######## io_bridge_arbiter ########
==> io_bridge_arbiter/ff_map.png <==
Other sequential cells in the stronger grey, the rest of the logic in the fainter grey.
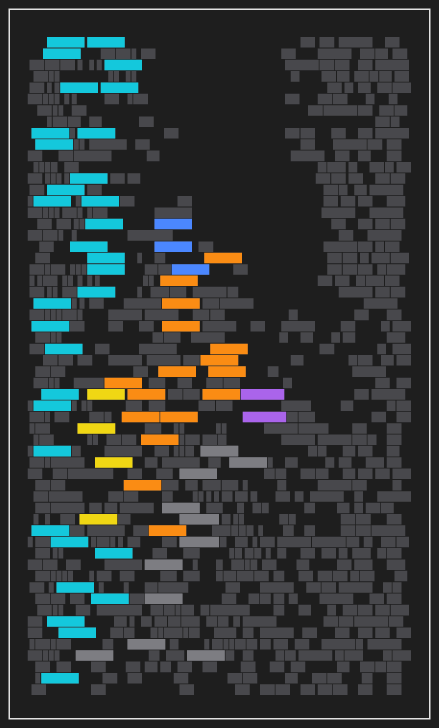

--- config.mk ---
export PLATFORM = sky130hd
export DESIGN_NAME = io_bridge_arbiter
export DESIGN_NICKNAME = d
export VERILOG_FILES = /design/src/rtl/io_bridge_arbiter.sv
export SDC_FILE = /design/constraint.sdc
export NUM_CORES = 1
export LEC_CHECK = 0
export ABC_CLOCK_PERIOD_IN_PS = 2950
export CAP_MARGIN = 20
export CORE_ASPECT_RATIO = 1.75
export CORE_MARGIN = 4
export CORE_UTILIZATION = 30
export DETAILED_ROUTE_END_ITERATION = 6
export PLACE_DENSITY = 0.7
export SYNTH_ARGS = -nofsm -noshare
export SYNTH_HDL_FRONTEND = slang
export SYNTH_SLANG_ARGS = --single-unit
--- constraint.sdc ---
create_clock -name clk -period 2.95 [get_ports clk]
set_input_delay 0.7375 -clock clk [delete_from_list [all_inputs] [get_ports clk]]
set_output_delay 0.7375 -clock clk [all_outputs]
set_load 0.005 [all_outputs]
--- src/rtl/io_bridge_arbiter.sv ---
// Round-robin arbiter sharing the bridge slave port among NUM_REQ Avalon-MM requesters.
// Outstanding reads are tracked in an ID FIFO so returning data reaches its issuer.
module io_bridge_arbiter #(
    parameter int NUM_REQ  = 4,
    parameter int ID_W     = 2,
    parameter int ADDR_W   = 6,
    parameter int DATA_W   = 32,
    parameter int MAX_PEND = 8,
    parameter int PEND_W   = 3
) (
    input  logic                      clk,
    input  logic                      reset_n,
    input  logic [NUM_REQ*ADDR_W-1:0] req_address,
    input  logic [NUM_REQ*4-1:0]      req_byteenable,
    input  logic [NUM_REQ-1:0]        req_read,
    input  logic [NUM_REQ-1:0]        req_write,
    input  logic [NUM_REQ*DATA_W-1:0] req_writedata,
    output logic [NUM_REQ-1:0]        req_waitrequest,
    output logic [DATA_W-1:0]         req_readdata,
    output logic [NUM_REQ-1:0]        req_readdatavalid,
    output logic [ADDR_W-1:0]         br_address,
    output logic [3:0]                br_byteenable,
    output logic                      br_read,
    output logic                      br_write,
    output logic [DATA_W-1:0]         br_writedata,
    input  logic                      br_waitrequest,
    input  logic [DATA_W-1:0]         br_readdata,
    input  logic                      br_readdatavalid,
    output logic [PEND_W:0]           pend_count,
    output logic                      rsp_error
);

    typedef enum logic {IDLE, BUSY} state_t;

    state_t              state;
    logic [ID_W-1:0]     grant_id;
    logic [ID_W-1:0]     rr_ptr;
    logic [ID_W-1:0]     id_fifo [MAX_PEND];
    logic [PEND_W-1:0]   wr_ptr;
    logic [PEND_W-1:0]   rd_ptr;

    logic [NUM_REQ-1:0]  elig;
    logic                any_elig;
    logic [ID_W-1:0]     winner;
    logic                busy;
    logic                g_read;
    logic                g_write;
    logic                accept;
    logic                push;
    logic                pop;

    always_comb begin
        for (int i = 0; i < NUM_REQ; i++) begin
            elig[i] = req_write[i] | (req_read[i] & (pend_count < (PEND_W+1)'(MAX_PEND)));
        end
    end

    // Scan downward so the nearest eligible index after rr_ptr is the last one to win.
    always_comb begin
        any_elig = 1'b0;
        winner   = '0;
        for (int k = NUM_REQ; k >= 1; k--) begin
            if (elig[(int'(rr_ptr) + k) % NUM_REQ]) begin
                any_elig = 1'b1;
                winner   = ID_W'((int'(rr_ptr) + k) % NUM_REQ);
            end
        end
    end

    assign busy    = (state == BUSY);
    assign g_read  = req_read[grant_id];
    assign g_write = req_write[grant_id];

    always_comb begin
        br_address      = '0;
        br_byteenable   = '0;
        br_writedata    = '0;
        br_read         = 1'b0;
        br_write        = 1'b0;
        req_waitrequest = '1;
        if (busy) begin
            br_address                = req_address[int'(grant_id)*ADDR_W +: ADDR_W];
            br_byteenable             = req_byteenable[int'(grant_id)*4 +: 4];
            br_writedata              = req_writedata[int'(grant_id)*DATA_W +: DATA_W];
            br_read                   = g_read;
            br_write                  = g_write;
            req_waitrequest[grant_id] = br_waitrequest;
        end
    end

    assign accept = (br_read | br_write) & ~br_waitrequest;
    assign push   = accept & br_read;
    assign pop    = br_readdatavalid & (pend_count != '0);

    always_ff @(posedge clk or negedge reset_n) begin
        if (!reset_n) begin
            state    <= IDLE;
            grant_id <= '0;
            rr_ptr   <= ID_W'(NUM_REQ - 1);
        end else begin
            case (state)
                IDLE: begin
                    if (any_elig) begin
                        grant_id <= winner;
                        state    <= BUSY;
                    end
                end
                BUSY: begin
                    if (accept) begin
                        rr_ptr <= grant_id;
                        state  <= IDLE;
                    end else if (!g_read && !g_write) begin
                        state <= IDLE;
                    end
                end
                default: state <= IDLE;
            endcase
        end
    end

    // A read grant was only given below MAX_PEND, so a push never overflows the FIFO.
    always_ff @(posedge clk or negedge reset_n) begin
        if (!reset_n) begin
            wr_ptr            <= '0;
            rd_ptr            <= '0;
            pend_count        <= '0;
            rsp_error         <= 1'b0;
            req_readdatavalid <= '0;
            req_readdata      <= '0;
            for (int i = 0; i < MAX_PEND; i++) begin
                id_fifo[i] <= '0;
            end
        end else begin
            if (push) begin
                id_fifo[wr_ptr] <= grant_id;
                wr_ptr          <= wr_ptr + 1'b1;
            end
            if (pop) begin
                rd_ptr <= rd_ptr + 1'b1;
            end
            if (push && !pop) begin
                pend_count <= pend_count + 1'b1;
            end else if (pop && !push) begin
                pend_count <= pend_count - 1'b1;
            end
            if (br_readdatavalid && pend_count == '0) begin
                rsp_error <= 1'b1;
            end
            if (pop) begin
                req_readdatavalid <= NUM_REQ'(1) << id_fifo[rd_ptr];
                req_readdata      <= br_readdata;
            end else begin
                req_readdatavalid <= '0;
            end
        end
    end

endmodule

######## divider_top_flat ########
<file path="config.mk">
export PLATFORM = sky130hd
export DESIGN_NAME = divider_top_flat
export DESIGN_NICKNAME = d
export VERILOG_FILES = /design/src/rtl/divider_top_if.sv /design/src/rtl/divider_top.sv /design/src/flat_wrapper.sv
export SDC_FILE = /design/constraint.sdc
export NUM_CORES = 1
export LEC_CHECK = 0
export ABC_CLOCK_PERIOD_IN_PS = 4800
export CAP_MARGIN = 25
export CORE_ASPECT_RATIO = 1.75
export CORE_MARGIN = 2
export CORE_UTILIZATION = 25
export DETAILED_ROUTE_END_ITERATION = 6
export SYNTH_ARGS = -nofsm -noshare
export SYNTH_HDL_FRONTEND = slang
export SYNTH_SLANG_ARGS = --single-unit
</file>
<file path="constraint.sdc">
create_clock -name clk -period 4.8 [get_ports clk]
set_clock_uncertainty 0.05 [all_clocks]
set_input_delay 1.44 -clock clk [delete_from_list [all_inputs] [get_ports clk]]
set_output_delay 1.44 -clock clk [all_outputs]
set_load 0.05 [all_outputs]
</file>
<file path="src/rtl/divider_top_if.sv">
// Operand/result bundle shared by the divider and its front end.
// The front end drives operands and valid; the divider returns status and results.
interface divider_top_if #(
    parameter int unsigned N_WIDTH = 16,
    parameter int unsigned D_WIDTH = 8
);
    logic               valid;
    logic [N_WIDTH-1:0] dividend;
    logic               dividend_sign;
    logic [D_WIDTH-1:0] divisor;
    logic               divisor_sign;
    logic               busy;
    logic               div_done;
    logic               div_by_zero;
    logic               div_sign;
    logic [N_WIDTH-1:0] quotient;
    logic [D_WIDTH-1:0] remainder;

    modport master (
        output valid, dividend, dividend_sign, divisor, divisor_sign,
        input  busy, div_done, div_by_zero, div_sign, quotient, remainder
    );

    modport slave (
        input  valid, dividend, dividend_sign, divisor, divisor_sign,
        output busy, div_done, div_by_zero, div_sign, quotient, remainder
    );
endinterface

</file>
<file path="src/rtl/divider_top.sv">
// Sequential sign-magnitude restoring divider, one quotient bit per clock.
// Results are held in output registers until the next completion.
module divider_top #(
    parameter int unsigned N_WIDTH = 16,
    parameter int unsigned D_WIDTH = 8
) (
    input logic          clk,
    input logic          rst,
    divider_top_if.slave bus
);
    localparam int unsigned CntW = (N_WIDTH > 1) ? $clog2(N_WIDTH) : 1;

    typedef enum logic [1:0] {StIdle, StCalc, StDone} state_e;

    state_e             state_q, state_d;
    logic [N_WIDTH-1:0] dvd_q, dvd_d;
    logic [D_WIDTH-1:0] dvs_q, dvs_d;
    logic [D_WIDTH:0]   rem_q, rem_d;
    logic [CntW-1:0]    cnt_q, cnt_d;
    logic               sign_q, sign_d;
    logic [N_WIDTH-1:0] quotient_q, quotient_d;
    logic [D_WIDTH-1:0] remainder_q, remainder_d;
    logic               dbz_q, dbz_d;
    logic               div_sign_q, div_sign_d;

    logic [D_WIDTH:0]   rem_shift;
    logic [D_WIDTH+1:0] trial;
    logic               q_bit;
    logic [D_WIDTH:0]   rem_next;
    logic [N_WIDTH-1:0] quo_next;

    // Dividend register doubles as the quotient: bits leave at the MSB, quotient bits enter at LSB.
    always_comb begin
        rem_shift = {rem_q[D_WIDTH-1:0], dvd_q[N_WIDTH-1]};
        trial     = {1'b0, rem_shift} - {2'b00, dvs_q};
        q_bit     = ~trial[D_WIDTH+1];
        rem_next  = q_bit ? trial[D_WIDTH:0] : rem_shift;
        quo_next  = {dvd_q[N_WIDTH-2:0], q_bit};
    end

    always_comb begin
        state_d     = state_q;
        dvd_d       = dvd_q;
        dvs_d       = dvs_q;
        rem_d       = rem_q;
        cnt_d       = cnt_q;
        sign_d      = sign_q;
        quotient_d  = quotient_q;
        remainder_d = remainder_q;
        dbz_d       = dbz_q;
        div_sign_d  = div_sign_q;
        case (state_q)
            StIdle: begin
                if (bus.valid) begin
                    if (bus.divisor != '0) begin
                        dvd_d   = bus.dividend;
                        dvs_d   = bus.divisor;
                        sign_d  = bus.dividend_sign ^ bus.divisor_sign;
                        rem_d   = '0;
                        cnt_d   = CntW'(N_WIDTH - 1);
                        state_d = StCalc;
                    end else begin
                        quotient_d  = '1;
                        remainder_d = '0;
                        dbz_d       = 1'b1;
                        div_sign_d  = 1'b0;
                        state_d     = StDone;
                    end
                end
            end
            StCalc: begin
                dvd_d = quo_next;
                rem_d = rem_next;
                cnt_d = cnt_q - CntW'(1);
                if (cnt_q == '0) begin
                    quotient_d  = quo_next;
                    remainder_d = rem_next[D_WIDTH-1:0];
                    dbz_d       = 1'b0;
                    // A zero quotient is never reported as negative.
                    div_sign_d  = sign_q & (|quo_next);
                    state_d     = StDone;
                end
            end
            StDone: begin
                if (!bus.valid) state_d = StIdle;
            end
            default: state_d = StIdle;
        endcase
    end

    always_ff @(posedge clk or posedge rst) begin
        if (rst) begin
            state_q     <= StIdle;
            dvd_q       <= '0;
            dvs_q       <= '0;
            rem_q       <= '0;
            cnt_q       <= '0;
            sign_q      <= 1'b0;
            quotient_q  <= '0;
            remainder_q <= '0;
            dbz_q       <= 1'b0;
            div_sign_q  <= 1'b0;
        end else begin
            state_q     <= state_d;
            dvd_q       <= dvd_d;
            dvs_q       <= dvs_d;
            rem_q       <= rem_d;
            cnt_q       <= cnt_d;
            sign_q      <= sign_d;
            quotient_q  <= quotient_d;
            remainder_q <= remainder_d;
            dbz_q       <= dbz_d;
            div_sign_q  <= div_sign_d;
        end
    end

    assign bus.busy        = (state_q == StCalc);
    assign bus.div_done    = (state_q == StDone);
    assign bus.div_by_zero = dbz_q;
    assign bus.div_sign    = div_sign_q;
    assign bus.quotient    = quotient_q;
    assign bus.remainder   = remainder_q;
endmodule

</file>
<file path="src/flat_wrapper.sv">
// flat-port wrapper written by rule: the top's interface ports become plain ports
module divider_top_flat 
#(
    parameter int unsigned N_WIDTH = 16,
    parameter int unsigned D_WIDTH = 8
)
  (clk, rst, bus_valid, bus_dividend, bus_dividend_sign, bus_divisor, bus_divisor_sign, bus_busy, bus_div_done, bus_div_by_zero, bus_div_sign, bus_quotient, bus_remainder);
  divider_top_if #(.N_WIDTH(N_WIDTH), .D_WIDTH(D_WIDTH)) bus_i ();
  input logic clk;
  input logic rst;
  input wire logic [$bits(bus_i.valid)-1:0] bus_valid;
  input wire logic [$bits(bus_i.dividend)-1:0] bus_dividend;
  input wire logic [$bits(bus_i.dividend_sign)-1:0] bus_dividend_sign;
  input wire logic [$bits(bus_i.divisor)-1:0] bus_divisor;
  input wire logic [$bits(bus_i.divisor_sign)-1:0] bus_divisor_sign;
  output wire logic [$bits(bus_i.busy)-1:0] bus_busy;
  output wire logic [$bits(bus_i.div_done)-1:0] bus_div_done;
  output wire logic [$bits(bus_i.div_by_zero)-1:0] bus_div_by_zero;
  output wire logic [$bits(bus_i.div_sign)-1:0] bus_div_sign;
  output wire logic [$bits(bus_i.quotient)-1:0] bus_quotient;
  output wire logic [$bits(bus_i.remainder)-1:0] bus_remainder;
  assign bus_i.valid = bus_valid;
  assign bus_i.dividend = bus_dividend;
  assign bus_i.dividend_sign = bus_dividend_sign;
  assign bus_i.divisor = bus_divisor;
  assign bus_i.divisor_sign = bus_divisor_sign;
  assign bus_busy = bus_i.busy;
  assign bus_div_done = bus_i.div_done;
  assign bus_div_by_zero = bus_i.div_by_zero;
  assign bus_div_sign = bus_i.div_sign;
  assign bus_quotient = bus_i.quotient;
  assign bus_remainder = bus_i.remainder;
  divider_top #(.N_WIDTH(N_WIDTH), .D_WIDTH(D_WIDTH)) u_core (.clk(clk), .rst(rst), .bus(bus_i));
endmodule
</file>
######## tqv_stage_loader ########
<file path="src/rtl/tqv_stage_loader.sv">
// tqv_stage_loader
//   Bus initiator for the TinyQV peripheral register interface. Buffers up to
//   NUM_WORDS 32-bit object-table words from a producer. On every rising edge
//   of the peripheral interrupt it writes the whole table to byte addresses
//   0,4,..,4*(NUM_WORDS-1), writes CTRL_VALUE to CONTROL_ADDR, then reads the
//   control byte back to confirm STAGING_READY (bit1).
//
// Ports
//   clk, rst_n          clock, synchronous active-low reset
//   ld_valid/ld_ready   producer handshake, ld_data is the word
//   clear               empties the buffer (IDLE only, beats a same-cycle load)
//   irq                 peripheral user_interrupt, rising edge triggers a frame
//   address, wdata      peripheral address / data_in (hold while bus idle)
//   data_write_n        11 idle, 10 32-bit write, 00 8-bit write
//   data_read_n         11 idle, 00 8-bit read
//   rdata, data_ready   peripheral data_out and read acknowledge
//   busy                not IDLE
//   done                one-cycle pulse when a frame update completes
//   err                 sticky: [0] underrun, [1] overrun, [2] readback fail
//   clr_err             clears err (a same-cycle new error still sets)
//   frame_cnt           completed updates, wraps
module tqv_stage_loader #(
  parameter int          NUM_WORDS    = 4,
  parameter logic [5:0]  CONTROL_ADDR = 6'd63,
  parameter logic [7:0]  CTRL_VALUE   = 8'h02,
  parameter int          TIMEOUT      = 255
) (
  input  logic        clk,
  input  logic        rst_n,
  input  logic        ld_valid,
  output logic        ld_ready,
  input  logic [31:0] ld_data,
  input  logic        clear,
  input  logic        irq,
  output logic [5:0]  address,
  output logic [31:0] wdata,
  output logic [1:0]  data_write_n,
  output logic [1:0]  data_read_n,
  input  logic [31:0] rdata,
  input  logic        data_ready,
  output logic        busy,
  output logic        done,
  output logic [2:0]  err,
  input  logic        clr_err,
  output logic [15:0] frame_cnt
);

  localparam logic [3:0] NW       = 4'(NUM_WORDS);
  localparam logic [3:0] LAST_IDX = 4'(NUM_WORDS - 1);
  localparam int         TW       = $clog2(TIMEOUT + 1);
  localparam logic [TW-1:0] TMO_LAST = TW'(TIMEOUT - 1);

  typedef enum logic [2:0] {
    S_IDLE,
    S_WR,
    S_WR_GAP,
    S_CTRL,
    S_CTRL_GAP,
    S_RD
  } state_e;

  state_e         state_q, state_d;
  logic [3:0]     count_q, count_d;
  logic [3:0]     idx_q, idx_d;
  logic [TW-1:0]  tmo_q, tmo_d;
  logic [5:0]     addr_q, addr_d;
  logic [31:0]    wdata_q, wdata_d;
  logic [1:0]     wn_q, wn_d;
  logic [1:0]     rn_q, rn_d;
  logic           done_q, done_d;
  logic [2:0]     err_q, err_d;
  logic [2:0]     err_set;
  logic [15:0]    frame_q, frame_d;
  logic           irq_d_q;
  logic           trig;
  logic           ld_fire;
  logic           clear_idle;

  // Full 16-entry array so the 4-bit index selects without truncation;
  // entries at or above NUM_WORDS are never written or read.
  logic [31:0]    buf_q [16];

  assign trig       = irq && !irq_d_q;
  assign ld_ready   = (state_q == S_IDLE) && (count_q < NW);
  assign ld_fire    = ld_valid && ld_ready;
  assign clear_idle = (state_q == S_IDLE) && clear;

  assign address      = addr_q;
  assign wdata        = wdata_q;
  assign data_write_n = wn_q;
  assign data_read_n  = rn_q;
  assign busy         = (state_q != S_IDLE);
  assign done         = done_q;
  assign err          = err_q;
  assign frame_cnt    = frame_q;

  always_ff @(posedge clk) begin
    if (ld_fire && !clear_idle) begin
      buf_q[count_q] <= ld_data;
    end
  end

  always_comb begin
    count_d = count_q;
    if (clear_idle) begin
      count_d = '0;
    end else if (ld_fire) begin
      count_d = count_q + 4'd1;
    end
  end

  // Bus outputs are registered from the next state, so a strobe is visible
  // for exactly the cycle the FSM sits in WR/CTRL and never glitches.
  always_comb begin
    state_d = state_q;
    idx_d   = idx_q;
    tmo_d   = tmo_q;
    addr_d  = addr_q;
    wdata_d = wdata_q;
    wn_d    = 2'b11;
    rn_d    = 2'b11;
    done_d  = 1'b0;
    frame_d = frame_q;
    err_set = '0;

    case (state_q)
      S_IDLE: begin
        if (trig) begin
          if (count_q == NW) begin
            state_d = S_WR;
            idx_d   = '0;
            addr_d  = '0;
            wdata_d = buf_q[0];
            wn_d    = 2'b10;
          end else begin
            err_set[0] = 1'b1;
          end
        end
      end
      S_WR: begin
        state_d = S_WR_GAP;
      end
      S_WR_GAP: begin
        if (idx_q == LAST_IDX) begin
          state_d = S_CTRL;
          addr_d  = CONTROL_ADDR;
          wdata_d = {24'b0, CTRL_VALUE};
          wn_d    = 2'b00;
        end else begin
          idx_d   = idx_q + 4'd1;
          state_d = S_WR;
          addr_d  = {idx_d, 2'b00};
          wdata_d = buf_q[idx_d];
          wn_d    = 2'b10;
        end
      end
      S_CTRL: begin
        state_d = S_CTRL_GAP;
      end
      S_CTRL_GAP: begin
        state_d = S_RD;
        addr_d  = CONTROL_ADDR;
        rn_d    = 2'b00;
        tmo_d   = '0;
      end
      S_RD: begin
        if (data_ready) begin
          if (rdata[1] != CTRL_VALUE[1]) begin
            err_set[2] = 1'b1;
          end
          done_d  = 1'b1;
          frame_d = frame_q + 16'd1;
          state_d = S_IDLE;
        end else if (tmo_q == TMO_LAST) begin
          err_set[2] = 1'b1;
          done_d  = 1'b1;
          frame_d = frame_q + 16'd1;
          state_d = S_IDLE;
        end else begin
          tmo_d = tmo_q + 1'b1;
          rn_d  = 2'b00;
        end
      end
      default: begin
        state_d = S_IDLE;
      end
    endcase

    if (trig && (state_q != S_IDLE)) begin
      err_set[1] = 1'b1;
    end

    err_d = (clr_err ? 3'b000 : err_q) | err_set;
  end

  always_ff @(posedge clk) begin
    if (!rst_n) begin
      state_q <= S_IDLE;
      count_q <= '0;
      idx_q   <= '0;
      tmo_q   <= '0;
      addr_q  <= '0;
      wdata_q <= '0;
      wn_q    <= 2'b11;
      rn_q    <= 2'b11;
      done_q  <= 1'b0;
      err_q   <= '0;
      frame_q <= '0;
      irq_d_q <= 1'b0;
    end else begin
      state_q <= state_d;
      count_q <= count_d;
      idx_q   <= idx_d;
      tmo_q   <= tmo_d;
      addr_q  <= addr_d;
      wdata_q <= wdata_d;
      wn_q    <= wn_d;
      rn_q    <= rn_d;
      done_q  <= done_d;
      err_q   <= err_d;
      frame_q <= frame_d;
      irq_d_q <= irq;
    end
  end

endmodule

</file>
<file path="config.mk">
export PLATFORM = sky130hd
export DESIGN_NAME = tqv_stage_loader
export DESIGN_NICKNAME = d
export VERILOG_FILES = /design/src/rtl/tqv_stage_loader.sv
export SDC_FILE = /design/constraint.sdc
export NUM_CORES = 1
export LEC_CHECK = 0
export CAP_MARGIN = 5
export CORE_ASPECT_RATIO = 1.4
export CORE_MARGIN = 3
export CORE_UTILIZATION = 52
export CTS_CLUSTER_SIZE = 20
export DETAILED_ROUTE_END_ITERATION = 16
export PLACE_DENSITY = 0.71
export SYNTH_ARGS = -nofsm -noshare
export SYNTH_HDL_FRONTEND = slang
export SYNTH_SLANG_ARGS = --single-unit
</file>
<file path="constraint.sdc">
create_clock -name clk -period 7.54 [get_ports clk]
set_input_delay 1.131 -clock clk [delete_from_list [all_inputs] [get_ports clk]]
set_output_delay 1.131 -clock clk [all_outputs]
set_load 0.005 [all_outputs]
</file>
==> io_bridge_arbiter/clock_nets.png <==
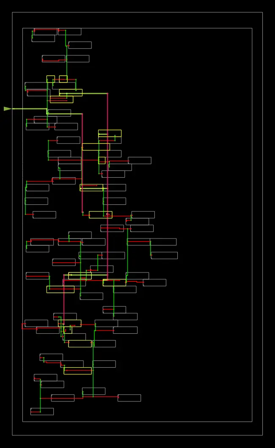
flip-flop and latch count: 68
count of clock-net buffers in the final layout: 9
clock insertion delay at the later pin of the skew report: 0.33 ns

About io_bridge_arbiter/ff_map.png:
Orange marks `id_fifo`, flops 16, where middle. Cyan marks `req_readdata`, flops 32, where a column on the left. Blue marks `rd_ptr`, flops 3. Yellow marks `req_readdatavalid`, flops 4, where left middle. Purple marks `grant_id`, flops 2.

==> results.json, io_bridge_arbiter <==
{
  "route.detailed.drc": 0,
  "cts.sink_count": 68,
  "cts_hold_buf": 0,
  "grt_use_met3_pct": 9.502,
  "postRouteWirelength_mm": 19.05,
  "hold_class": "flip-flop to flip-flop",
  "ys_seq_elements": 68,
  "mappedNetlistNets": 625,
  "post_synthesis_compound_gate_area_fraction_pct": 3.858,
  "warning_count": 26,
  "total_of_buffers_placed_on_input_and_output_ports": 300,
  "vdd_ir_drop_max_mv": 0.4666,
  "finalCriticalPeriod_ns": 2.903,
  "drv_cap": 0,
  "min_to": "rsp_error$_DFFE_PN0P_",
  "xor_area_share_pct": 1.566,
  "max_slew_margin_pct": 50.41,
  "run_status": "completed",
  "ant_nets": 0,
  "synth.cell_area_um2": 4476,
  "synthesized_netlist_cell_count": 407,
  "cell_count_of_the_worst_hold_path": 1,
  "yosys.cell_types.count": 46
}
io_bridge_arbiter: through the flow:
| step | hold slack (ns) | setup WS [ns] | area, um2 | power [mW] | TNS, ns |
|---|---|---|---|---|---|
| 6_report | 0.4627 | 0.04674 | 8220 | 6.643 | 0 |
| 5_1_grt | 0.4879 | 0.009989 | 8220 | 7.108 | 0 |
| 4_1_cts | 0.4668 | 0.004057 | 8158 | 6.759 | 0 |
| 3_5_place_dp | 0.4483 | -0.1815 | 7841 | 5.619 | -2.201 |
| 3_3_place_gp | 0.4470 | -0.1398 | 7841 | 5.508 | -1.797 |
| 2_1_floorplan | 0.4419 | 0.2487 | 4476 | 3.615 | 0 |
io_bridge_arbiter: final cells by class:
cell class | instances | area, um2
Fill cell | 1261 | 6294
Timing Repair Buffer | 332 | 3281
Multi-Input combinational cell | 305 | 2621
Sequential cell | 68 | 1712
Clock buffer | 9 | 225.2
Tap cell | 180 | 225.2
Clock inverter | 7 | 123.9
Inverter | 6 | 22.52
Antenna cell | 4 | 10.01
io_bridge_arbiter: power by group:
group	total, mW	internal [mW]	switching (mW)
Combinational	3.73	2.26	1.47
Clock	1.25	0.831	0.414
Sequential	1.67	1.29	0.374
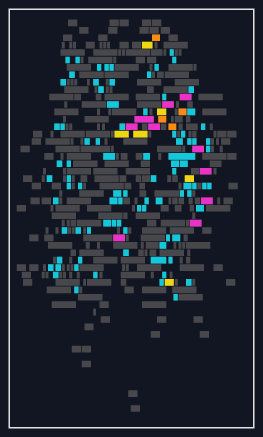
(divider_top_flat/gates.png)
Yellow marks mux cells, cells 6, most used mux2i_1. Cyan marks aoi and oai cells, cells 86, most used o21ai_0. Magenta marks fa/ha/maj cells, cells 10, most used ha_1. Orange marks xor and xnor cells, cells 4, most used xnor2_1.
non-filler cells in the finished layout: 568
most frequent logic cell in the layout: sky130_fd_sc_hd__nand2_1

==> divider_top_flat/class_map.png <==
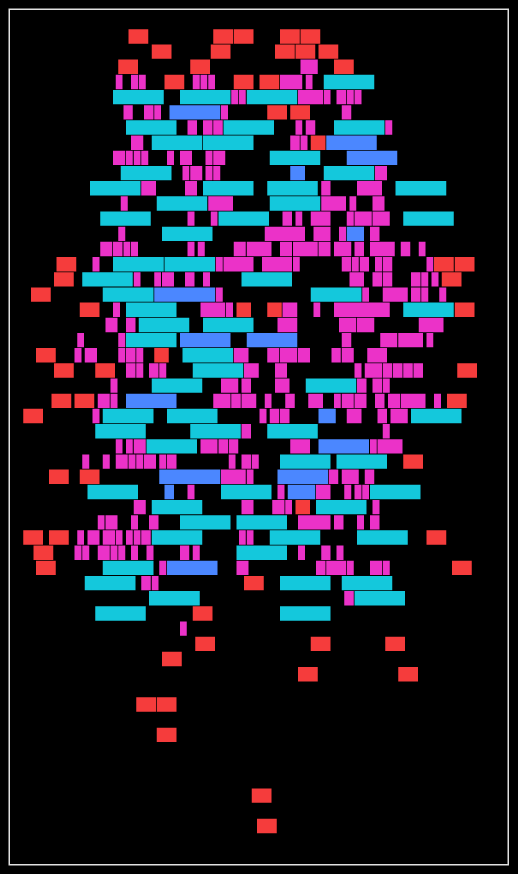
Cyan marks registers, cells 65, share of their area 40%. Red marks remaining buffers and delay cells, cells 61, share of their area 15%. Magenta marks remaining logic cells, cells 258, share of their area 37%. Blue marks clock drivers and dummy loads, cells 16, share of their area 8.2%.

==> results.json, divider_top_flat <==
{
  "cts_resizes": 0,
  "route.detailed.drc": 0,
  "crit_required_ns": 3.31,
  "max_slew_margin_pct": 45.58,
  "die.size.y_um": 153.0,
  "dr_total_vias": 2646,
  "numPlacedInstances": 552,
  "hold_viol_final": 0,
  "post_cts.repair.setup_buffers": 0,
  "min_to": "u_core.bus.quotient[11]$_DFFE_PP0P_",
  "postRouteWirelength_mm": 8.638,
  "run_status": "completed",
  "synth_top_flop_cell": "sky130_fd_sc_hd__dfrtp_1",
  "cts-htree-levels": 3,
  "synth_largest_type_area_fraction_pct": 51.30,
  "fa_ha_area_share_pct": 4.183,
  "most_common_cell": "sky130_fd_sc_hd__nand2_1",
  "timing.critical_path.depth": 3,
  "final_cell_area_um2": 4242,
  "enable_flop_cells": 0
}
[divider_top_flat: layer usage]
layer | part of all wire (%) | vias up | GRT usage (%)
met3 | 3.7 | 12 | 3.726
met4 | 2.0 | 0 | 4.833
met2 | 56 | 44 | 24.83
met5 | 0 | - | 0
li1 | - | 1303 | -
met1 | 38 | 1287 | 14.16
[divider_top_flat: worst register-to-register path, cell delays in order, from the launching register on]
cell and delay, ns:
sky130_fd_sc_hd__dfrtp_1 0.39, sky130_fd_sc_hd__ha_1 0.39, sky130_fd_sc_hd__a21oi_1 0.26, sky130_fd_sc_hd__o221ai_1 0.23, sky130_fd_sc_hd__nor3_1 0.67, sky130_fd_sc_hd__a2bb2oi_1 0.25
sky130_fd_sc_hd__o21ai_0 0.25
[divider_top_flat: cell type report]
class	count	area [um2]
timing repair buffer	61	598.1
inverter	17	63.81
clock inverter	6	90.09
sequential	65	1627
fill	1334	8190
clock buffer	10	239.0
multi-input combinational	241	1414
tap	168	210.2
[divider_top_flat: power breakdown]
| part | total, mW | internal [mW] | switching (mW) |
|---|---|---|---|
| sequential | 1.01 | 0.820 | 0.193 |
| clock | 0.714 | 0.470 | 0.244 |
| combinational | 1.91 | 0.693 | 1.21 |
==> tqv_stage_loader/class_map.png <==
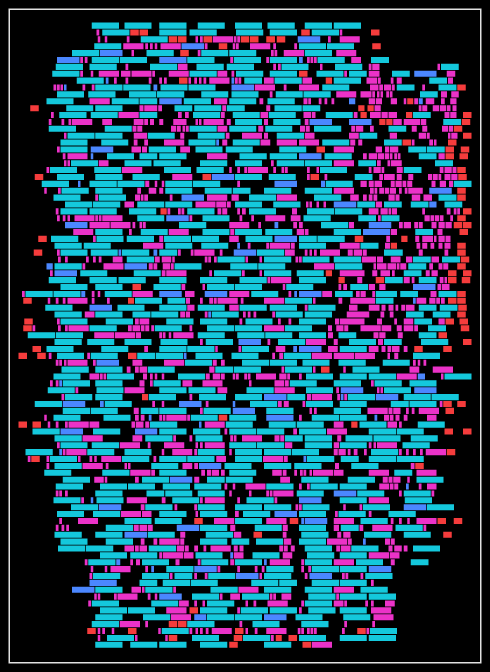
Cyan marks registers, cells 592, share of their area 62%. Red marks remaining buffers and delay cells, cells 120, share of their area 4.2%. Blue marks clock drivers and dummy loads, cells 103, share of their area 6.3%. Magenta marks remaining logic cells, cells 978, share of their area 28%.

==> results.json, tqv_stage_loader <==
{
  "die_area_um2": 47900,
  "clkTransAtPathRegs_ns": 0.07,
  "core.rowCount": 91,
  "global_routing_met2_resource_utilization_pct": 33.79,
  "fa_ha_area_share_pct": 0.4251,
  "n_sequential_cell": 592,
  "critPathKind": "flip-flop to flip-flop",
  "run_status": "completed",
  "route.detailed.drc": 0,
  "drv_slew": 0,
  "period_used_pct": 52.05,
  "clock_cell_area_share_pct": 6.176,
  "syn_area_per_cell_um2": 18.49,
  "post_drt_via_cell_ratio": 5.384,
  "cts_hold_buf": 0,
  "hold_viol_final": 0
}
## tqv_stage_loader: sequential cells by signal, indices dropped and copies added, names as in the netlist, 2 cells and up
name	cells
buf_q	512
wdata	32
frame_cnt	16
tmo_q	8
address	5
count_q	4
idx_q	4
err	3
state_q	3
data_write_n	2
## tqv_stage_loader: power groups by stage
stage | clock network [mW] | registers, mW | logic [mW]
2_1_floorplan | 0 | 3.85 | 0.123
3_3_place_gp | 0 | 3.86 | 0.192
3_5_place_dp | 0 | 3.87 | 0.196
4_1_cts | 2.72 | 3.81 | 0.198
5_1_grt | 2.85 | 3.82 | 0.227
6_report | 2.66 | 3.80 | 0.202
## tqv_stage_loader: path summary, 6_finish.rpt
| kind | start | endpoint | slack, ns | cells past startpoint |
|---|---|---|---|---|
| hold reg to reg | err[1]$_SDFF_PN0_ | err[1]$_SDFF_PN0_ | 0.46 | 2 |
| hold / removal | err[1]$_SDFF_PN0_ | err[1]$_SDFF_PN0_ | 0.46 | 2 |
| setup / recovery | idx_q[0]$_SDFFE_PN0P_ | wdata[3]$_SDFFE_PN0P_ | 3.62 | 6 |
| setup reg to reg | idx_q[0]$_SDFFE_PN0P_ | wdata[3]$_SDFFE_PN0P_ | 3.62 | 6 |

######## coin_change_dispenser ########
==> coin_change_dispenser/clock_nets.png <==
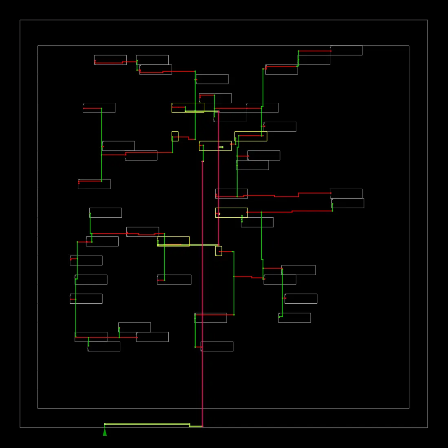

**config.mk**
```make
export PLATFORM = sky130hd
export DESIGN_NAME = coin_change_dispenser
export DESIGN_NICKNAME = d
export VERILOG_FILES = /design/src/rtl/coin_change_dispenser.sv
export SDC_FILE = /design/constraint.sdc
export NUM_CORES = 1
export LEC_CHECK = 0
export ABC_AREA = 1
export CAP_MARGIN = 30
export CORE_MARGIN = 5
export CORE_UTILIZATION = 25
export DETAILED_ROUTE_END_ITERATION = 10
export GPL_ROUTABILITY_DRIVEN = 0
export GPL_TIMING_DRIVEN = 1
export MAX_ROUTING_LAYER = met4
export PLACE_DENSITY = 0.53
export SLEW_MARGIN = 0
export SYNTH_ARGS = -nofsm -noshare
export SYNTH_HDL_FRONTEND = slang
export SYNTH_SLANG_ARGS = --single-unit
```
**constraint.sdc**
```tcl
create_clock -name clkm -period 2.45 [get_ports clkm]
set_clock_uncertainty 0.1 [all_clocks]
set_input_delay 0.735 -clock clkm [delete_from_list [all_inputs] [get_ports clkm]]
set_output_delay 0.735 -clock clkm [all_outputs]
set_load 0.05 [all_outputs]
```
**src/rtl/coin_change_dispenser.sv**
```systemverilog
// rtl/coin_change_dispenser.sv - greedy coin payout sequencer driving a three-denomination hopper
// Pays |DATA_in| with the largest available coins, one hopper handshake per coin, then reports the total.
module coin_change_dispenser #(
  parameter int DEN_H   = 10,
  parameter int DEN_M   = 5,
  parameter int DEN_L   = 1,
  parameter int ACK_TMO = 255
) (
  input  logic       clkm,
  input  logic       rstm,
  input  logic       in_RDY,
  input  logic [7:0] DATA_in,
  input  logic [2:0] coin_empty,
  input  logic       hopper_ack,
  output logic       coin_req,
  output logic [1:0] coin_sel,
  output logic       out_RDY,
  output logic [7:0] DATA_out,
  output logic       fault,
  output logic       state_cmp
);

  typedef enum logic [2:0] {
    S_IDLE, S_LOAD, S_SEL, S_REQ, S_RELEASE, S_REPORT, S_CMP
  } state_t;

  localparam logic [7:0] VAL_H = 8'(DEN_H);
  localparam logic [7:0] VAL_M = 8'(DEN_M);
  localparam logic [7:0] VAL_L = 8'(DEN_L);
  localparam logic [7:0] TMO   = 8'(ACK_TMO);

  state_t     state_q, state_d;
  logic [7:0] opnd_q, opnd_d;
  logic [7:0] rem_q, rem_d;
  logic [7:0] total_q, total_d;
  logic [7:0] cnt_q, cnt_d;
  logic [1:0] sel_q, sel_d;
  logic       fault_q, fault_d;

  logic [1:0] pick;
  logic [7:0] sel_val;
  logic [7:0] mag;

  // Zero-valued denominations are never picked so a misconfiguration cannot spin forever.
  always_comb begin
    pick = 2'b00;
    if (VAL_H != 8'd0 && VAL_H <= rem_q && !coin_empty[2]) pick = 2'b01;
    else if (VAL_M != 8'd0 && VAL_M <= rem_q && !coin_empty[1]) pick = 2'b10;
    else if (VAL_L != 8'd0 && VAL_L <= rem_q && !coin_empty[0]) pick = 2'b11;
  end

  always_comb begin
    case (sel_q)
      2'b01:   sel_val = VAL_H;
      2'b10:   sel_val = VAL_M;
      2'b11:   sel_val = VAL_L;
      default: sel_val = 8'd0;
    endcase
  end

  // -128 has no positive 8-bit twin, so it saturates to 127.
  always_comb begin
    if (opnd_q == 8'h80)  mag = 8'd127;
    else if (opnd_q[7])   mag = ~opnd_q + 8'd1;
    else                  mag = opnd_q;
  end

  always_comb begin
    state_d = state_q;
    opnd_d  = opnd_q;
    rem_d   = rem_q;
    total_d = total_q;
    cnt_d   = cnt_q;
    sel_d   = sel_q;
    fault_d = fault_q;
    case (state_q)
      S_IDLE: begin
        if (in_RDY) begin
          opnd_d  = DATA_in;
          rem_d   = 8'd0;
          total_d = 8'd0;
          fault_d = 1'b0;
          sel_d   = 2'b00;
          state_d = S_LOAD;
        end
      end
      S_LOAD: begin
        if (in_RDY) begin
          opnd_d = DATA_in;
        end else begin
          rem_d   = mag;
          state_d = S_SEL;
        end
      end
      S_SEL: begin
        if (pick != 2'b00) begin
          sel_d   = pick;
          cnt_d   = TMO;
          state_d = S_REQ;
        end else begin
          if (rem_q != 8'd0) fault_d = 1'b1;
          state_d = S_REPORT;
        end
      end
      S_REQ: begin
        if (hopper_ack) begin
          rem_d   = rem_q - sel_val;
          total_d = total_q + sel_val;
          state_d = S_RELEASE;
        end else if (cnt_q <= 8'd1) begin
          cnt_d   = 8'd0;
          fault_d = 1'b1;
          state_d = S_REPORT;
        end else begin
          cnt_d = cnt_q - 8'd1;
        end
      end
      S_RELEASE: begin
        if (!hopper_ack) state_d = S_SEL;
      end
      S_REPORT: begin
        sel_d   = 2'b00;
        state_d = S_CMP;
      end
      S_CMP: begin
        state_d = S_IDLE;
      end
      default: state_d = S_IDLE;
    endcase
  end

  always_ff @(posedge clkm or posedge rstm) begin
    if (rstm) begin
      state_q <= S_IDLE;
      opnd_q  <= 8'd0;
      rem_q   <= 8'd0;
      total_q <= 8'd0;
      cnt_q   <= 8'd0;
      sel_q   <= 2'b00;
      fault_q <= 1'b0;
    end else begin
      state_q <= state_d;
      opnd_q  <= opnd_d;
      rem_q   <= rem_d;
      total_q <= total_d;
      cnt_q   <= cnt_d;
      sel_q   <= sel_d;
      fault_q <= fault_d;
    end
  end

  // The running total doubles as the result; it only changes while dispensing and clears on a new frame.
  assign coin_req  = (state_q == S_REQ);
  assign coin_sel  = (state_q == S_REQ || state_q == S_RELEASE) ? sel_q :
                     (state_q == S_SEL) ? pick : 2'b00;
  assign out_RDY   = (state_q == S_REPORT);
  assign state_cmp = (state_q == S_CMP);
  assign DATA_out  = total_q;
  assign fault     = fault_q;

endmodule

```
######## feed_pop_scheduler_flat ########
$ cat config.mk
export PLATFORM = sky130hd
export DESIGN_NAME = feed_pop_scheduler_flat
export DESIGN_NICKNAME = d
export VERILOG_FILES = /design/src/rtl/feed_pop_scheduler_pkg.sv /design/src/rtl/feed_pop_scheduler_if.sv /design/src/rtl/feed_pop_scheduler_skew_shreg.sv /design/src/rtl/feed_pop_scheduler.sv /design/src/flat_wrapper.sv
export SDC_FILE = /design/constraint.sdc
export NUM_CORES = 1
export LEC_CHECK = 0
export CORE_MARGIN = 1.5
export CORE_UTILIZATION = 30
export DETAILED_ROUTE_END_ITERATION = 7
export GPL_ROUTABILITY_DRIVEN = 0
export GPL_TIMING_DRIVEN = 0
export PLACE_DENSITY = 0.46
export SETUP_SLACK_MARGIN = 0.3
export SYNTH_ARGS = -nofsm -noshare
export SYNTH_HDL_FRONTEND = slang
export SYNTH_SLANG_ARGS = --single-unit
export TNS_END_PERCENT = 50
$ cat constraint.sdc
create_clock -name i_clk -period 4.07 [get_ports i_clk]
set_input_delay 1.0175 -clock i_clk [delete_from_list [all_inputs] [get_ports i_clk]]
set_output_delay 1.0175 -clock i_clk [all_outputs]
set_load 0.01 [all_outputs]
$ cat src/rtl/feed_pop_scheduler_pkg.sv
// Shared types and helpers for the feeder pop scheduler.
// Latency: n/a (declarations only).
// Backpressure: n/a.
package feed_sched_pkg;

    // Scheduler FSM states, 3-bit encoding.
    typedef enum logic [2:0] {
        S_IDLE  = 3'd0,
        S_FILL  = 3'd1,
        S_RUN   = 3'd2,
        S_DRAIN = 3'd3,
        S_CLEAR = 3'd4
    } feed_state_e;

    // Bits needed to count from 0 up to max_val inclusive (never less than 1).
    function automatic int unsigned cnt_width(input int unsigned max_val);
        return (max_val < 2) ? 1 : $clog2(max_val + 1);
    endfunction

endpackage

$ cat src/rtl/feed_pop_scheduler_if.sv
// Control/lane bundle between core FSM, pop scheduler and feeder lanes.
// Latency: n/a (wires only).
// Backpressure: i_pipeline_en stalls the scheduler; no other flow control.
interface feed_pop_scheduler_if #(
    parameter int N_LANES = 8,
    parameter int CNT_W   = 16
);
    logic               i_start;
    logic               i_abort;
    logic [CNT_W-1:0]   i_npops;
    logic               i_pipeline_en;
    logic [N_LANES-1:0] i_lane_empty;
    logic [N_LANES-1:0] o_pop_en;
    logic               o_clearfifo;
    logic               o_busy;
    logic               o_done;
    logic               o_underrun;

    // Core control side: drives tile commands, observes status.
    modport master (
        output i_start, i_abort, i_npops, i_pipeline_en, i_lane_empty,
        input  o_pop_en, o_clearfifo, o_busy, o_done, o_underrun
    );

    // Scheduler side.
    modport slave (
        input  i_start, i_abort, i_npops, i_pipeline_en, i_lane_empty,
        output o_pop_en, o_clearfifo, o_busy, o_done, o_underrun
    );
endinterface

$ cat src/rtl/feed_pop_scheduler_skew_shreg.sv
// Enabled serial-in/parallel-out shift register producing a one-cycle-per-lane diagonal.
// Latency: 1 enabled cycle from ser_in to par_out[0], +1 per lane after that.
// Backpressure: shift_en low holds contents; clr has priority over shifting.
module feed_skew_shreg #(
    parameter int WIDTH = 8
) (
    input  logic             i_clk,
    input  logic             i_rstn,
    input  logic             shift_en,
    input  logic             clr,
    input  logic             ser_in,
    output logic [WIDTH-1:0] par_out
);

    // Shift toward the high lanes on enabled cycles; synchronous clear wins.
    always_ff @(posedge i_clk or negedge i_rstn) begin
        if (!i_rstn) begin
            par_out <= '0;
        end else if (clr) begin
            par_out <= '0;
        end else if (shift_en) begin
            par_out <= {par_out[WIDTH-2:0], ser_in};
        end
    end

endmodule

$ cat src/rtl/feed_pop_scheduler.sv
// Sequences skewed per-lane FIFO pops for one feeder side, counts pops, flags underrun, clears FIFOs.
// Latency: IDLE->FILL 1 cycle, first lane-0 pop 1 enabled cycle after RUN entry, npops+N_LANES-1 enabled cycles of pops.
// Backpressure: i_pipeline_en low freezes pop pattern and counter; i_lane_empty gates FILL->RUN only.
module feed_pop_scheduler
    import feed_sched_pkg::*;
#(
    parameter int N_LANES = 8,
    parameter int CNT_W   = 16
) (
    input  logic                 i_clk,
    input  logic                 i_rstn,
    feed_pop_scheduler_if.slave  bus
);

    localparam logic [2:0] ST_IDLE  = S_IDLE;
    localparam logic [2:0] ST_FILL  = S_FILL;
    localparam logic [2:0] ST_RUN   = S_RUN;
    localparam logic [2:0] ST_DRAIN = S_DRAIN;
    localparam logic [2:0] ST_CLEAR = S_CLEAR;

    logic [2:0]         state;
    logic [2:0]         state_nxt;
    logic [CNT_W-1:0]   cnt;
    logic [CNT_W-1:0]   cnt_inc;
    logic [CNT_W-1:0]   npops_q;
    logic               underrun;
    logic [N_LANES-1:0] skew;

    logic start_acc;
    logic head;
    logic active;
    logic run_last;
    logic shift_en;
    logic shift_in;
    logic skew_clr;
    logic underrun_hit;

    assign start_acc = (state == ST_IDLE) && bus.i_start;
    assign head      = (cnt < npops_q);
    assign cnt_inc   = cnt + CNT_W'(1);
    assign active    = (state == ST_RUN) || (state == ST_DRAIN);
    // Counter only advances on enabled cycles, so the last pop and a stall never coincide.
    assign run_last  = bus.i_pipeline_en && head && (cnt_inc == npops_q);

    // New pops enter lane 0 only while RUN still owes pops; DRAIN just flushes the diagonal.
    assign shift_en  = active && bus.i_pipeline_en;
    assign shift_in  = (state == ST_RUN) && head;
    // Zero the diagonal on the way into CLEAR so no pop overlaps the FIFO clear.
    assign skew_clr  = (state_nxt == ST_CLEAR) || (state == ST_CLEAR);

    assign underrun_hit = active && bus.i_pipeline_en && ((skew & bus.i_lane_empty) != '0);

    // Next-state selection; abort overrides every other transition from busy states.
    always_comb begin
        state_nxt = state;
        case (state)
            ST_IDLE: begin
                if (bus.i_start) state_nxt = ST_FILL;
            end
            ST_FILL: begin
                if (bus.i_abort)                 state_nxt = ST_CLEAR;
                else if (npops_q == '0)          state_nxt = ST_CLEAR;
                else if (bus.i_lane_empty == '0) state_nxt = ST_RUN;
            end
            ST_RUN: begin
                if (bus.i_abort)   state_nxt = ST_CLEAR;
                else if (run_last) state_nxt = ST_DRAIN;
            end
            ST_DRAIN: begin
                if (bus.i_abort)     state_nxt = ST_CLEAR;
                else if (skew == '0) state_nxt = ST_CLEAR;
            end
            ST_CLEAR: begin
                state_nxt = ST_IDLE;
            end
            default: begin
                state_nxt = ST_IDLE;
            end
        endcase
    end

    // State register.
    always_ff @(posedge i_clk or negedge i_rstn) begin
        if (!i_rstn) begin
            state <= ST_IDLE;
        end else begin
            state <= state_nxt;
        end
    end

    // Latch the tile length on start and count lane-0 pops during RUN.
    always_ff @(posedge i_clk or negedge i_rstn) begin
        if (!i_rstn) begin
            cnt     <= '0;
            npops_q <= '0;
        end else if (start_acc) begin
            cnt     <= '0;
            npops_q <= bus.i_npops;
        end else if ((state == ST_RUN) && bus.i_pipeline_en && head) begin
            cnt     <= cnt_inc;
        end
    end

    // Sticky underrun flag, rearmed by the next accepted start.
    always_ff @(posedge i_clk or negedge i_rstn) begin
        if (!i_rstn) begin
            underrun <= 1'b0;
        end else if (start_acc) begin
            underrun <= 1'b0;
        end else if (underrun_hit) begin
            underrun <= 1'b1;
        end
    end

    feed_skew_shreg #(
        .WIDTH (N_LANES)
    ) u_skew (
        .i_clk    (i_clk),
        .i_rstn   (i_rstn),
        .shift_en (shift_en),
        .clr      (skew_clr),
        .ser_in   (shift_in),
        .par_out  (skew)
    );

    // All outputs are decodes of registers; nothing flows combinationally from inputs.
    assign bus.o_pop_en    = skew;
    assign bus.o_clearfifo = (state == ST_CLEAR);
    assign bus.o_done      = (state == ST_CLEAR);
    assign bus.o_busy      = (state != ST_IDLE);
    assign bus.o_underrun  = underrun;

endmodule

$ cat src/flat_wrapper.sv
// flat-port wrapper written by rule: the top's interface ports become plain ports
module feed_pop_scheduler_flat import feed_sched_pkg::*;
#(
    parameter int N_LANES = 8,
    parameter int CNT_W   = 16
)
  (i_clk, i_rstn, bus_i_start, bus_i_abort, bus_i_npops, bus_i_pipeline_en, bus_i_lane_empty, bus_o_pop_en, bus_o_clearfifo, bus_o_busy, bus_o_done, bus_o_underrun);
  feed_pop_scheduler_if #(.N_LANES(N_LANES), .CNT_W(CNT_W)) bus_i ();
  input  logic i_clk;
  input  logic i_rstn;
  input wire logic [$bits(bus_i.i_start)-1:0] bus_i_start;
  input wire logic [$bits(bus_i.i_abort)-1:0] bus_i_abort;
  input wire logic [$bits(bus_i.i_npops)-1:0] bus_i_npops;
  input wire logic [$bits(bus_i.i_pipeline_en)-1:0] bus_i_pipeline_en;
  input wire logic [$bits(bus_i.i_lane_empty)-1:0] bus_i_lane_empty;
  output wire logic [$bits(bus_i.o_pop_en)-1:0] bus_o_pop_en;
  output wire logic [$bits(bus_i.o_clearfifo)-1:0] bus_o_clearfifo;
  output wire logic [$bits(bus_i.o_busy)-1:0] bus_o_busy;
  output wire logic [$bits(bus_i.o_done)-1:0] bus_o_done;
  output wire logic [$bits(bus_i.o_underrun)-1:0] bus_o_underrun;
  assign bus_i.i_start = bus_i_start;
  assign bus_i.i_abort = bus_i_abort;
  assign bus_i.i_npops = bus_i_npops;
  assign bus_i.i_pipeline_en = bus_i_pipeline_en;
  assign bus_i.i_lane_empty = bus_i_lane_empty;
  assign bus_o_pop_en = bus_i.o_pop_en;
  assign bus_o_clearfifo = bus_i.o_clearfifo;
  assign bus_o_busy = bus_i.o_busy;
  assign bus_o_done = bus_i.o_done;
  assign bus_o_underrun = bus_i.o_underrun;
  feed_pop_scheduler #(.N_LANES(N_LANES), .CNT_W(CNT_W)) u_core (.i_clk(i_clk), .i_rstn(i_rstn), .bus(bus_i));
endmodule
######## axis_write_burst ########
### config.mk
export PLATFORM = sky130hd
export DESIGN_NAME = axis_write_burst
export DESIGN_NICKNAME = d
export VERILOG_FILES = /design/src/rtl/axis_write_burst.sv
export SDC_FILE = /design/constraint.sdc
export NUM_CORES = 1
export LEC_CHECK = 0
export CAP_MARGIN = 40
export CORE_ASPECT_RATIO = 1.2
export CORE_MARGIN = 1.5
export CORE_UTILIZATION = 45
export DETAILED_ROUTE_END_ITERATION = 8
export HOLD_SLACK_MARGIN = 0.12
export PLACE_DENSITY = 0.68
export SLEW_MARGIN = 10
export SYNTH_ARGS = -nofsm -noshare
export SYNTH_HDL_FRONTEND = slang
export SYNTH_SLANG_ARGS = --single-unit
### constraint.sdc
create_clock -name clk -period 16.6 [get_ports clk]
set_clock_uncertainty 0.1 [all_clocks]
set_input_delay 3.32 -clock clk [delete_from_list [all_inputs] [get_ports clk]]
set_output_delay 3.32 -clock clk [all_outputs]
set_load 0.02 [all_outputs]
### src/rtl/axis_write_burst.sv
// Stream-to-AXI write engine: packs stream words into AXI beats, splits transfers into 4 KiB-safe bursts.
// AW runs ahead of W by up to OUTSTANDING bursts. Define AXIS_WRITE_BRESP_EN to add B-channel tracking.
module axis_write_burst #(
  parameter int CFG_ID         = 1,
  parameter int CFG_ADDR       = 23,
  parameter int CFG_DATA       = 24,
  parameter int CFG_AWIDTH     = 5,
  parameter int CFG_DWIDTH     = 32,
  parameter int AXI_LEN_WIDTH  = 8,
  parameter int AXI_ADDR_WIDTH = 32,
  parameter int AXI_DATA_WIDTH = 64,
  parameter int DATA_WIDTH     = 32,
  parameter int MAX_BURST      = 16,
  parameter int OUTSTANDING    = 4
) (
  input  logic                      clk,
  input  logic                      rst,
  input  logic [CFG_AWIDTH-1:0]     cfg_addr,
  input  logic [CFG_DWIDTH-1:0]     cfg_data,
  input  logic                      cfg_valid,
  output logic [AXI_ADDR_WIDTH-1:0] axi_awaddr,
  output logic [AXI_LEN_WIDTH-1:0]  axi_awlen,
  output logic                      axi_awvalid,
  input  logic                      axi_awready,
  output logic [AXI_DATA_WIDTH-1:0] axi_wdata,
  output logic                      axi_wlast,
  output logic                      axi_wvalid,
  input  logic                      axi_wready,
`ifdef AXIS_WRITE_BRESP_EN
  input  logic [1:0]                axi_bresp,
  input  logic                      axi_bvalid,
  output logic                      axi_bready,
`endif
  input  logic [DATA_WIDTH-1:0]     data,
  input  logic                      valid,
  output logic                      ready,
  output logic                      busy,
  output logic                      done
);
  localparam int RATIO      = AXI_DATA_WIDTH / DATA_WIDTH;
  localparam int BEAT_SHIFT = $clog2(AXI_DATA_WIDTH / 8);
  localparam int PTR_W      = (OUTSTANDING > 1) ? $clog2(OUTSTANDING) : 1;
  localparam int DEPTH      = 2 ** PTR_W;
  localparam int CNT_W      = $clog2(RATIO + 1);

  typedef enum logic [4:0] {
    IDLE   = 5'b00001,
    CONFIG = 5'b00010,
    RUN    = 5'b00100,
    DRAIN  = 5'b01000,
    DONE   = 5'b10000
  } state_t;

  state_t                    state_q, state_d;
  logic [1:0]                cfg_cnt_q, cfg_cnt_d;
  logic [AXI_ADDR_WIDTH-1:0] start_q, start_d;
  logic [CFG_DWIDTH-1:0]     len_q, len_d;
  logic                      circ_q, circ_d;
  logic [AXI_ADDR_WIDTH-1:0] aw_addr_q, aw_addr_d;
  logic [CFG_DWIDTH-1:0]     aw_rem_q, aw_rem_d;
  logic                      awvalid_q, awvalid_d;
  logic [AXI_ADDR_WIDTH-1:0] awaddr_q, awaddr_d;
  logic [AXI_LEN_WIDTH-1:0]  awlen_q, awlen_d;
  logic [AXI_LEN_WIDTH-1:0]  fifo_mem_q [DEPTH];
  logic [PTR_W-1:0]          wr_ptr_q, wr_ptr_d, rd_ptr_q, rd_ptr_d;
  logic [PTR_W:0]            fcnt_q, fcnt_d;
  logic [AXI_LEN_WIDTH-1:0]  wbeat_q, wbeat_d;
  logic [AXI_DATA_WIDTH-1:0] pack_q, pack_d;
  logic [CNT_W-1:0]          pk_cnt_q, pk_cnt_d;
`ifdef AXIS_WRITE_BRESP_EN
  logic [CFG_DWIDTH-1:0]     issued_q, issued_d, bcnt_q, bcnt_d;
  logic                      err_q, err_d;
`endif

  logic                      run, aw_hs, w_full, w_valid, w_last, w_hs, s_hs;
  logic [12:0]               to_4k;
  logic [CFG_DWIDTH-1:0]     beats, beats_4k;
  logic [CNT_W-1:0]          base_cnt;

  assign run     = (state_q == RUN);
  assign aw_hs   = awvalid_q & axi_awready;
  assign w_full  = (pk_cnt_q == CNT_W'(RATIO));
  assign w_valid = run & w_full & (fcnt_q != '0);
  assign w_last  = w_valid & (wbeat_q == fifo_mem_q[rd_ptr_q]);
  assign w_hs    = w_valid & axi_wready;
  assign ready   = run & (~w_full | w_hs);
  assign s_hs    = valid & ready;

  assign axi_awvalid = awvalid_q;
  assign axi_awaddr  = awaddr_q;
  assign axi_awlen   = awlen_q;
  assign axi_wdata   = pack_q;
  assign axi_wvalid  = w_valid;
  assign axi_wlast   = w_last;
  assign busy        = (state_q == RUN) | (state_q == DRAIN);
  assign done        = (state_q == DONE);
`ifdef AXIS_WRITE_BRESP_EN
  assign axi_bready  = busy;
`endif

  always_comb begin
    // Beats allowed in the next burst: clipped by MAX_BURST, what is left, and the next 4 KiB page.
    to_4k    = 13'h1000 - {1'b0, aw_addr_q[11:0]};
    beats_4k = CFG_DWIDTH'(to_4k >> BEAT_SHIFT);
    beats    = CFG_DWIDTH'(MAX_BURST);
    if (aw_rem_q < beats) beats = aw_rem_q;
    if (beats_4k < beats) beats = beats_4k;
  end

  always_comb begin
    state_d   = state_q;
    cfg_cnt_d = cfg_cnt_q;
    start_d   = start_q;
    len_d     = len_q;
    circ_d    = circ_q;
    aw_addr_d = aw_addr_q;
    aw_rem_d  = aw_rem_q;
    awvalid_d = awvalid_q & ~aw_hs;
    awaddr_d  = awaddr_q;
    awlen_d   = awlen_q;
    wr_ptr_d  = wr_ptr_q + PTR_W'(aw_hs);
    rd_ptr_d  = rd_ptr_q + PTR_W'(w_hs & w_last);
    fcnt_d    = fcnt_q + (PTR_W+1)'(aw_hs) - (PTR_W+1)'(w_hs & w_last);
    wbeat_d   = w_hs ? (w_last ? '0 : wbeat_q + 1'b1) : wbeat_q;
    pack_d    = pack_q;
    base_cnt  = w_hs ? '0 : pk_cnt_q;
    pk_cnt_d  = base_cnt;
    if (s_hs) begin
      for (int i = 0; i < RATIO; i++) begin
        if (CNT_W'(i) == base_cnt) pack_d[i*DATA_WIDTH +: DATA_WIDTH] = data;
      end
      pk_cnt_d = base_cnt + CNT_W'(1);
    end
`ifdef AXIS_WRITE_BRESP_EN
    issued_d = issued_q + CFG_DWIDTH'(aw_hs);
    bcnt_d   = bcnt_q;
    err_d    = err_q;
    if (axi_bvalid && busy) begin
      bcnt_d = bcnt_q + 1'b1;
      if (axi_bresp != 2'b00) err_d = 1'b1;
    end
`endif

    case (state_q)
      IDLE: begin
        if (cfg_valid && cfg_addr == CFG_AWIDTH'(CFG_ADDR) && cfg_data == CFG_DWIDTH'(CFG_ID)) begin
          state_d   = CONFIG;
          cfg_cnt_d = '0;
          pk_cnt_d  = '0;
`ifdef AXIS_WRITE_BRESP_EN
          err_d     = 1'b0;
`endif
        end
      end
      CONFIG: begin
        if (cfg_valid && cfg_addr == CFG_AWIDTH'(CFG_DATA)) begin
          cfg_cnt_d = cfg_cnt_q + 1'b1;
          case (cfg_cnt_q)
            2'd0:    start_d = cfg_data[AXI_ADDR_WIDTH-1:0] & ~AXI_ADDR_WIDTH'((1 << BEAT_SHIFT) - 1);
            2'd1:    len_d   = cfg_data;
            default: begin
              circ_d    = cfg_data[0];
              aw_addr_d = start_q;
              aw_rem_d  = len_q;
              state_d   = (len_q == '0) ? IDLE : RUN;
`ifdef AXIS_WRITE_BRESP_EN
              issued_d  = '0;
              bcnt_d    = '0;
`endif
            end
          endcase
        end
      end
      RUN: begin
        // Address/remaining advance when the burst is presented; its length enters the FIFO on handshake.
        if (!awvalid_q && aw_rem_q != '0 && fcnt_q < (PTR_W+1)'(OUTSTANDING)) begin
          awvalid_d = 1'b1;
          awaddr_d  = aw_addr_q;
          awlen_d   = AXI_LEN_WIDTH'(beats - 1'b1);
          aw_addr_d = aw_addr_q + (AXI_ADDR_WIDTH'(beats) << BEAT_SHIFT);
          aw_rem_d  = aw_rem_q - beats;
        end
        if (aw_rem_q == '0 && !awvalid_q && fcnt_q == '0) state_d = DRAIN;
      end
      DRAIN: begin
`ifdef AXIS_WRITE_BRESP_EN
        if (bcnt_q == issued_q) begin
          if (circ_q && !err_q) begin
            state_d   = RUN;
            aw_addr_d = start_q;
            aw_rem_d  = len_q;
            issued_d  = '0;
            bcnt_d    = '0;
          end else begin
            state_d = DONE;
          end
        end
`else
        if (circ_q) begin
          state_d   = RUN;
          aw_addr_d = start_q;
          aw_rem_d  = len_q;
        end else begin
          state_d = DONE;
        end
`endif
      end
      DONE:    state_d = IDLE;
      default: state_d = IDLE;
    endcase
  end

  always_ff @(posedge clk) begin
    if (!rst) begin
      state_q   <= IDLE;
      cfg_cnt_q <= '0;
      start_q   <= '0;
      len_q     <= '0;
      circ_q    <= 1'b0;
      aw_addr_q <= '0;
      aw_rem_q  <= '0;
      awvalid_q <= 1'b0;
      awaddr_q  <= '0;
      awlen_q   <= '0;
      wr_ptr_q  <= '0;
      rd_ptr_q  <= '0;
      fcnt_q    <= '0;
      wbeat_q   <= '0;
      pack_q    <= '0;
      pk_cnt_q  <= '0;
`ifdef AXIS_WRITE_BRESP_EN
      issued_q  <= '0;
      bcnt_q    <= '0;
      err_q     <= 1'b0;
`endif
    end else begin
      state_q   <= state_d;
      cfg_cnt_q <= cfg_cnt_d;
      start_q   <= start_d;
      len_q     <= len_d;
      circ_q    <= circ_d;
      aw_addr_q <= aw_addr_d;
      aw_rem_q  <= aw_rem_d;
      awvalid_q <= awvalid_d;
      awaddr_q  <= awaddr_d;
      awlen_q   <= awlen_d;
      wr_ptr_q  <= wr_ptr_d;
      rd_ptr_q  <= rd_ptr_d;
      fcnt_q    <= fcnt_d;
      wbeat_q   <= wbeat_d;
      pack_q    <= pack_d;
      pk_cnt_q  <= pk_cnt_d;
`ifdef AXIS_WRITE_BRESP_EN
      issued_q  <= issued_d;
      bcnt_q    <= bcnt_d;
      err_q     <= err_d;
`endif
    end
  end

  always_ff @(posedge clk) begin
    if (aw_hs) fifo_mem_q[wr_ptr_q] <= awlen_q;
  end
endmodule

==> coin_change_dispenser/clock_wires.png <==
The bar under the picture is 20 um long.
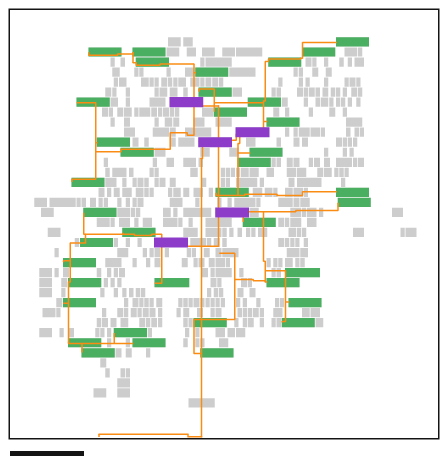
Green marks flip-flops, count 38. Purple marks clock-net drivers, count 5. Orange marks clock wires, length 669 um.
There are 6 routed clock nets.

==> coin_change_dispenser/gates.png <==
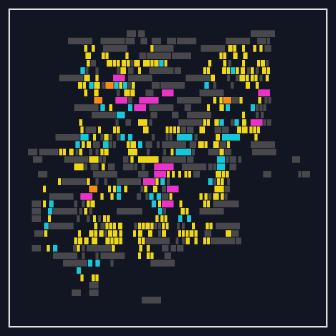
Cyan marks aoi and oai cells, cells 42, most used o21ai_0. Orange marks xor and xnor cells, cells 4. Yellow marks nand cells, cells 218, most used nand2_1. Magenta marks fa/ha/maj cells, cells 13, most used ha_1.

## Picture notes: coin_change_dispenser/clock_nets.png
number of CTS-inserted buffers: 5
sinks on the clock net: 38
clock insertion delay at the later pin of the skew report: 0.28 ns
count of clock-net buffers in the final layout: 5

==> results.json, coin_change_dispenser <==
{
  "run_status": "finished, violations left",
  "violations": "negative setup slack",
  "vdd_ir_drop_max_mv": 0.4819,
  "globalRouteMet1Util_pct": 16.61,
  "final-setup-viol-count": 2,
  "leakagePower_nw": 1.921,
  "ys_top_logic_family": "simple AND/OR/NAND/NOR gates",
  "postRouteWirelength_mm": 7.424,
  "post_synthesis_compound_gate_area_fraction_pct": 8.800,
  "synth_stat.cells": 423,
  "crit_arrival_ns": 1.65,
  "combinational_gates": 320,
  "final.setup.worst_slack_ns": -0.03478,
  "max_freq_mhz": 402.5,
  "synthesized_netlist_cell_count": 423,
  "grt_usage_pct": 12.30,
  "worstSetupStartpointType": "primary input"
}
==> coin_change_dispenser: power by group <==
group          leakage (nW)  switching [mW]  total (mW)  internal (mW)
clock                0.0694           0.253       0.620          0.368
sequential            0.488           0.226        1.09          0.866
combinational          1.36            1.93        3.20           1.27
total                  1.92            2.41        4.91           2.50
==> coin_change_dispenser: Yosys cell counts (3+ instances only) <==
cell type	instances	area share, %
sky130_fd_sc_hd__nand2_1	156	21
sky130_fd_sc_hd__inv_1	55	7.3
sky130_fd_sc_hd__nand3_1	43	7.6
sky130_fd_sc_hd__dfrtp_1	38	34
sky130_fd_sc_hd__nor2_1	30	4.0
sky130_fd_sc_hd__o21ai_0	28	5.0
sky130_fd_sc_hd__ha_1	11	4.9
sky130_fd_sc_hd__nand4_1	9	2.0
sky130_fd_sc_hd__a21oi_1	7	1.2
sky130_fd_sc_hd__nand2_2	4	0.89
sky130_fd_sc_hd__nand3_2	4	1.4
sky130_fd_sc_hd__nor3_1	4	0.71
sky130_fd_sc_hd__inv_2	3	0.40
sky130_fd_sc_hd__o21ai_1	3	0.53
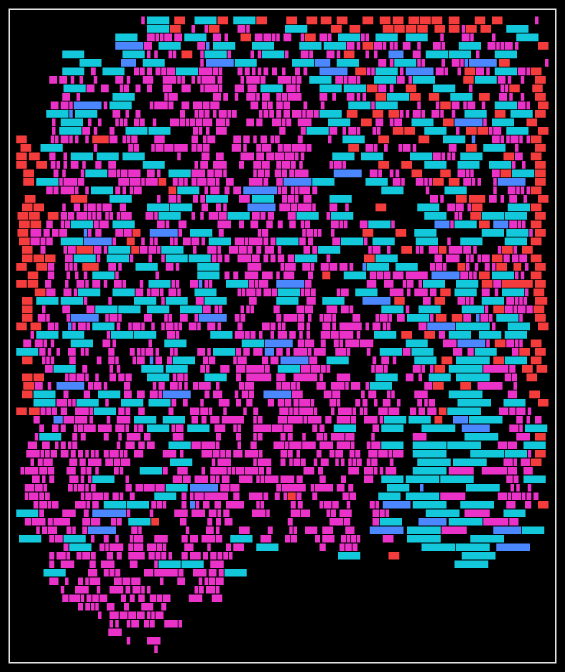
(axis_write_burst/class_map.png)
Red marks remaining buffers and delay cells, cells 200, share of their area 11%. Cyan marks registers, cells 281, share of their area 32%. Magenta marks remaining logic cells, cells 1561, share of their area 52%. Blue marks clock drivers and dummy loads, cells 55, share of their area 5.6%.
Std-Cell Core Area: 34810 um2
proportion of cell area occupied by registers: 30.99%

==> results.json, axis_write_burst <==
{
  "run_status": "completed",
  "n_sequential_cell": 281,
  "crit_path_cell_trace": "clkdlybuf4s50_1 > nand2_1 > a21oi_1 > clkdlybuf4s50_1",
  "io-pin-count": 185,
  "cts.sink_count": 281,
  "crit_required_ns": 13.18,
  "library_cell_with_the_largest_summed_area_after_synthesis": "sky130_fd_sc_hd__dfxtp_1",
  "globalRouteOverflowTotal": 0,
  "grt_use_met3_pct": 3.603,
  "detailroute.wirelength.met3_mm": 2.998,
  "grt_most_used_layer": "met2",
  "top_signal_layer_used": "met5",
  "wire_length_of_the_first_global_routing_pass_mm": 72.23,
  "avgRoutedWirePerCell_um": 17.79,
  "die.size.y_um": 208.7,
  "nonClockBufferCount": 200,
  "final-setup-viol-count": 0,
  "final_cells": 2559,
  "synth_largest_type_area_fraction_pct": 31.43,
  "number_of_global_route_vias_before_repair": 13816,
  "clock_cell_area_share_pct": 5.432,
  "n_antenna_cell": 0,
  "async_reset_ff_share_pct": 0,
  "critical_path.endpoint": "ready"
}
## axis_write_burst: metrics by stage
stage	instance area [um2]	power [mW]	utilization [%]
after floorplan	16030	0.7748	-
after global placement	18030	0.8139	51.78
after detailed placement	18140	0.8147	52.12
after CTS	19190	1.519	55.11
after global routing	19190	1.557	55.11
final	19190	1.508	55.11
## axis_write_burst: registers in the layout, indices dropped and copies added (netlist names), 2 cells and up
register	count
axi_wdata	64
aw_addr_q	29
state_q	5
wbeat_q	8
cfg_cnt_q	2
aw_rem_q	32
rd_ptr_q	2
axi_awlen	8
pk_cnt_q	2
wr_ptr_q	2
axi_awaddr	29
len_q	32
fifo_mem_q	32
start_q	29
fcnt_q	3
## axis_write_burst: kinds of logic after synthesis
group / Yosys count / synth area share, %
other cells: 2 / 0.04735
fa+ha+maj: 75 / 5.964
mux: 14 / 1.515
xor+xnor: 76 / 4.331
buf+inv: 173 / 4.394
flops: 281 / 37.49
compound gates: 558 / 24.26
simple gates: 742 / 22.00
## axis_write_burst: power breakdown
part | internal [mW] | leakage [nW] | switching [mW]
registers | 0.686 | 2.22 | 0.00138
logic | 0.0488 | 4.41 | 0.0659
clock network | 0.429 | 0.508 | 0.276
total | 1.16 | 7.14 | 0.344
==> feed_pop_scheduler_flat/gates.png <==
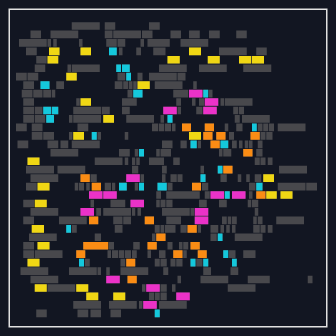
Magenta marks fa/ha/maj cells, cells 17, most used ha_1. Orange marks xor and xnor cells, cells 24, most used xnor2_1. Cyan marks aoi and oai cells, cells 31, most used a21oi_1. Yellow marks mux cells, cells 27, most used mux2_2, where spread over the die.

==> results.json, feed_pop_scheduler_flat <==
{
  "run_status": "completed",
  "whs_ns": 0.5057,
  "final_cell_mix": "sky130_fd_sc_hd__dfrtp_1 (44), sky130_fd_sc_hd__clkdlybuf4s50_1 (39), sky130_fd_sc_hd__nand3_1 (38), sky130_fd_sc_hd__nor2_1 (20), sky130_fd_sc_hd__inv_1 (19)",
  "async_reset_ff_share_pct": 100.0,
  "largest_registers": "u_core.cnt (16), u_core.npops_q (16), u_core.u_skew.par_out (8)",
  "post_synthesis_compound_gate_area_fraction_pct": 9.760,
  "clock_latency_ns": 0.31,
  "die.size.y_um": 101.7,
  "critPathSlowestCell": "sky130_fd_sc_hd__clkbuf_1",
  "finalCriticalPeriod_ns": 3.224,
  "drt_first_pass_iters": 4,
  "die_x_um": 101.7,
  "layout.area.seq_um2": 1101,
  "synth_top_flop_cell": "sky130_fd_sc_hd__dfrtp_1",
  "totalPowerFinal_mw": 1.420,
  "final_cell_area_um2": 3611,
  "dominant_cells": "logic gates",
  "rsz0062_at_grt": "false",
  "r2r_slack_ns": 1.34,
  "postLayoutCoreUtil_pct": 38.71
}
[feed_pop_scheduler_flat: routing by layer]
| layer | wire length (um) | share of wire [%] | up-vias | global-route usage (%) |
|---|---|---|---|---|
| met5 | 0 | 0 | - | 0 |
| met3 | 323 | 4.1 | 8 | 3.175 |
| li1 | - | - | 1230 | - |
| met4 | 102 | 1.3 | 0 | 3.953 |
| met2 | 3547 | 45 | 59 | 26.41 |
| met1 | 3902 | 50 | 1186 | 23.94 |
[feed_pop_scheduler_flat: synth_stat cells, drive strengths merged (2+ instances only)]
cell type	instances	share of area, %
xor2	9	2.7
nand4	9	1.9
a21o	4	1.0
xnor2	14	4.2
nor3b	4	1.0
nor2	20	2.6
ha	17	7.3
o21bai	2	0.51
o22ai	2	0.43
mux2	18	6.9
buf	5	1.5
mux2i	9	3.1
and2	2	0.43
nand2b	2	0.43
clkbuf	11	1.4
nand3	38	6.5
inv	19	2.4
a221o	2	0.68
or4	5	1.3
nor4	6	1.3
or3	11	2.4
a21oi	12	2.1
dfrtp	44	38
o21ai	7	1.2
a22oi	2	0.51
nor3	7	1.2
nand2	17	2.2
o21a	3	0.77

==> gallery <==
Register map, names as in the netlist.
Other sequential cells in the stronger grey, the rest of the logic in the fainter grey.
picture 1
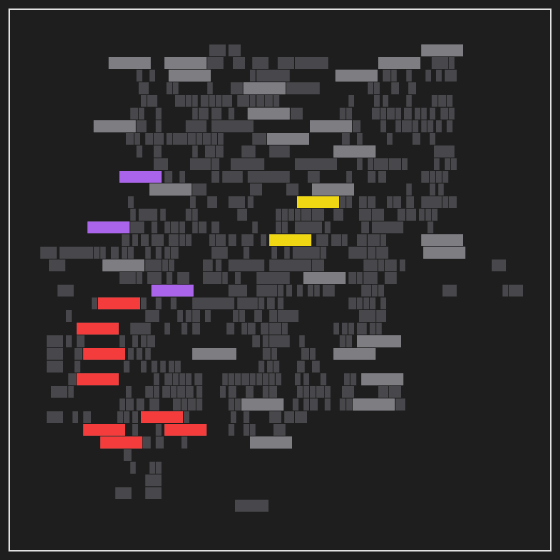
picture 2
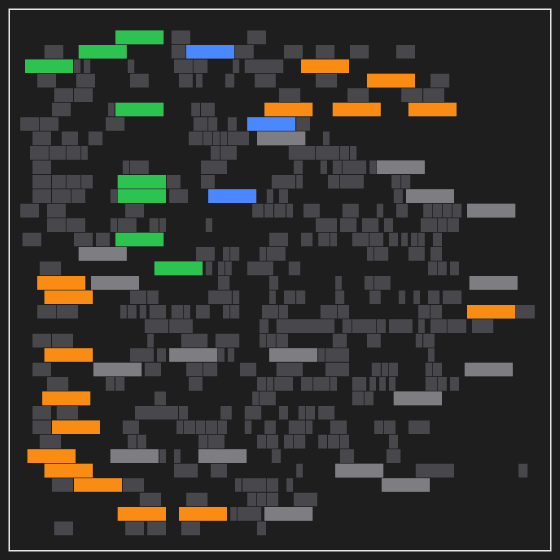
picture 3
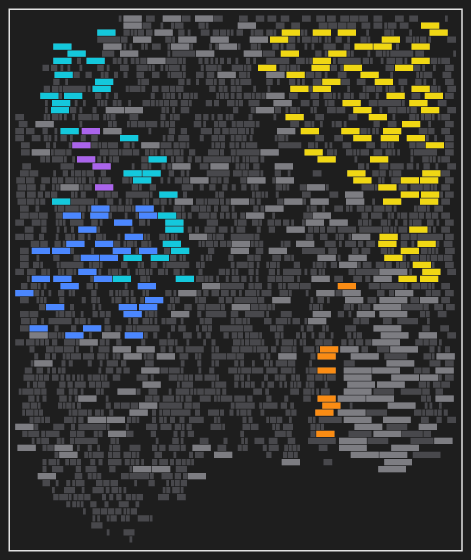
Of these, most sequential cells: picture 3
coin_change_dispenser is picture 1.
axis_write_burst is picture 3.
feed_pop_scheduler_flat is picture 2.


######## bus_dev_endpoint_flat ########
==> bus_dev_endpoint_flat/clock_wires.png <==
The bar under the picture is 50 um long.
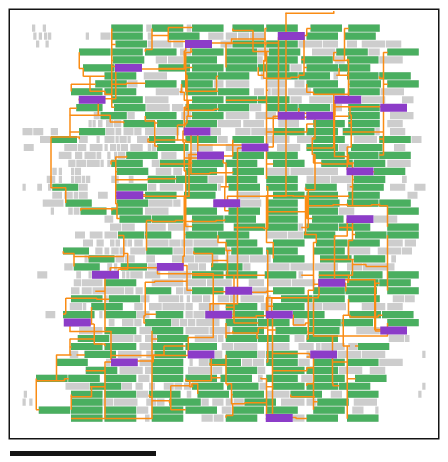

--- src/rtl/bus_dev_endpoint_if.sv ---
// Bus/host signal bundle for bus_dev_endpoint.
//
// Handshake rules:
//   Host TX: a packet moves when tx_valid && tx_ready are both high at a rising edge.
//   Bus TX:  pndng means D_pop holds a valid head. The bus consumes it with pop.
//            A pop while pndng is low is ignored.
//   Bus RX:  push is a one-cycle delivery with no back-pressure. The endpoint
//            either stores the packet or discards it.
//   Host RX: the head moves when rx_valid && rx_ready are both high at a rising edge.
interface bus_dev_endpoint_if #(
    parameter int unsigned pckg_sz = 16
);
    logic               tx_valid;
    logic               tx_ready;
    logic [pckg_sz-1:0] tx_data;
    logic               pndng;
    logic [pckg_sz-1:0] D_pop;
    logic               pop;
    logic               push;
    logic [pckg_sz-1:0] D_push;
    logic               rx_valid;
    logic               rx_ready;
    logic [pckg_sz-1:0] rx_data;
    logic [7:0]         rx_drop_cnt;
    logic [7:0]         rx_addr_err_cnt;
    logic               pop_uflow;

    // The device endpoint.
    modport slave (
        input  tx_valid, tx_data, pop, push, D_push, rx_ready,
        output tx_ready, pndng, D_pop, rx_valid, rx_data,
               rx_drop_cnt, rx_addr_err_cnt, pop_uflow
    );

    // The host and bus side that drives the endpoint.
    modport master (
        output tx_valid, tx_data, pop, push, D_push, rx_ready,
        input  tx_ready, pndng, D_pop, rx_valid, rx_data,
               rx_drop_cnt, rx_addr_err_cnt, pop_uflow
    );
endinterface

--- src/rtl/bus_dev_endpoint.sv ---
// bus_dev_endpoint: the device side of the shared bus.
//   The TX FIFO takes host packets and offers its head to the bus through pndng/D_pop.
//   The RX FIFO stores bus deliveries whose destination ID is this device or broadcast.
// Optional macro BUS_EP_ERR_CNT_EN builds the drop/address-error counters and the
// pop-underflow flag. Without the macro these three outputs are tied to 0.
// The interface pckg_sz must match this module's pckg_sz.
module bus_dev_endpoint #(
    parameter int unsigned pckg_sz   = 16,
    parameter int unsigned depth     = 8,
    parameter logic [7:0]  id        = 8'h00,
    parameter logic [7:0]  broadcast = 8'hFF
) (
    input  logic                clk,
    input  logic                reset,
    bus_dev_endpoint_if.slave   bus
);
    localparam int unsigned AW = $clog2(depth);
    localparam logic [AW:0]   CNT_FULL = (AW+1)'(depth);
    localparam logic [AW:0]   CNT_ONE  = (AW+1)'(1);
    localparam logic [AW-1:0] PTR_ONE  = AW'(1);

    // ---------------- TX FIFO ----------------
    logic [pckg_sz-1:0] r_tx_mem [depth];
    logic [AW-1:0]      r_tx_wr_ptr;
    logic [AW-1:0]      r_tx_rd_ptr;
    logic [AW:0]        r_tx_cnt;
    logic               w_tx_full;
    logic               w_tx_empty;
    logic               w_tx_wr;
    logic               w_tx_rd;

    // The flags come from the registered count only.
    // A pop in the same cycle as full does not raise tx_ready until the next cycle.
    assign w_tx_full  = (r_tx_cnt == CNT_FULL);
    assign w_tx_empty = (r_tx_cnt == '0);
    assign w_tx_wr    = bus.tx_valid && !w_tx_full;
    assign w_tx_rd    = bus.pop && !w_tx_empty;

    assign bus.tx_ready = !w_tx_full;
    assign bus.pndng    = !w_tx_empty;
    assign bus.D_pop    = r_tx_mem[r_tx_rd_ptr];

    // TX storage has no reset. Clearing the count is enough to discard the contents.
    always_ff @(posedge clk) begin
        if (w_tx_wr) r_tx_mem[r_tx_wr_ptr] <= bus.tx_data;
    end

    // TX pointers and occupancy. When a write and a pop happen together, the count holds.
    always_ff @(posedge clk or negedge reset) begin
        if (!reset) begin
            r_tx_wr_ptr <= '0;
            r_tx_rd_ptr <= '0;
            r_tx_cnt    <= '0;
        end else begin
            if (w_tx_wr) r_tx_wr_ptr <= r_tx_wr_ptr + PTR_ONE;
            if (w_tx_rd) r_tx_rd_ptr <= r_tx_rd_ptr + PTR_ONE;
            case ({w_tx_wr, w_tx_rd})
                2'b10:   r_tx_cnt <= r_tx_cnt + CNT_ONE;
                2'b01:   r_tx_cnt <= r_tx_cnt - CNT_ONE;
                default: r_tx_cnt <= r_tx_cnt;
            endcase
        end
    end

    // ---------------- RX FIFO ----------------
    logic [pckg_sz-1:0] r_rx_mem [depth];
    logic [AW-1:0]      r_rx_wr_ptr;
    logic [AW-1:0]      r_rx_rd_ptr;
    logic [AW:0]        r_rx_cnt;
    logic               w_rx_full;
    logic               w_rx_empty;
    logic [7:0]         w_dest;
    logic               w_id_ok;
    logic               w_rx_wr;
    logic               w_rx_rd;

    assign w_rx_full  = (r_rx_cnt == CNT_FULL);
    assign w_rx_empty = (r_rx_cnt == '0);
    assign w_dest     = bus.D_push[pckg_sz-1 -: 8];
    assign w_id_ok    = (w_dest == id) || (w_dest == broadcast);
    // Full comes from the registered count. A push that arrives while the FIFO is
    // full is dropped, even if the host reads in the same cycle.
    assign w_rx_wr    = bus.push && w_id_ok && !w_rx_full;
    assign w_rx_rd    = bus.rx_ready && !w_rx_empty;

    assign bus.rx_valid = !w_rx_empty;
    assign bus.rx_data  = r_rx_mem[r_rx_rd_ptr];

    // RX storage, written only for accepted packets.
    always_ff @(posedge clk) begin
        if (w_rx_wr) r_rx_mem[r_rx_wr_ptr] <= bus.D_push;
    end

    // RX pointers and occupancy.
    always_ff @(posedge clk or negedge reset) begin
        if (!reset) begin
            r_rx_wr_ptr <= '0;
            r_rx_rd_ptr <= '0;
            r_rx_cnt    <= '0;
        end else begin
            if (w_rx_wr) r_rx_wr_ptr <= r_rx_wr_ptr + PTR_ONE;
            if (w_rx_rd) r_rx_rd_ptr <= r_rx_rd_ptr + PTR_ONE;
            case ({w_rx_wr, w_rx_rd})
                2'b10:   r_rx_cnt <= r_rx_cnt + CNT_ONE;
                2'b01:   r_rx_cnt <= r_rx_cnt - CNT_ONE;
                default: r_rx_cnt <= r_rx_cnt;
            endcase
        end
    end

    // ---------------- Error reporting ----------------
`ifdef BUS_EP_ERR_CNT_EN
    logic [7:0] r_rx_drop_cnt;
    logic [7:0] r_rx_addr_err_cnt;
    logic       r_pop_uflow;
    logic       w_rx_drop;
    logic       w_rx_addr_err;

    // The ID check comes first. A mismatched packet counts as an address error, never as a drop.
    assign w_rx_drop     = bus.push && w_id_ok && w_rx_full;
    assign w_rx_addr_err = bus.push && !w_id_ok;

    // Saturating counters and the sticky underflow flag.
    always_ff @(posedge clk or negedge reset) begin
        if (!reset) begin
            r_rx_drop_cnt     <= 8'd0;
            r_rx_addr_err_cnt <= 8'd0;
            r_pop_uflow       <= 1'b0;
        end else begin
            if (w_rx_drop && (r_rx_drop_cnt != 8'hFF))
                r_rx_drop_cnt <= r_rx_drop_cnt + 8'd1;
            if (w_rx_addr_err && (r_rx_addr_err_cnt != 8'hFF))
                r_rx_addr_err_cnt <= r_rx_addr_err_cnt + 8'd1;
            if (bus.pop && w_tx_empty)
                r_pop_uflow <= 1'b1;
        end
    end

    assign bus.rx_drop_cnt     = r_rx_drop_cnt;
    assign bus.rx_addr_err_cnt = r_rx_addr_err_cnt;
    assign bus.pop_uflow       = r_pop_uflow;
`else
    assign bus.rx_drop_cnt     = 8'd0;
    assign bus.rx_addr_err_cnt = 8'd0;
    assign bus.pop_uflow       = 1'b0;
`endif

endmodule

--- src/flat_wrapper.sv ---
// flat-port wrapper written by rule: the top's interface ports become plain ports
module bus_dev_endpoint_flat 
#(
    parameter int unsigned pckg_sz   = 16,
    parameter int unsigned depth     = 8,
    parameter logic [7:0]  id        = 8'h00,
    parameter logic [7:0]  broadcast = 8'hFF
)
  (clk, reset, bus_tx_valid, bus_tx_data, bus_pop, bus_push, bus_D_push, bus_rx_ready, bus_tx_ready, bus_pndng, bus_D_pop, bus_rx_valid, bus_rx_data, bus_rx_drop_cnt, bus_rx_addr_err_cnt, bus_pop_uflow);
  bus_dev_endpoint_if #(.pckg_sz(pckg_sz)) bus_i ();
  input  logic clk;
  input  logic reset;
  input wire logic [$bits(bus_i.tx_valid)-1:0] bus_tx_valid;
  input wire logic [$bits(bus_i.tx_data)-1:0] bus_tx_data;
  input wire logic [$bits(bus_i.pop)-1:0] bus_pop;
  input wire logic [$bits(bus_i.push)-1:0] bus_push;
  input wire logic [$bits(bus_i.D_push)-1:0] bus_D_push;
  input wire logic [$bits(bus_i.rx_ready)-1:0] bus_rx_ready;
  output wire logic [$bits(bus_i.tx_ready)-1:0] bus_tx_ready;
  output wire logic [$bits(bus_i.pndng)-1:0] bus_pndng;
  output wire logic [$bits(bus_i.D_pop)-1:0] bus_D_pop;
  output wire logic [$bits(bus_i.rx_valid)-1:0] bus_rx_valid;
  output wire logic [$bits(bus_i.rx_data)-1:0] bus_rx_data;
  output wire logic [$bits(bus_i.rx_drop_cnt)-1:0] bus_rx_drop_cnt;
  output wire logic [$bits(bus_i.rx_addr_err_cnt)-1:0] bus_rx_addr_err_cnt;
  output wire logic [$bits(bus_i.pop_uflow)-1:0] bus_pop_uflow;
  assign bus_i.tx_valid = bus_tx_valid;
  assign bus_i.tx_data = bus_tx_data;
  assign bus_i.pop = bus_pop;
  assign bus_i.push = bus_push;
  assign bus_i.D_push = bus_D_push;
  assign bus_i.rx_ready = bus_rx_ready;
  assign bus_tx_ready = bus_i.tx_ready;
  assign bus_pndng = bus_i.pndng;
  assign bus_D_pop = bus_i.D_pop;
  assign bus_rx_valid = bus_i.rx_valid;
  assign bus_rx_data = bus_i.rx_data;
  assign bus_rx_drop_cnt = bus_i.rx_drop_cnt;
  assign bus_rx_addr_err_cnt = bus_i.rx_addr_err_cnt;
  assign bus_pop_uflow = bus_i.pop_uflow;
  bus_dev_endpoint #(.pckg_sz(pckg_sz), .depth(depth), .id(id), .broadcast(broadcast)) u_core (.clk(clk), .reset(reset), .bus(bus_i));
endmodule
--- config.mk ---
export PLATFORM = sky130hd
export DESIGN_NAME = bus_dev_endpoint_flat
export DESIGN_NICKNAME = d
export VERILOG_FILES = /design/src/rtl/bus_dev_endpoint_if.sv /design/src/rtl/bus_dev_endpoint.sv /design/src/flat_wrapper.sv
export SDC_FILE = /design/constraint.sdc
export NUM_CORES = 1
export LEC_CHECK = 0
export CORE_MARGIN = 4
export CORE_UTILIZATION = 58
export DETAILED_ROUTE_END_ITERATION = 7
export PLACE_DENSITY = 0.9
export REMOVE_ABC_BUFFERS = 1
export SYNTH_ARGS = -nofsm -noshare
export SYNTH_HDL_FRONTEND = slang
export SYNTH_SLANG_ARGS = --single-unit
--- constraint.sdc ---
create_clock -name clk -period 2.9 [get_ports clk]
set_input_delay 0.725 -clock clk [delete_from_list [all_inputs] [get_ports clk]]
set_output_delay 0.725 -clock clk [all_outputs]
set_load 0.005 [all_outputs]
######## booth_pipe_sched ########
[src/rtl/booth_pipe_sched.sv]
// Scheduler for the 3-stage Booth multiplier pipeline: round-robin grant of two
// operand requesters, per-stage load strobes, tag tracking and a valid/ready
// result port with backpressure that ripples back one stage per cycle.
module booth_pipe_sched #(
    parameter int CNT_WIDTH = 8
) (
    input  logic                 clk,
    input  logic                 rst_n,
    input  logic [1:0]           req_valid,
    output logic [1:0]           req_ready,
    output logic                 op_sel,
    output logic                 lt1,
    output logic                 lt2,
    output logic                 lt3,
    output logic                 out_valid,
    input  logic                 out_ready,
    output logic                 out_tag,
    output logic                 busy,
    output logic [CNT_WIDTH-1:0] done_cnt
);

    logic v1, v2, v3;
    logic t1, t2, t3;
    logic last_gnt;
    logic op_sel_q;
    logic [CNT_WIDTH-1:0] cnt_q;

    logic s1_free, s2_free, s3_free;
    logic gnt_any, gnt_idx;

    // Stage strobes resolve from the output backwards so a consume and a
    // refill of the same stage can happen in one cycle; reset blocks all.
    always_comb begin
        s3_free = !v3 || out_ready;
        lt3     = rst_n && v2 && s3_free;
        s2_free = !v2 || lt3;
        lt2     = rst_n && v1 && s2_free;
        s1_free = !v1 || lt2;
    end

    // Round-robin arbiter: a lone requester wins outright, a tie goes to the
    // index that did not win last time.
    always_comb begin
        gnt_any = 1'b0;
        gnt_idx = 1'b0;
        if (rst_n && s1_free) begin
            case (req_valid)
                2'b01: begin
                    gnt_any = 1'b1;
                    gnt_idx = 1'b0;
                end
                2'b10: begin
                    gnt_any = 1'b1;
                    gnt_idx = 1'b1;
                end
                2'b11: begin
                    gnt_any = 1'b1;
                    gnt_idx = !last_gnt;
                end
                default: begin
                    gnt_any = 1'b0;
                    gnt_idx = 1'b0;
                end
            endcase
        end
        req_ready = gnt_any ? (gnt_idx ? 2'b10 : 2'b01) : 2'b00;
        lt1       = |(req_valid & req_ready);
        // The operand mux keeps pointing at the last winner while idle.
        if (!rst_n) begin
            op_sel = 1'b0;
        end else if (gnt_any) begin
            op_sel = gnt_idx;
        end else begin
            op_sel = op_sel_q;
        end
    end

    // Pipeline occupancy, tags, arbitration pointer and completion counter.
    always_ff @(posedge clk) begin
        if (!rst_n) begin
            v1       <= 1'b0;
            v2       <= 1'b0;
            v3       <= 1'b0;
            t1       <= 1'b0;
            t2       <= 1'b0;
            t3       <= 1'b0;
            last_gnt <= 1'b1;
            op_sel_q <= 1'b0;
            cnt_q    <= '0;
        end else begin
            v1 <= lt1 | (v1 & !lt2);
            v2 <= lt2 | (v2 & !lt3);
            v3 <= lt3 | (v3 & !out_ready);
            if (lt1) begin
                t1       <= op_sel;
                last_gnt <= op_sel;
                op_sel_q <= op_sel;
            end
            if (lt2) begin
                t2 <= t1;
            end
            if (lt3) begin
                t3 <= t2;
            end
            if (v3 && out_ready) begin
                cnt_q <= cnt_q + CNT_WIDTH'(1);
            end
        end
    end

    // Result port and status.
    always_comb begin
        out_valid = v3;
        out_tag   = t3;
        busy      = v1 | v2 | v3;
        done_cnt  = cnt_q;
    end

endmodule

[config.mk]
export PLATFORM = sky130hd
export DESIGN_NAME = booth_pipe_sched
export DESIGN_NICKNAME = d
export VERILOG_FILES = /design/src/rtl/booth_pipe_sched.sv
export SDC_FILE = /design/constraint.sdc
export NUM_CORES = 1
export LEC_CHECK = 0
export CAP_MARGIN = 20
export CORE_MARGIN = 3
export CORE_UTILIZATION = 47
export CTS_CLUSTER_SIZE = 12
export DETAILED_ROUTE_END_ITERATION = 8
export GPL_ROUTABILITY_DRIVEN = 0
export PLACE_DENSITY = 0.88
export SYNTH_ARGS = -nofsm -noshare
export SYNTH_HDL_FRONTEND = slang
export SYNTH_SLANG_ARGS = --single-unit
export TNS_END_PERCENT = 10
[constraint.sdc]
create_clock -name clk -period 2.6 [get_ports clk]
set_input_delay 0.52 -clock clk [delete_from_list [all_inputs] [get_ports clk]]
set_output_delay 0.52 -clock clk [all_outputs]
set_load 0.01 [all_outputs]
######## insight_trace_packetizer ########
[src/rtl/insight_trace_packetizer.sv]
// Builds one timestamped trace record per core event cycle and streams records from a FIFO.
// Overflow is reported in-band by a marker record carrying the number of lost events.
module insight_trace_packetizer #(
  parameter int unsigned XLEN    = 32,
  parameter int unsigned DELTA_W = 16,
  parameter int unsigned DEPTH   = 8,
  localparam int unsigned REC_W  = DELTA_W + 5 + 2 * XLEN,
  localparam int unsigned PTR_W  = $clog2(DEPTH),
  localparam int unsigned LVL_W  = PTR_W + 1
) (
  input  logic               clock,
  input  logic               reset,
  input  logic               enable,
  input  logic               commit,
  input  logic               exception,
  input  logic               interrupt_fire,
  input  logic               wfi,
  input  logic               cease,
  input  logic [XLEN-1:0]    pc,
  input  logic [XLEN-1:0]    data,
  output logic               out_valid,
  input  logic               out_ready,
  output logic [REC_W-1:0]   out_data,
  output logic [15:0]        drop_count,
  output logic               overflow_pending,
  output logic [LVL_W-1:0]   level
);

  localparam logic [LVL_W-1:0] LevelFull = LVL_W'(DEPTH);

  logic [REC_W-1:0]   mem_q [DEPTH];
  logic [PTR_W-1:0]   wr_ptr_q, rd_ptr_q;
  logic [LVL_W-1:0]   level_q, level_d;
  logic [DELTA_W-1:0] delta_q, delta_d;
  logic [15:0]        drop_q, drop_d;
  logic               pend_q, pend_d;

  logic [4:0]         flags;
  logic               event_cycle;
  logic               pop;
  logic               can_write;
  logic               wr_en;
  logic [REC_W-1:0]   wr_rec;

  assign out_valid        = (level_q != '0);
  assign out_data         = out_valid ? mem_q[rd_ptr_q] : '0;
  assign drop_count       = drop_q;
  assign overflow_pending = pend_q;
  assign level            = level_q;

  always_comb begin
    flags       = {cease, wfi, interrupt_fire, exception, commit};
    event_cycle = enable & (|flags);
    pop         = out_valid & out_ready;
    // Full FIFO still accepts a write when the head leaves on the same edge.
    can_write   = (level_q != LevelFull) | pop;
    wr_en       = 1'b0;
    wr_rec      = '0;
    drop_d      = drop_q;
    pend_d      = pend_q;

    if (pend_q && can_write) begin
      // Marker wins the slot; any coincident event starts the next drop tally.
      wr_en  = 1'b1;
      wr_rec = {delta_q, 5'b0, {XLEN{1'b0}}, {(XLEN - 16){1'b0}}, drop_q};
      drop_d = {15'b0, event_cycle};
      pend_d = event_cycle;
    end else if (event_cycle) begin
      if (can_write) begin
        wr_en  = 1'b1;
        wr_rec = {delta_q, flags, pc, data};
      end else begin
        drop_d = (&drop_q) ? drop_q : drop_q + 16'd1;
        pend_d = 1'b1;
      end
    end

    if (!enable || event_cycle) begin
      delta_d = '0;
    end else begin
      delta_d = (&delta_q) ? delta_q : delta_q + DELTA_W'(1);
    end

    unique case ({wr_en, pop})
      2'b10:   level_d = level_q + LVL_W'(1);
      2'b01:   level_d = level_q - LVL_W'(1);
      default: level_d = level_q;
    endcase
  end

  always_ff @(posedge clock) begin
    if (reset) begin
      wr_ptr_q <= '0;
      rd_ptr_q <= '0;
      level_q  <= '0;
      delta_q  <= '0;
      drop_q   <= '0;
      pend_q   <= 1'b0;
    end else begin
      if (wr_en) wr_ptr_q <= wr_ptr_q + PTR_W'(1);
      if (pop)   rd_ptr_q <= rd_ptr_q + PTR_W'(1);
      level_q <= level_d;
      delta_q <= delta_d;
      drop_q  <= drop_d;
      pend_q  <= pend_d;
    end
  end

  // Storage needs no reset; out_data is masked while the FIFO is empty.
  always_ff @(posedge clock) begin
    if (wr_en) mem_q[wr_ptr_q] <= wr_rec;
  end

endmodule
[config.mk]
export PLATFORM = sky130hd
export DESIGN_NAME = insight_trace_packetizer
export DESIGN_NICKNAME = d
export VERILOG_FILES = /design/src/rtl/insight_trace_packetizer.sv
export SDC_FILE = /design/constraint.sdc
export NUM_CORES = 1
export LEC_CHECK = 0
export ABC_AREA = 1
export CELL_PAD_IN_SITES_DETAIL_PLACEMENT = 1
export CELL_PAD_IN_SITES_GLOBAL_PLACEMENT = 1
export CORE_MARGIN = 1.5
export CORE_UTILIZATION = 43
export DETAILED_ROUTE_END_ITERATION = 8
export GPL_TIMING_DRIVEN = 0
export PLACE_DENSITY = 0.73
export SYNTH_ARGS = -nofsm -noshare
export SYNTH_HDL_FRONTEND = slang
export SYNTH_SLANG_ARGS = --single-unit
[constraint.sdc]
create_clock -name clock -period 7.8 [get_ports clock]
set_input_delay 0.78 -clock clock [delete_from_list [all_inputs] [get_ports clock]]
set_output_delay 0.78 -clock clock [all_outputs]
set_load 0.02 [all_outputs]
######## program_sequencer ########
$ cat src/rtl/program_sequencer.sv
// program_sequencer: instruction feeder for the cpu core.
// Holds a loadable program memory, drives the core's din/run inputs and steps a
// program counter. A 2-bit phase register mirrors the core's step counter so the
// instruction word is presented in fetch (phase 0) and an MVI immediate in phase 1.
// A HALT opcode drops run and waits for a new start.
// Optional feature: define SEQ_STEP_EN to add a single-step input (step_i); each
// step pulse allows exactly one RUN phase-0 fetch.
//
// state | meaning
// IDLE  | after reset, waiting for start; loads accepted
// ARM   | started, waiting for phase 3 so RUN begins on phase 0
// RUN   | feeding the core; fetch on phase 0
// HALT  | HALT word seen; loads accepted, start re-arms
module program_sequencer #(
    parameter int          ADDR_W  = 5,
    parameter int          DATA_W  = 16,
    parameter logic [2:0]  HALT_OP = 3'b111
) (
    input  logic              clk_i,
    input  logic              reset_i,
    input  logic              start_i,
    input  logic              load_en_i,
    input  logic [ADDR_W-1:0] load_addr_i,
    input  logic [DATA_W-1:0] load_data_i,
    input  logic              cpu_done_i,
`ifdef SEQ_STEP_EN
    input  logic              step_i,
`endif
    output logic              cpu_run_o,
    output logic [DATA_W-1:0] cpu_din_o,
    output logic [ADDR_W-1:0] pc_o,
    output logic              busy_o,
    output logic              halted_o
);

    typedef enum logic [1:0] {S_IDLE, S_ARM, S_RUN, S_HALT} state_t;

    localparam logic [2:0] OP_MVI      = 3'b001;
    localparam logic [2:0] OP_LAST_CLR = 3'b011;

    state_t            state_q, state_d;
    logic [ADDR_W-1:0] pc_q, pc_d;
    logic [1:0]        phase_q, phase_d;
    logic [2:0]        op_q, op_d;
    logic [DATA_W-1:0] mem_q [2**ADDR_W];
    logic [DATA_W-1:0] word;
    logic              is_halt;
    logic              fetch_ok;

    assign word     = mem_q[pc_q];
    assign is_halt  = (word[8:6] == HALT_OP);
    assign pc_o     = pc_q;
    assign busy_o   = (state_q == S_ARM) || (state_q == S_RUN);
    assign halted_o = (state_q == S_HALT);

`ifdef SEQ_STEP_EN
    logic step_pend_q, step_pend_d;

    // A fetch attempt on a HALT word does not spend the pending step.
    assign fetch_ok    = step_pend_q;
    assign step_pend_d = (step_pend_q &
                          ~((state_q == S_RUN) && (phase_q == 2'd0) && !is_halt)) | step_i;

    // Pending single-step flag.
    always_ff @(posedge clk_i or posedge reset_i) begin
        if (reset_i) begin
            step_pend_q <= 1'b0;
        end else begin
            step_pend_q <= step_pend_d;
        end
    end
`else
    assign fetch_ok = 1'b1;
`endif

    // Program memory write port; not reset, writes only while not busy.
    always_ff @(posedge clk_i) begin
        if (load_en_i && !busy_o) begin
            mem_q[load_addr_i] <= load_data_i;
        end
    end

    // State, pc, phase mirror and latched opcode registers.
    always_ff @(posedge clk_i or posedge reset_i) begin
        if (reset_i) begin
            state_q <= S_IDLE;
            pc_q    <= '0;
            phase_q <= 2'd0;
            op_q    <= 3'b000;
        end else begin
            state_q <= state_d;
            pc_q    <= pc_d;
            phase_q <= phase_d;
            op_q    <= op_d;
        end
    end

    // Next-state logic and core-facing outputs.
    always_comb begin
        state_d   = state_q;
        pc_d      = pc_q;
        op_d      = op_q;
        cpu_run_o = 1'b0;
        cpu_din_o = '0;
        // The core clears its counter on done only for opcodes 0..3; others wrap.
        if (cpu_done_i && (op_q <= OP_LAST_CLR)) begin
            phase_d = 2'd0;
        end else begin
            phase_d = phase_q + 2'd1;
        end

        case (state_q)
            S_IDLE, S_HALT: begin
                if (start_i) begin
                    state_d = S_ARM;
                    pc_d    = '0;
                end
            end
            S_ARM: begin
                if (phase_q == 2'd3) begin
                    state_d = S_RUN;
                end
            end
            S_RUN: begin
                cpu_din_o = word;
                if (phase_q == 2'd0) begin
                    if (is_halt) begin
                        state_d = S_HALT;
                    end else if (fetch_ok) begin
                        cpu_run_o = 1'b1;
                        op_d      = word[8:6];
                        pc_d      = pc_q + ADDR_W'(1);
                    end
                end else begin
                    cpu_run_o = 1'b1;
                    // MVI immediate is consumed by the core in phase 1.
                    if ((phase_q == 2'd1) && (op_q == OP_MVI)) begin
                        pc_d = pc_q + ADDR_W'(1);
                    end
                end
            end
            default: begin
                state_d = S_IDLE;
            end
        endcase
    end

endmodule

$ cat config.mk
export PLATFORM = sky130hd
export DESIGN_NAME = program_sequencer
export DESIGN_NICKNAME = d
export VERILOG_FILES = /design/src/rtl/program_sequencer.sv
export SDC_FILE = /design/constraint.sdc
export NUM_CORES = 1
export LEC_CHECK = 0
export CELL_PAD_IN_SITES_DETAIL_PLACEMENT = 0
export CELL_PAD_IN_SITES_GLOBAL_PLACEMENT = 1
export CORE_MARGIN = 4
export CORE_UTILIZATION = 55
export CTS_CLUSTER_SIZE = 40
export DETAILED_ROUTE_END_ITERATION = 12
export GPL_ROUTABILITY_DRIVEN = 1
export PLACE_DENSITY_LB_ADDON = 0.3
export RECOVER_POWER = 100
export SLEW_MARGIN = 20
export SYNTH_ARGS = -nofsm -noshare
export SYNTH_HDL_FRONTEND = slang
export SYNTH_SLANG_ARGS = --single-unit
$ cat constraint.sdc
create_clock -name clk_i -period 8.6 [get_ports clk_i]
set_input_delay 1.29 -clock clk_i [delete_from_list [all_inputs] [get_ports clk_i]]
set_output_delay 1.29 -clock clk_i [all_outputs]
set_load 0.1 [all_outputs]
######## signed_divider ########
[src/rtl/signed_divider_pkg.sv]
// signed_divider_pkg: shared ALU divider state encoding
package signed_divider_pkg;
  typedef enum logic [1:0] {
    IDLE = 2'd0,
    RUN  = 2'd1,
    FIX  = 2'd2,
    DONE = 2'd3
  } state_e;
endpackage

[src/rtl/signed_divider_negate.sv]
// twos_negate: combinational full-width two's-complement negation
module twos_negate #(
  parameter int l = 16
) (
  input  logic [l-1:0] x,
  output logic [l-1:0] y
);
  assign y = ~x + 1'b1;
endmodule

[src/rtl/signed_divider.sv]
// signed_divider: multi-cycle restoring signed divider with RISC-V div-by-zero semantics
module signed_divider
  import signed_divider_pkg::*;
#(
  parameter int l = 16
) (
  input  logic         clk,
  input  logic         rst,
  input  logic         start,
  input  logic [l-1:0] A,
  input  logic [l-1:0] B,
  output logic         busy,
  output logic         done,
  output logic [l-1:0] Q,
  output logic [l-1:0] Rem,
  output logic         div_zero
);
  localparam int CW = $clog2(l) + 1;
  state_e state_q, state_d;
  logic sq_q, sq_d, sr_q, sr_d, bz_q, bz_d, dz_q, dz_d;
  logic [l-1:0] bm_q, bm_d, quo_q, quo_d, q_q, q_d, r_q, r_d;
  logic [l:0] rem_q, rem_d;
  logic [CW-1:0] cnt_q, cnt_d;
  logic [l-1:0] na, nb, nq, nr, am, bm;
  logic [l:0] sh;
  logic [l+1:0] diff;
  logic go, ge, bz;
  twos_negate #(l) u_neg_a (.x(A), .y(na));
  twos_negate #(l) u_neg_b (.x(B), .y(nb));
  twos_negate #(l) u_neg_q (.x(quo_q), .y(nq));
  twos_negate #(l) u_neg_r (.x(rem_q[l-1:0]), .y(nr));
  assign am = A[l-1] ? na : A;
  assign bm = B[l-1] ? nb : B;
  assign bz = B == '0;
  assign go = start && (state_q == IDLE || state_q == DONE);
  always_comb begin
    state_d = state_q;
    sq_d = sq_q;
    sr_d = sr_q;
    bz_d = bz_q;
    dz_d = dz_q;
    bm_d = bm_q;
    quo_d = quo_q;
    rem_d = rem_q;
    cnt_d = cnt_q;
    q_d = q_q;
    r_d = r_q;
    sh = {rem_q[l-1:0], quo_q[l-1]};
    diff = {1'b0, sh} - {2'b00, bm_q};
    ge = rem_q[l] | ~diff[l+1];
    case (state_q)
      RUN: begin
        rem_d = ge ? diff[l:0] : sh;
        quo_d = {quo_q[l-2:0], ge};
        cnt_d = cnt_q + 1'b1;
        state_d = cnt_q == CW'(l - 1) ? FIX : RUN;
      end
      FIX: begin
        q_d = bz_q ? '1 : (sq_q ? nq : quo_q);
        r_d = sr_q ? nr : rem_q[l-1:0];
        dz_d = bz_q;
        state_d = DONE;
      end
      DONE: state_d = IDLE;
      default: state_d = IDLE;
    endcase
    if (go) begin
      sq_d = A[l-1] ^ B[l-1];
      sr_d = A[l-1];
      bz_d = bz;
      bm_d = bm;
      quo_d = am;
      // For B == 0 the remainder slot carries |A| so the sign fix in FIX reproduces A exactly
      rem_d = bz ? {1'b0, am} : '0;
      cnt_d = '0;
      state_d = bz ? FIX : RUN;
    end
  end
  always_ff @(posedge clk) begin
    if (rst) begin
      state_q <= IDLE;
      sq_q <= 1'b0;
      sr_q <= 1'b0;
      bz_q <= 1'b0;
      dz_q <= 1'b0;
      bm_q <= '0;
      quo_q <= '0;
      rem_q <= '0;
      cnt_q <= '0;
      q_q <= '0;
      r_q <= '0;
    end else begin
      state_q <= state_d;
      sq_q <= sq_d;
      sr_q <= sr_d;
      bz_q <= bz_d;
      dz_q <= dz_d;
      bm_q <= bm_d;
      quo_q <= quo_d;
      rem_q <= rem_d;
      cnt_q <= cnt_d;
      q_q <= q_d;
      r_q <= r_d;
    end
  end
  assign busy = state_q == RUN || state_q == FIX;
  assign done = state_q == DONE;
  assign Q = q_q;
  assign Rem = r_q;
  assign div_zero = dz_q;
endmodule

[config.mk]
export PLATFORM = sky130hd
export DESIGN_NAME = signed_divider
export DESIGN_NICKNAME = d
export VERILOG_FILES = /design/src/rtl/signed_divider_pkg.sv /design/src/rtl/signed_divider_negate.sv /design/src/rtl/signed_divider.sv
export SDC_FILE = /design/constraint.sdc
export NUM_CORES = 1
export LEC_CHECK = 0
export ABC_AREA = 1
export ABC_CLOCK_PERIOD_IN_PS = 2100
export CORE_ASPECT_RATIO = 1.2
export CORE_MARGIN = 2
export CORE_UTILIZATION = 45
export DETAILED_ROUTE_END_ITERATION = 8
export PLACE_DENSITY = 0.71
export SKIP_LAST_GASP = 1
export SYNTH_ARGS = -nofsm -noshare
export SYNTH_HDL_FRONTEND = slang
export SYNTH_SLANG_ARGS = --single-unit
[constraint.sdc]
create_clock -name clk -period 2.1 [get_ports clk]
set_input_delay 0.21 -clock clk [delete_from_list [all_inputs] [get_ports clk]]
set_output_delay 0.21 -clock clk [all_outputs]
set_load 0.01 [all_outputs]
==> insight_trace_packetizer/clock_nets.png <==
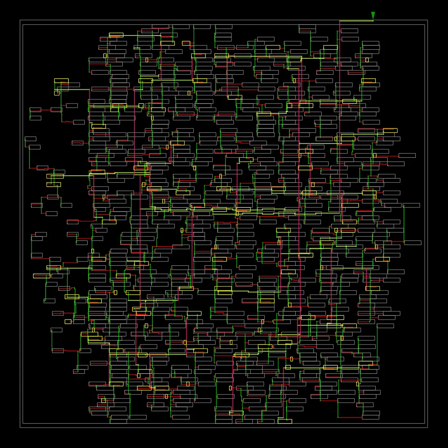
flip-flop and latch count: 726
Fin Clk Skew: 0.01924 ns
power consumed by the clock network: 3.55 mW

==> results.json, insight_trace_packetizer <==
{
  "io-pin-count": 180,
  "combinational_gates": 1564,
  "enable_flop_cells": 680,
  "power.density_nw_per_um2": 341.5,
  "yosysWarningCount": 0,
  "wire_length_of_the_first_global_routing_pass_mm": 136.7,
  "fa_ha_area_share_pct": 0.2925,
  "num_tap_cells": 931,
  "gp_routability_congestion": 0.8109,
  "whs_ns": 0.4960,
  "swShare_pct": 35.23,
  "power.group.top": "registers",
  "post_route_cells_drive_above_1_share_pct": 8.567,
  "post-dp-hpwl_mm": 59.68,
  "r2r_slack_ns": 4.87,
  "number_of_global_route_vias_before_repair": 22729,
  "top_signal_layer_used": "met5",
  "cp_slowest_stage_delay_ns": 0.72,
  "seq_area_frac_synth_pct": 71.28,
  "synthToLayoutAreaGrowth_pct": 19.68,
  "final_cells": 3779,
  "clock_latency_ns": 0.63,
  "async_reset_ff_share_pct": 0,
  "run_status": "completed",
  "warning_count": 27,
  "final_cell_mix": "sky130_fd_sc_hd__edfxtp_1 (680), sky130_fd_sc_hd__nor2_1 (638), sky130_fd_sc_hd__o21ai_0 (385), sky130_fd_sc_hd__nand2_1 (179), sky130_fd_sc_hd__clkdlybuf4s50_1 (179)",
  "detailroute.wirelength.met3_mm": 5.307
}
==> insight_trace_packetizer: worst min path at each step <==
stage | cells past startpoint | to | slack [ns]
floorplan | 2 | flip-flop | 0.43
global placement | 2 | rd_ptr_q[2]$_SDFFE_PP0N_ | 0.45
detailed placement | 1 | rd_ptr_q[0]$_SDFFE_PP0N_ | 0.48
CTS | 2 | rd_ptr_q[2]$_SDFFE_PP0N_ | 0.49
global route | 2 | rd_ptr_q[2]$_SDFFE_PP0N_ | 0.52
finish | 1 | rd_ptr_q[0]$_SDFFE_PP0N_ | 0.50
==> insight_trace_packetizer: logic make-up after synthesis <==
| family | after synthesis |
|---|---|
| DFF | 726 |
| and+or+nand+nor | 900 |
| xor gates and xnor gates | 12 |
| AOI/OAI and AO/OA | 560 |
| buffers and inverters | 222 |
| adders and majority gates | 7 |
| muxes | 85 |
==> insight_trace_packetizer: sequential cells by signal, indices dropped and copies added, names as in the netlist, named ones only <==
register and cells:
mem_q 680, delta_q 16, drop_count 16, level 4
rd_ptr_q 3, wr_ptr_q 3, overflow_pending 1
==> booth_pipe_sched/clock_nets.png <==
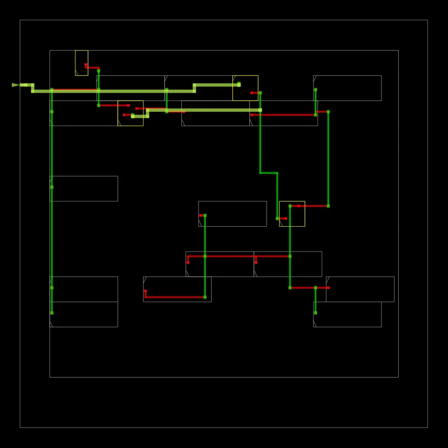
number of CTS-inserted buffers: 3
sinks on the clock net: 15
clock insertion delay at the later pin of the skew report: 0.28 ns
power consumed by the clock network: 0.130 mW
flip-flop and latch count: 15

==> results.json, booth_pipe_sched <==
{
  "detailroute.wirelength.met3_um": 65,
  "ys_top_cells_by_count": "sky130_fd_sc_hd__dfxtp_1 (15), sky130_fd_sc_hd__a21oi_1 (12), sky130_fd_sc_hd__nand3_1 (6), sky130_fd_sc_hd__nor2_1 (6)",
  "critPathKind": "primary input to output port",
  "syn_area_per_cell_um2": 8.419,
  "post-dp-hpwl_mm": 1.326,
  "synthesized_netlist_cell_count": 81,
  "grt_most_used_layer": "met2",
  "most_common_cell": "sky130_fd_sc_hd__dfxtp_1",
  "seq_power_share_pct": 56.4,
  "clock_share_of_power_pct": 30.1,
  "postRouteWirelength_mm": 1.722,
  "fp-utilization_pct": 51.13,
  "crit_required_ns": 2.08,
  "grt_start_max_net_pins": 14,
  "simple_gate_share_pct": 27.34,
  "final_net_count": 117,
  "wl_met2_um": 915,
  "run_status": "completed",
  "tightestPinTransition_ns": 0.4003,
  "total_of_buffers_placed_on_input_and_output_ports": 21,
  "final_cells": 125,
  "crit_arrival_ns": 2.01,
  "synth_top_flop_cell": "sky130_fd_sc_hd__dfxtp_1",
  "post_route_cells_drive_above_1_share_pct": 11.82,
  "final.setup.worst_slack_ns": 0.07439,
  "xor_area_share_pct": 2.569,
  "comb-power_mw": 0.0585,
  "cpMostUsedCell": "sky130_fd_sc_hd__clkdlybuf4s50_1",
  "mappedNetlistNets": 87
}
booth_pipe_sched: stage by stage:
| step | hold WS [ns] | cell area (um2) |
|---|---|---|
| after detailed placement | 0.4622 | 937.1 |
| after CTS | 0.4712 | 969.7 |
| after global placement | 0.4532 | 937.1 |
| final | 0.4735 | 977.2 |
| after floorplan | 0.4381 | 681.9 |
| after global routing | 0.4837 | 977.2 |
booth_pipe_sched: layout make-up:
class | count | area (um2)
multi-input combinational | 60 | 359.1
fill | 101 | 356.6
sequential | 15 | 300.3
timing repair buffer | 26 | 254.0
clock buffer | 4 | 26.28
inverter | 5 | 18.77
tap | 15 | 18.77
booth_pipe_sched: timing repair:
action | in CTS | in global routing
pin swaps | 1 | 0
setup endpoints to repair | 1 | 3
endpoints found under the hold margin | 0 | 0
buffers inserted | 1 | 0
resized | 2 | 3
booth_pipe_sched: registers in the layout, indices dropped and copies added, names as in the netlist:
| name | flops |
|---|---|
| out_tag | 1 |
| v1 | 1 |
| op_sel_q | 1 |
| v2 | 1 |
| out_valid | 1 |
| t2 | 1 |
| last_gnt | 1 |
| done_cnt | 8 |
==> signed_divider/clock_nets.png <==
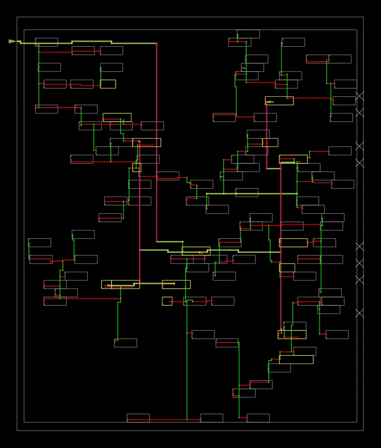
count of clock-net buffers in the final layout: 12
clock insertion delay at the later pin of the skew report: 0.35 ns
sinks on the clock net: 92
power consumed by the clock network: 1.75 mW
number of CTS-inserted buffers: 9

==> results.json, signed_divider <==
{
  "layout_top_cell_excl_fill_tap": "sky130_fd_sc_hd__nand2_1",
  "violations": "design-rule violations",
  "hold_class": "flip-flop to flip-flop",
  "io-pin-count": 70,
  "clock_skew_ns": 0.004474,
  "run_status": "finished, violations left",
  "dominant_cells": "logic gates",
  "route.detailed.drc": 8,
  "enable_flop_cells": 0,
  "crit_path_cell_trace": "inv_1 > ha_1 > nand2_1 > nand2_1 > a21oi_2 > nor2_1 > nor2_4 > nand2_4 > buf_4 > nand2_1 > nand3_1 > a21oi_1",
  "cp-startpoint": "bm_q[10]$_SDFFE_PP0P_",
  "seqAreaFraction_pct": 23.21,
  "yosys.cell_types.count": 44,
  "sequentialPower_mw": 1.96,
  "cp_slowest_stage_delay_ns": 0.37
}
==> signed_divider: sequential cells by signal, summed over array words and instances, names as in the netlist <==
register and cells:
sr_q 1, quo_q 16, bm_q 16, sq_q 1, rem_q 17, cnt_q 5
Rem 16, bz_q 1, div_zero 1, Q 16, state_q 2
==> signed_divider: routing by layer <==
layer  part of all wire (%)  vias up  track usage (%)
met4                    5.2        0            14.09
met2                     46      226            42.14
met5                      0        -                0
met1                     43     3049            32.13
met3                    5.2       52            3.142
li1                       -     3555                -
==> signed_divider: logic make-up (layout without fill, tap and decap cells) <==
family                   count (synthesis)  count (layout)  synth area share, %
adder cells (fa/ha/maj)                 26              26                5.192
AND/OR/NAND/NOR                        516             516                35.06
buffers and inverters                  206             307                12.47
XOR/XNOR                                21              21                2.869
flip-flops                              92              92                28.73
AND-OR/OR-AND                          179             179                15.67
==> signed_divider: timing repair <==
action	4_1_cts	5_1_grt
endpoints found under the setup margin	0	11
hold buffers	0	0
gates resized	0	10
buffers inserted	0	0
==> bus_dev_endpoint_flat/clock_nets.png <==
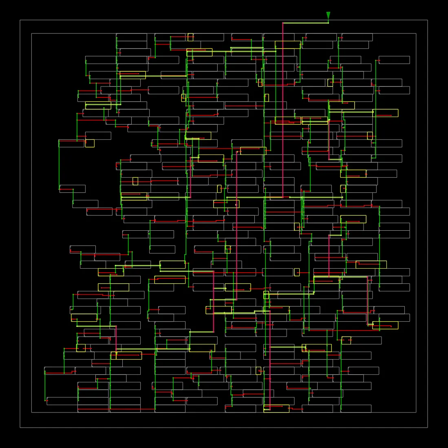
Fin Clk Skew: 0.01882 ns
flip-flop and latch count: 276

Notes on bus_dev_endpoint_flat/clock_wires.png above:
Orange marks clock wires, length 3020 um. Green marks flip-flops, count 276. Purple marks clock-net drivers, count 27.
There are 28 routed clock nets.

==> results.json, bus_dev_endpoint_flat <==
{
  "total_of_buffers_placed_on_input_and_output_ports": 72,
  "worstPathBufferInverterCount": 4,
  "post-dp-hpwl_mm": 13.64,
  "timing.rr.start": "u_core.r_tx_cnt[3]$_DFFE_PN0P_",
  "max_freq_mhz": 336.3,
  "final.setup.worst_slack_ns": -0.07397,
  "clock_share_of_power_pct": 25.9,
  "ys_top_logic_family": "multiplexers",
  "final-setup-viol-count": 12,
  "final_cell_area_um2": 13660,
  "cp_top_family": "multiplexers",
  "run_status": "finished, violations left",
  "cp_slowest_stage_delay_ns": 0.53,
  "timing.critical_path.depth": 6,
  "wire_length_of_the_first_global_routing_pass_mm": 38.49,
  "detailroute.wirelength.met3_mm": 1.775,
  "fa_ha_area_share_pct": 1.490,
  "seq_area_frac_synth_pct": 73.84,
  "critPathSlowestCell": "sky130_fd_sc_hd__mux4_2",
  "violations": "negative setup slack",
  "enable_flop_cells": 256,
  "power.share.combinational_pct": 36.2,
  "finalCriticalPeriod_ns": 2.974,
  "worst_r2r_endpoint": "u_core.r_tx_cnt[3]$_DFFE_PN0P_",
  "layout_top_cell_excl_fill_tap": "sky130_fd_sc_hd__edfxtp_1",
  "library_cell_with_the_largest_summed_area_after_synthesis": "sky130_fd_sc_hd__edfxtp_1",
  "postPlaceCellArea_um2": 12440,
  "crit_required_ns": 2.17
}
-- bus_dev_endpoint_flat: area by class of cell --
class / count / area [um2] / share of cell area (%)
sequential: 276 / 8190 / 59.95
clock buffer: 29 / 683.2 / 5.000
multi-input combinational: 211 / 2826 / 20.69
clock inverter: 20 / 182.7 / 1.337
timing repair buffer: 138 / 1435 / 10.50
inverter: 14 / 52.55 / 0.3846
tap: 234 / 292.8 / 2.143
-- bus_dev_endpoint_flat: power by group through the flow --
stage | Sequential [mW] | Combinational (mW) | Clock [mW]
after floorplan | 5.35 | 1.94 | 0
after global placement | 5.04 | 3.86 | 0
after detailed placement | 5.09 | 4.04 | 0
after CTS | 4.98 | 4.87 | 3.45
after global routing | 5.03 | 5.09 | 3.67
final | 5.01 | 4.80 | 3.44
-- bus_dev_endpoint_flat: sequential cells by signal, summed over array words and instances, names as in the netlist --
signal / flops
u_core.r_rx_wr_ptr: 3
u_core.r_tx_rd_ptr: 3
u_core.r_rx_mem: 128
u_core.r_tx_mem: 128
u_core.r_tx_cnt: 4
u_core.r_rx_cnt: 4
u_core.r_tx_wr_ptr: 3
u_core.r_rx_rd_ptr: 3
==> program_sequencer/ff_map.png <==
Other sequential cells in the stronger grey, the rest of the logic in the fainter grey.
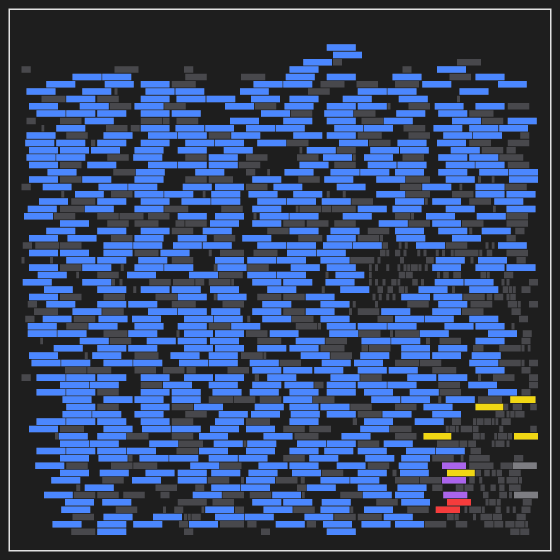
Yellow marks `pc_o`, flops 5, where bottom right. Purple marks `op_q`, flops 3. Blue marks `mem_q`, flops 512, where spread over the die. Red marks `phase_q`, flops 2.
Another 2 sequential cells are not coloured.

==> results.json, program_sequencer <==
{
  "grt_usage_pct": 23.28,
  "cts_root_buffer": "sky130_fd_sc_hd__clkbuf_16",
  "worst_hold_startpoint": "op_q[1]$_DFFE_PP0P_",
  "max_freq_mhz": 140.8,
  "globalRouteOverflowTotal": 0,
  "drv_cap": 15,
  "cell_count_of_the_worst_hold_path": 1,
  "worst-r2r-cell-count": 7,
  "drv_slew": 308,
  "ant_nets": 0,
  "r2r_slack_ns": 4.12,
  "cts-htree-levels": 2,
  "core_area_um2": 36520,
  "postRouteWirelength_mm": 46.12,
  "numCtsBuffers": 50,
  "worstSetupStartpointType": "flip-flop",
  "warning_count": 31,
  "most_common_cell": "sky130_fd_sc_hd__edfxtp_1",
  "final_cell_area_um2": 22910,
  "tightestPinTransition_ns": 2.368,
  "run_status": "finished, violations left",
  "mappedNetlistNets": 901,
  "enable_flop_cells": 512,
  "layout_top_cell_excl_fill_tap": "sky130_fd_sc_hd__edfxtp_1",
  "die.size.y_um": 200.3,
  "num_tap_cells": 468,
  "tritoncts": "done",
  "violations": "max-capacitance violations, max-slew violations",
  "avgRoutedWirePerCell_um": 31.42
}
[program_sequencer: logic make-up (layout without fill, tap and decap cells)]
kind of cell / count (synthesis) / in the layout / share of synthesized area (%)
flops: 524 / 524 / 77.11
fa+ha+maj: 8 / 8 / 0.4924
buf+inv: 53 / 186 / 1.089
compound gates: 15 / 15 / 0.5664
simple gates: 89 / 89 / 2.111
mux: 178 / 178 / 18.63
[program_sequencer: registers in the layout, summed over array words and instances, names as in the netlist]
name     count
phase_q      2
mem_q      512
pc_o         5
state_q      2
op_q         3
[program_sequencer: where the power goes]
part / switching [mW] / leakage (nW) / total, mW / internal, mW
Clock: 0.893 / 0.722 / 2.01 / 1.12
Combinational: 0.594 / 1.44 / 1.01 / 0.416
Sequential: 0.0725 / 4.75 / 2.93 / 2.86
Total: 1.56 / 6.91 / 5.95 / 4.39
[program_sequencer: worst max path at each step]
stage | endpoint | slack (ns) | cells past startpoint
final | cpu_run_o | 1.50 | 7
after global placement | cpu_run_o | 2.96 | 7
after floorplan | cpu_din_o[10] | 3.26 | 8
after CTS | cpu_run_o | 2.32 | 7
after global routing | cpu_run_o | 1.17 | 7
after detailed placement | cpu_run_o | 2.93 | 7


==> notes/layouts.md <==
Pictures saved along the way, in no particular order.

Selected gate families.
Plate I
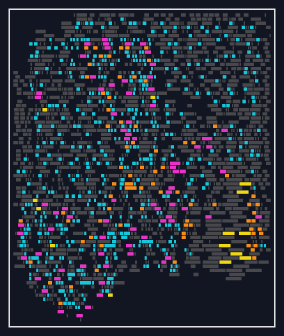
Plate II
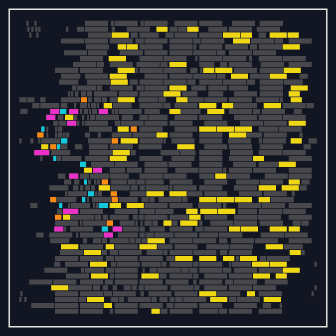
Plate III
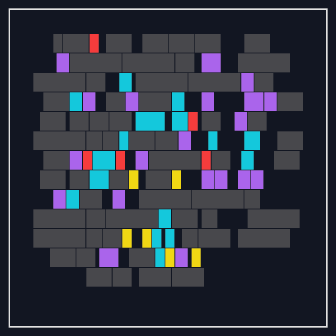
Plate IV
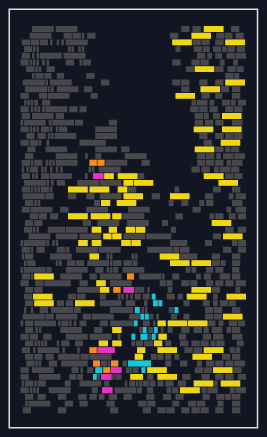
Plate V
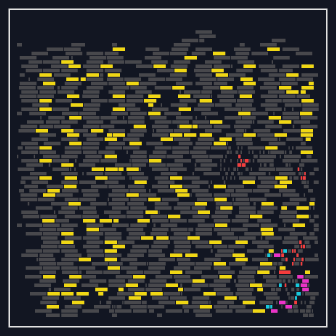
Plate VI
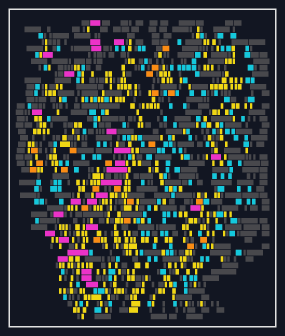
- fewest cells: Plate III
- most cells: Plate I
- program_sequencer = Plate V
- io_bridge_arbiter = Plate IV
- axis_write_burst = Plate I
- signed_divider = Plate VI
- booth_pipe_sched = Plate III
- bus_dev_endpoint_flat = Plate II


==> screenshots <==
Cells coloured by class.
(a)
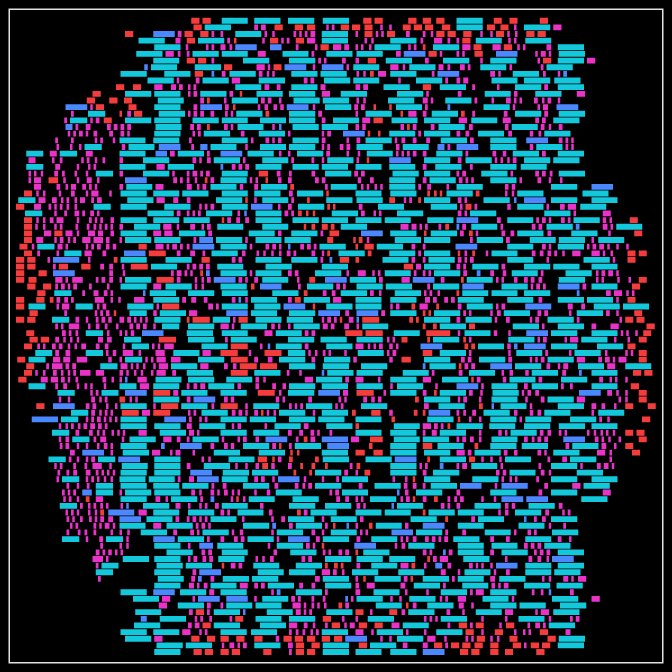
(b)
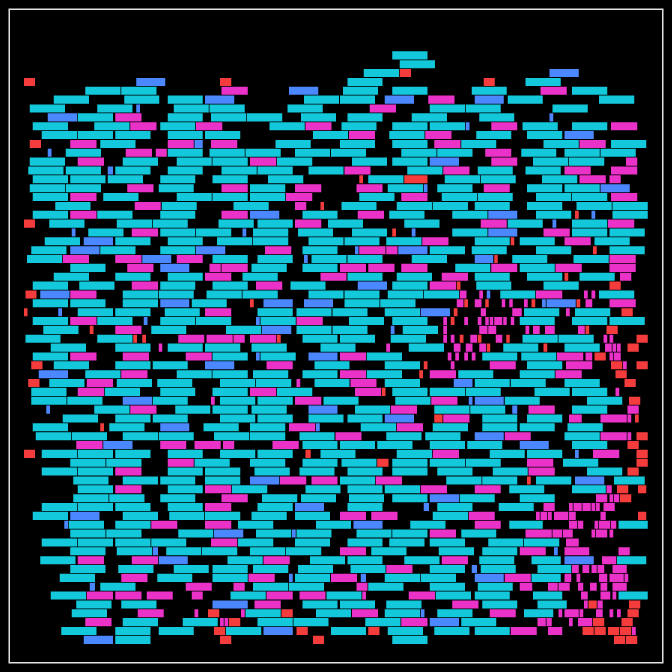
(c)
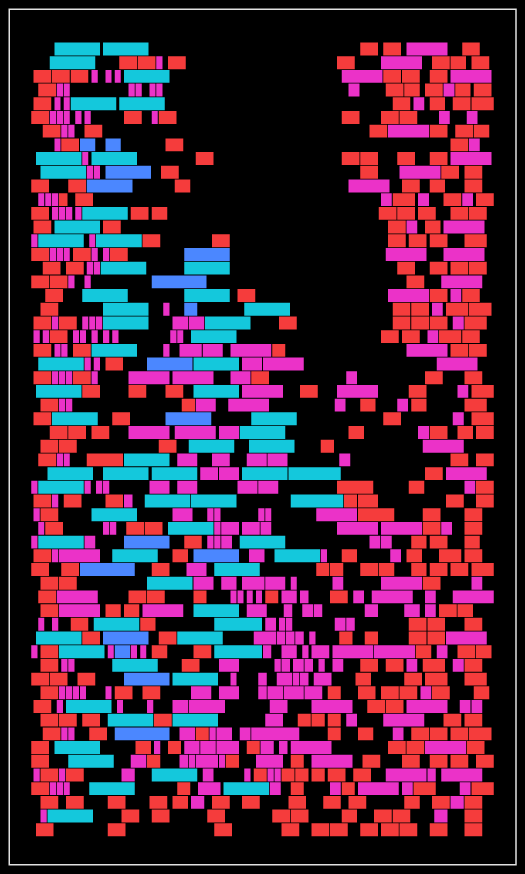
(d)
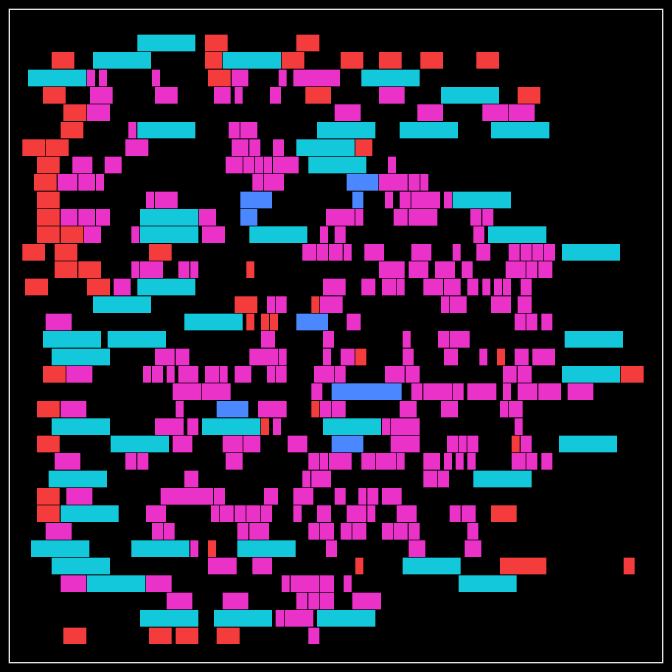
(e)
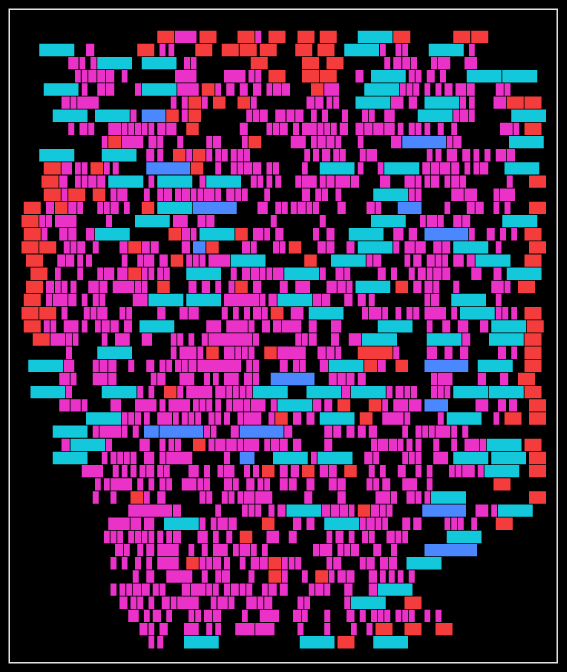
(f)
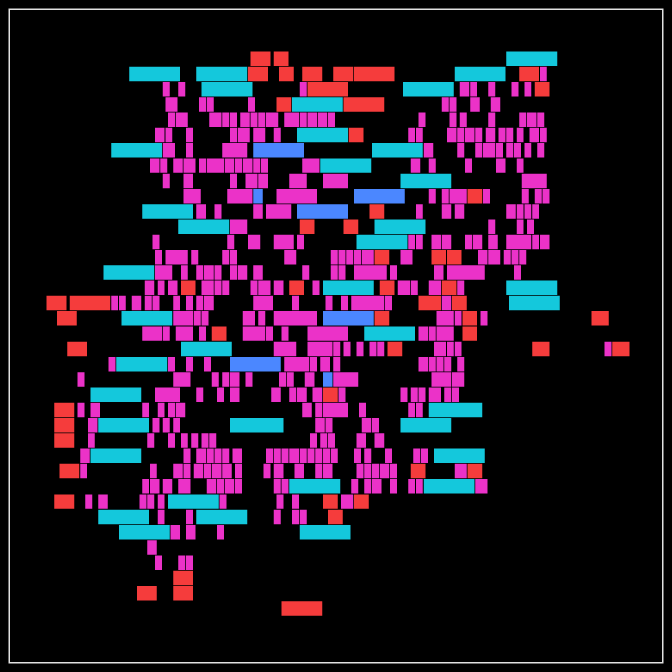
(f) is coin_change_dispenser.
(a) is insight_trace_packetizer.
(d) is feed_pop_scheduler_flat.
(c) is io_bridge_arbiter.
(e) is signed_divider.
(b) is program_sequencer.

Power figures rest on the tool's default switching activity, not on a simulated workload.
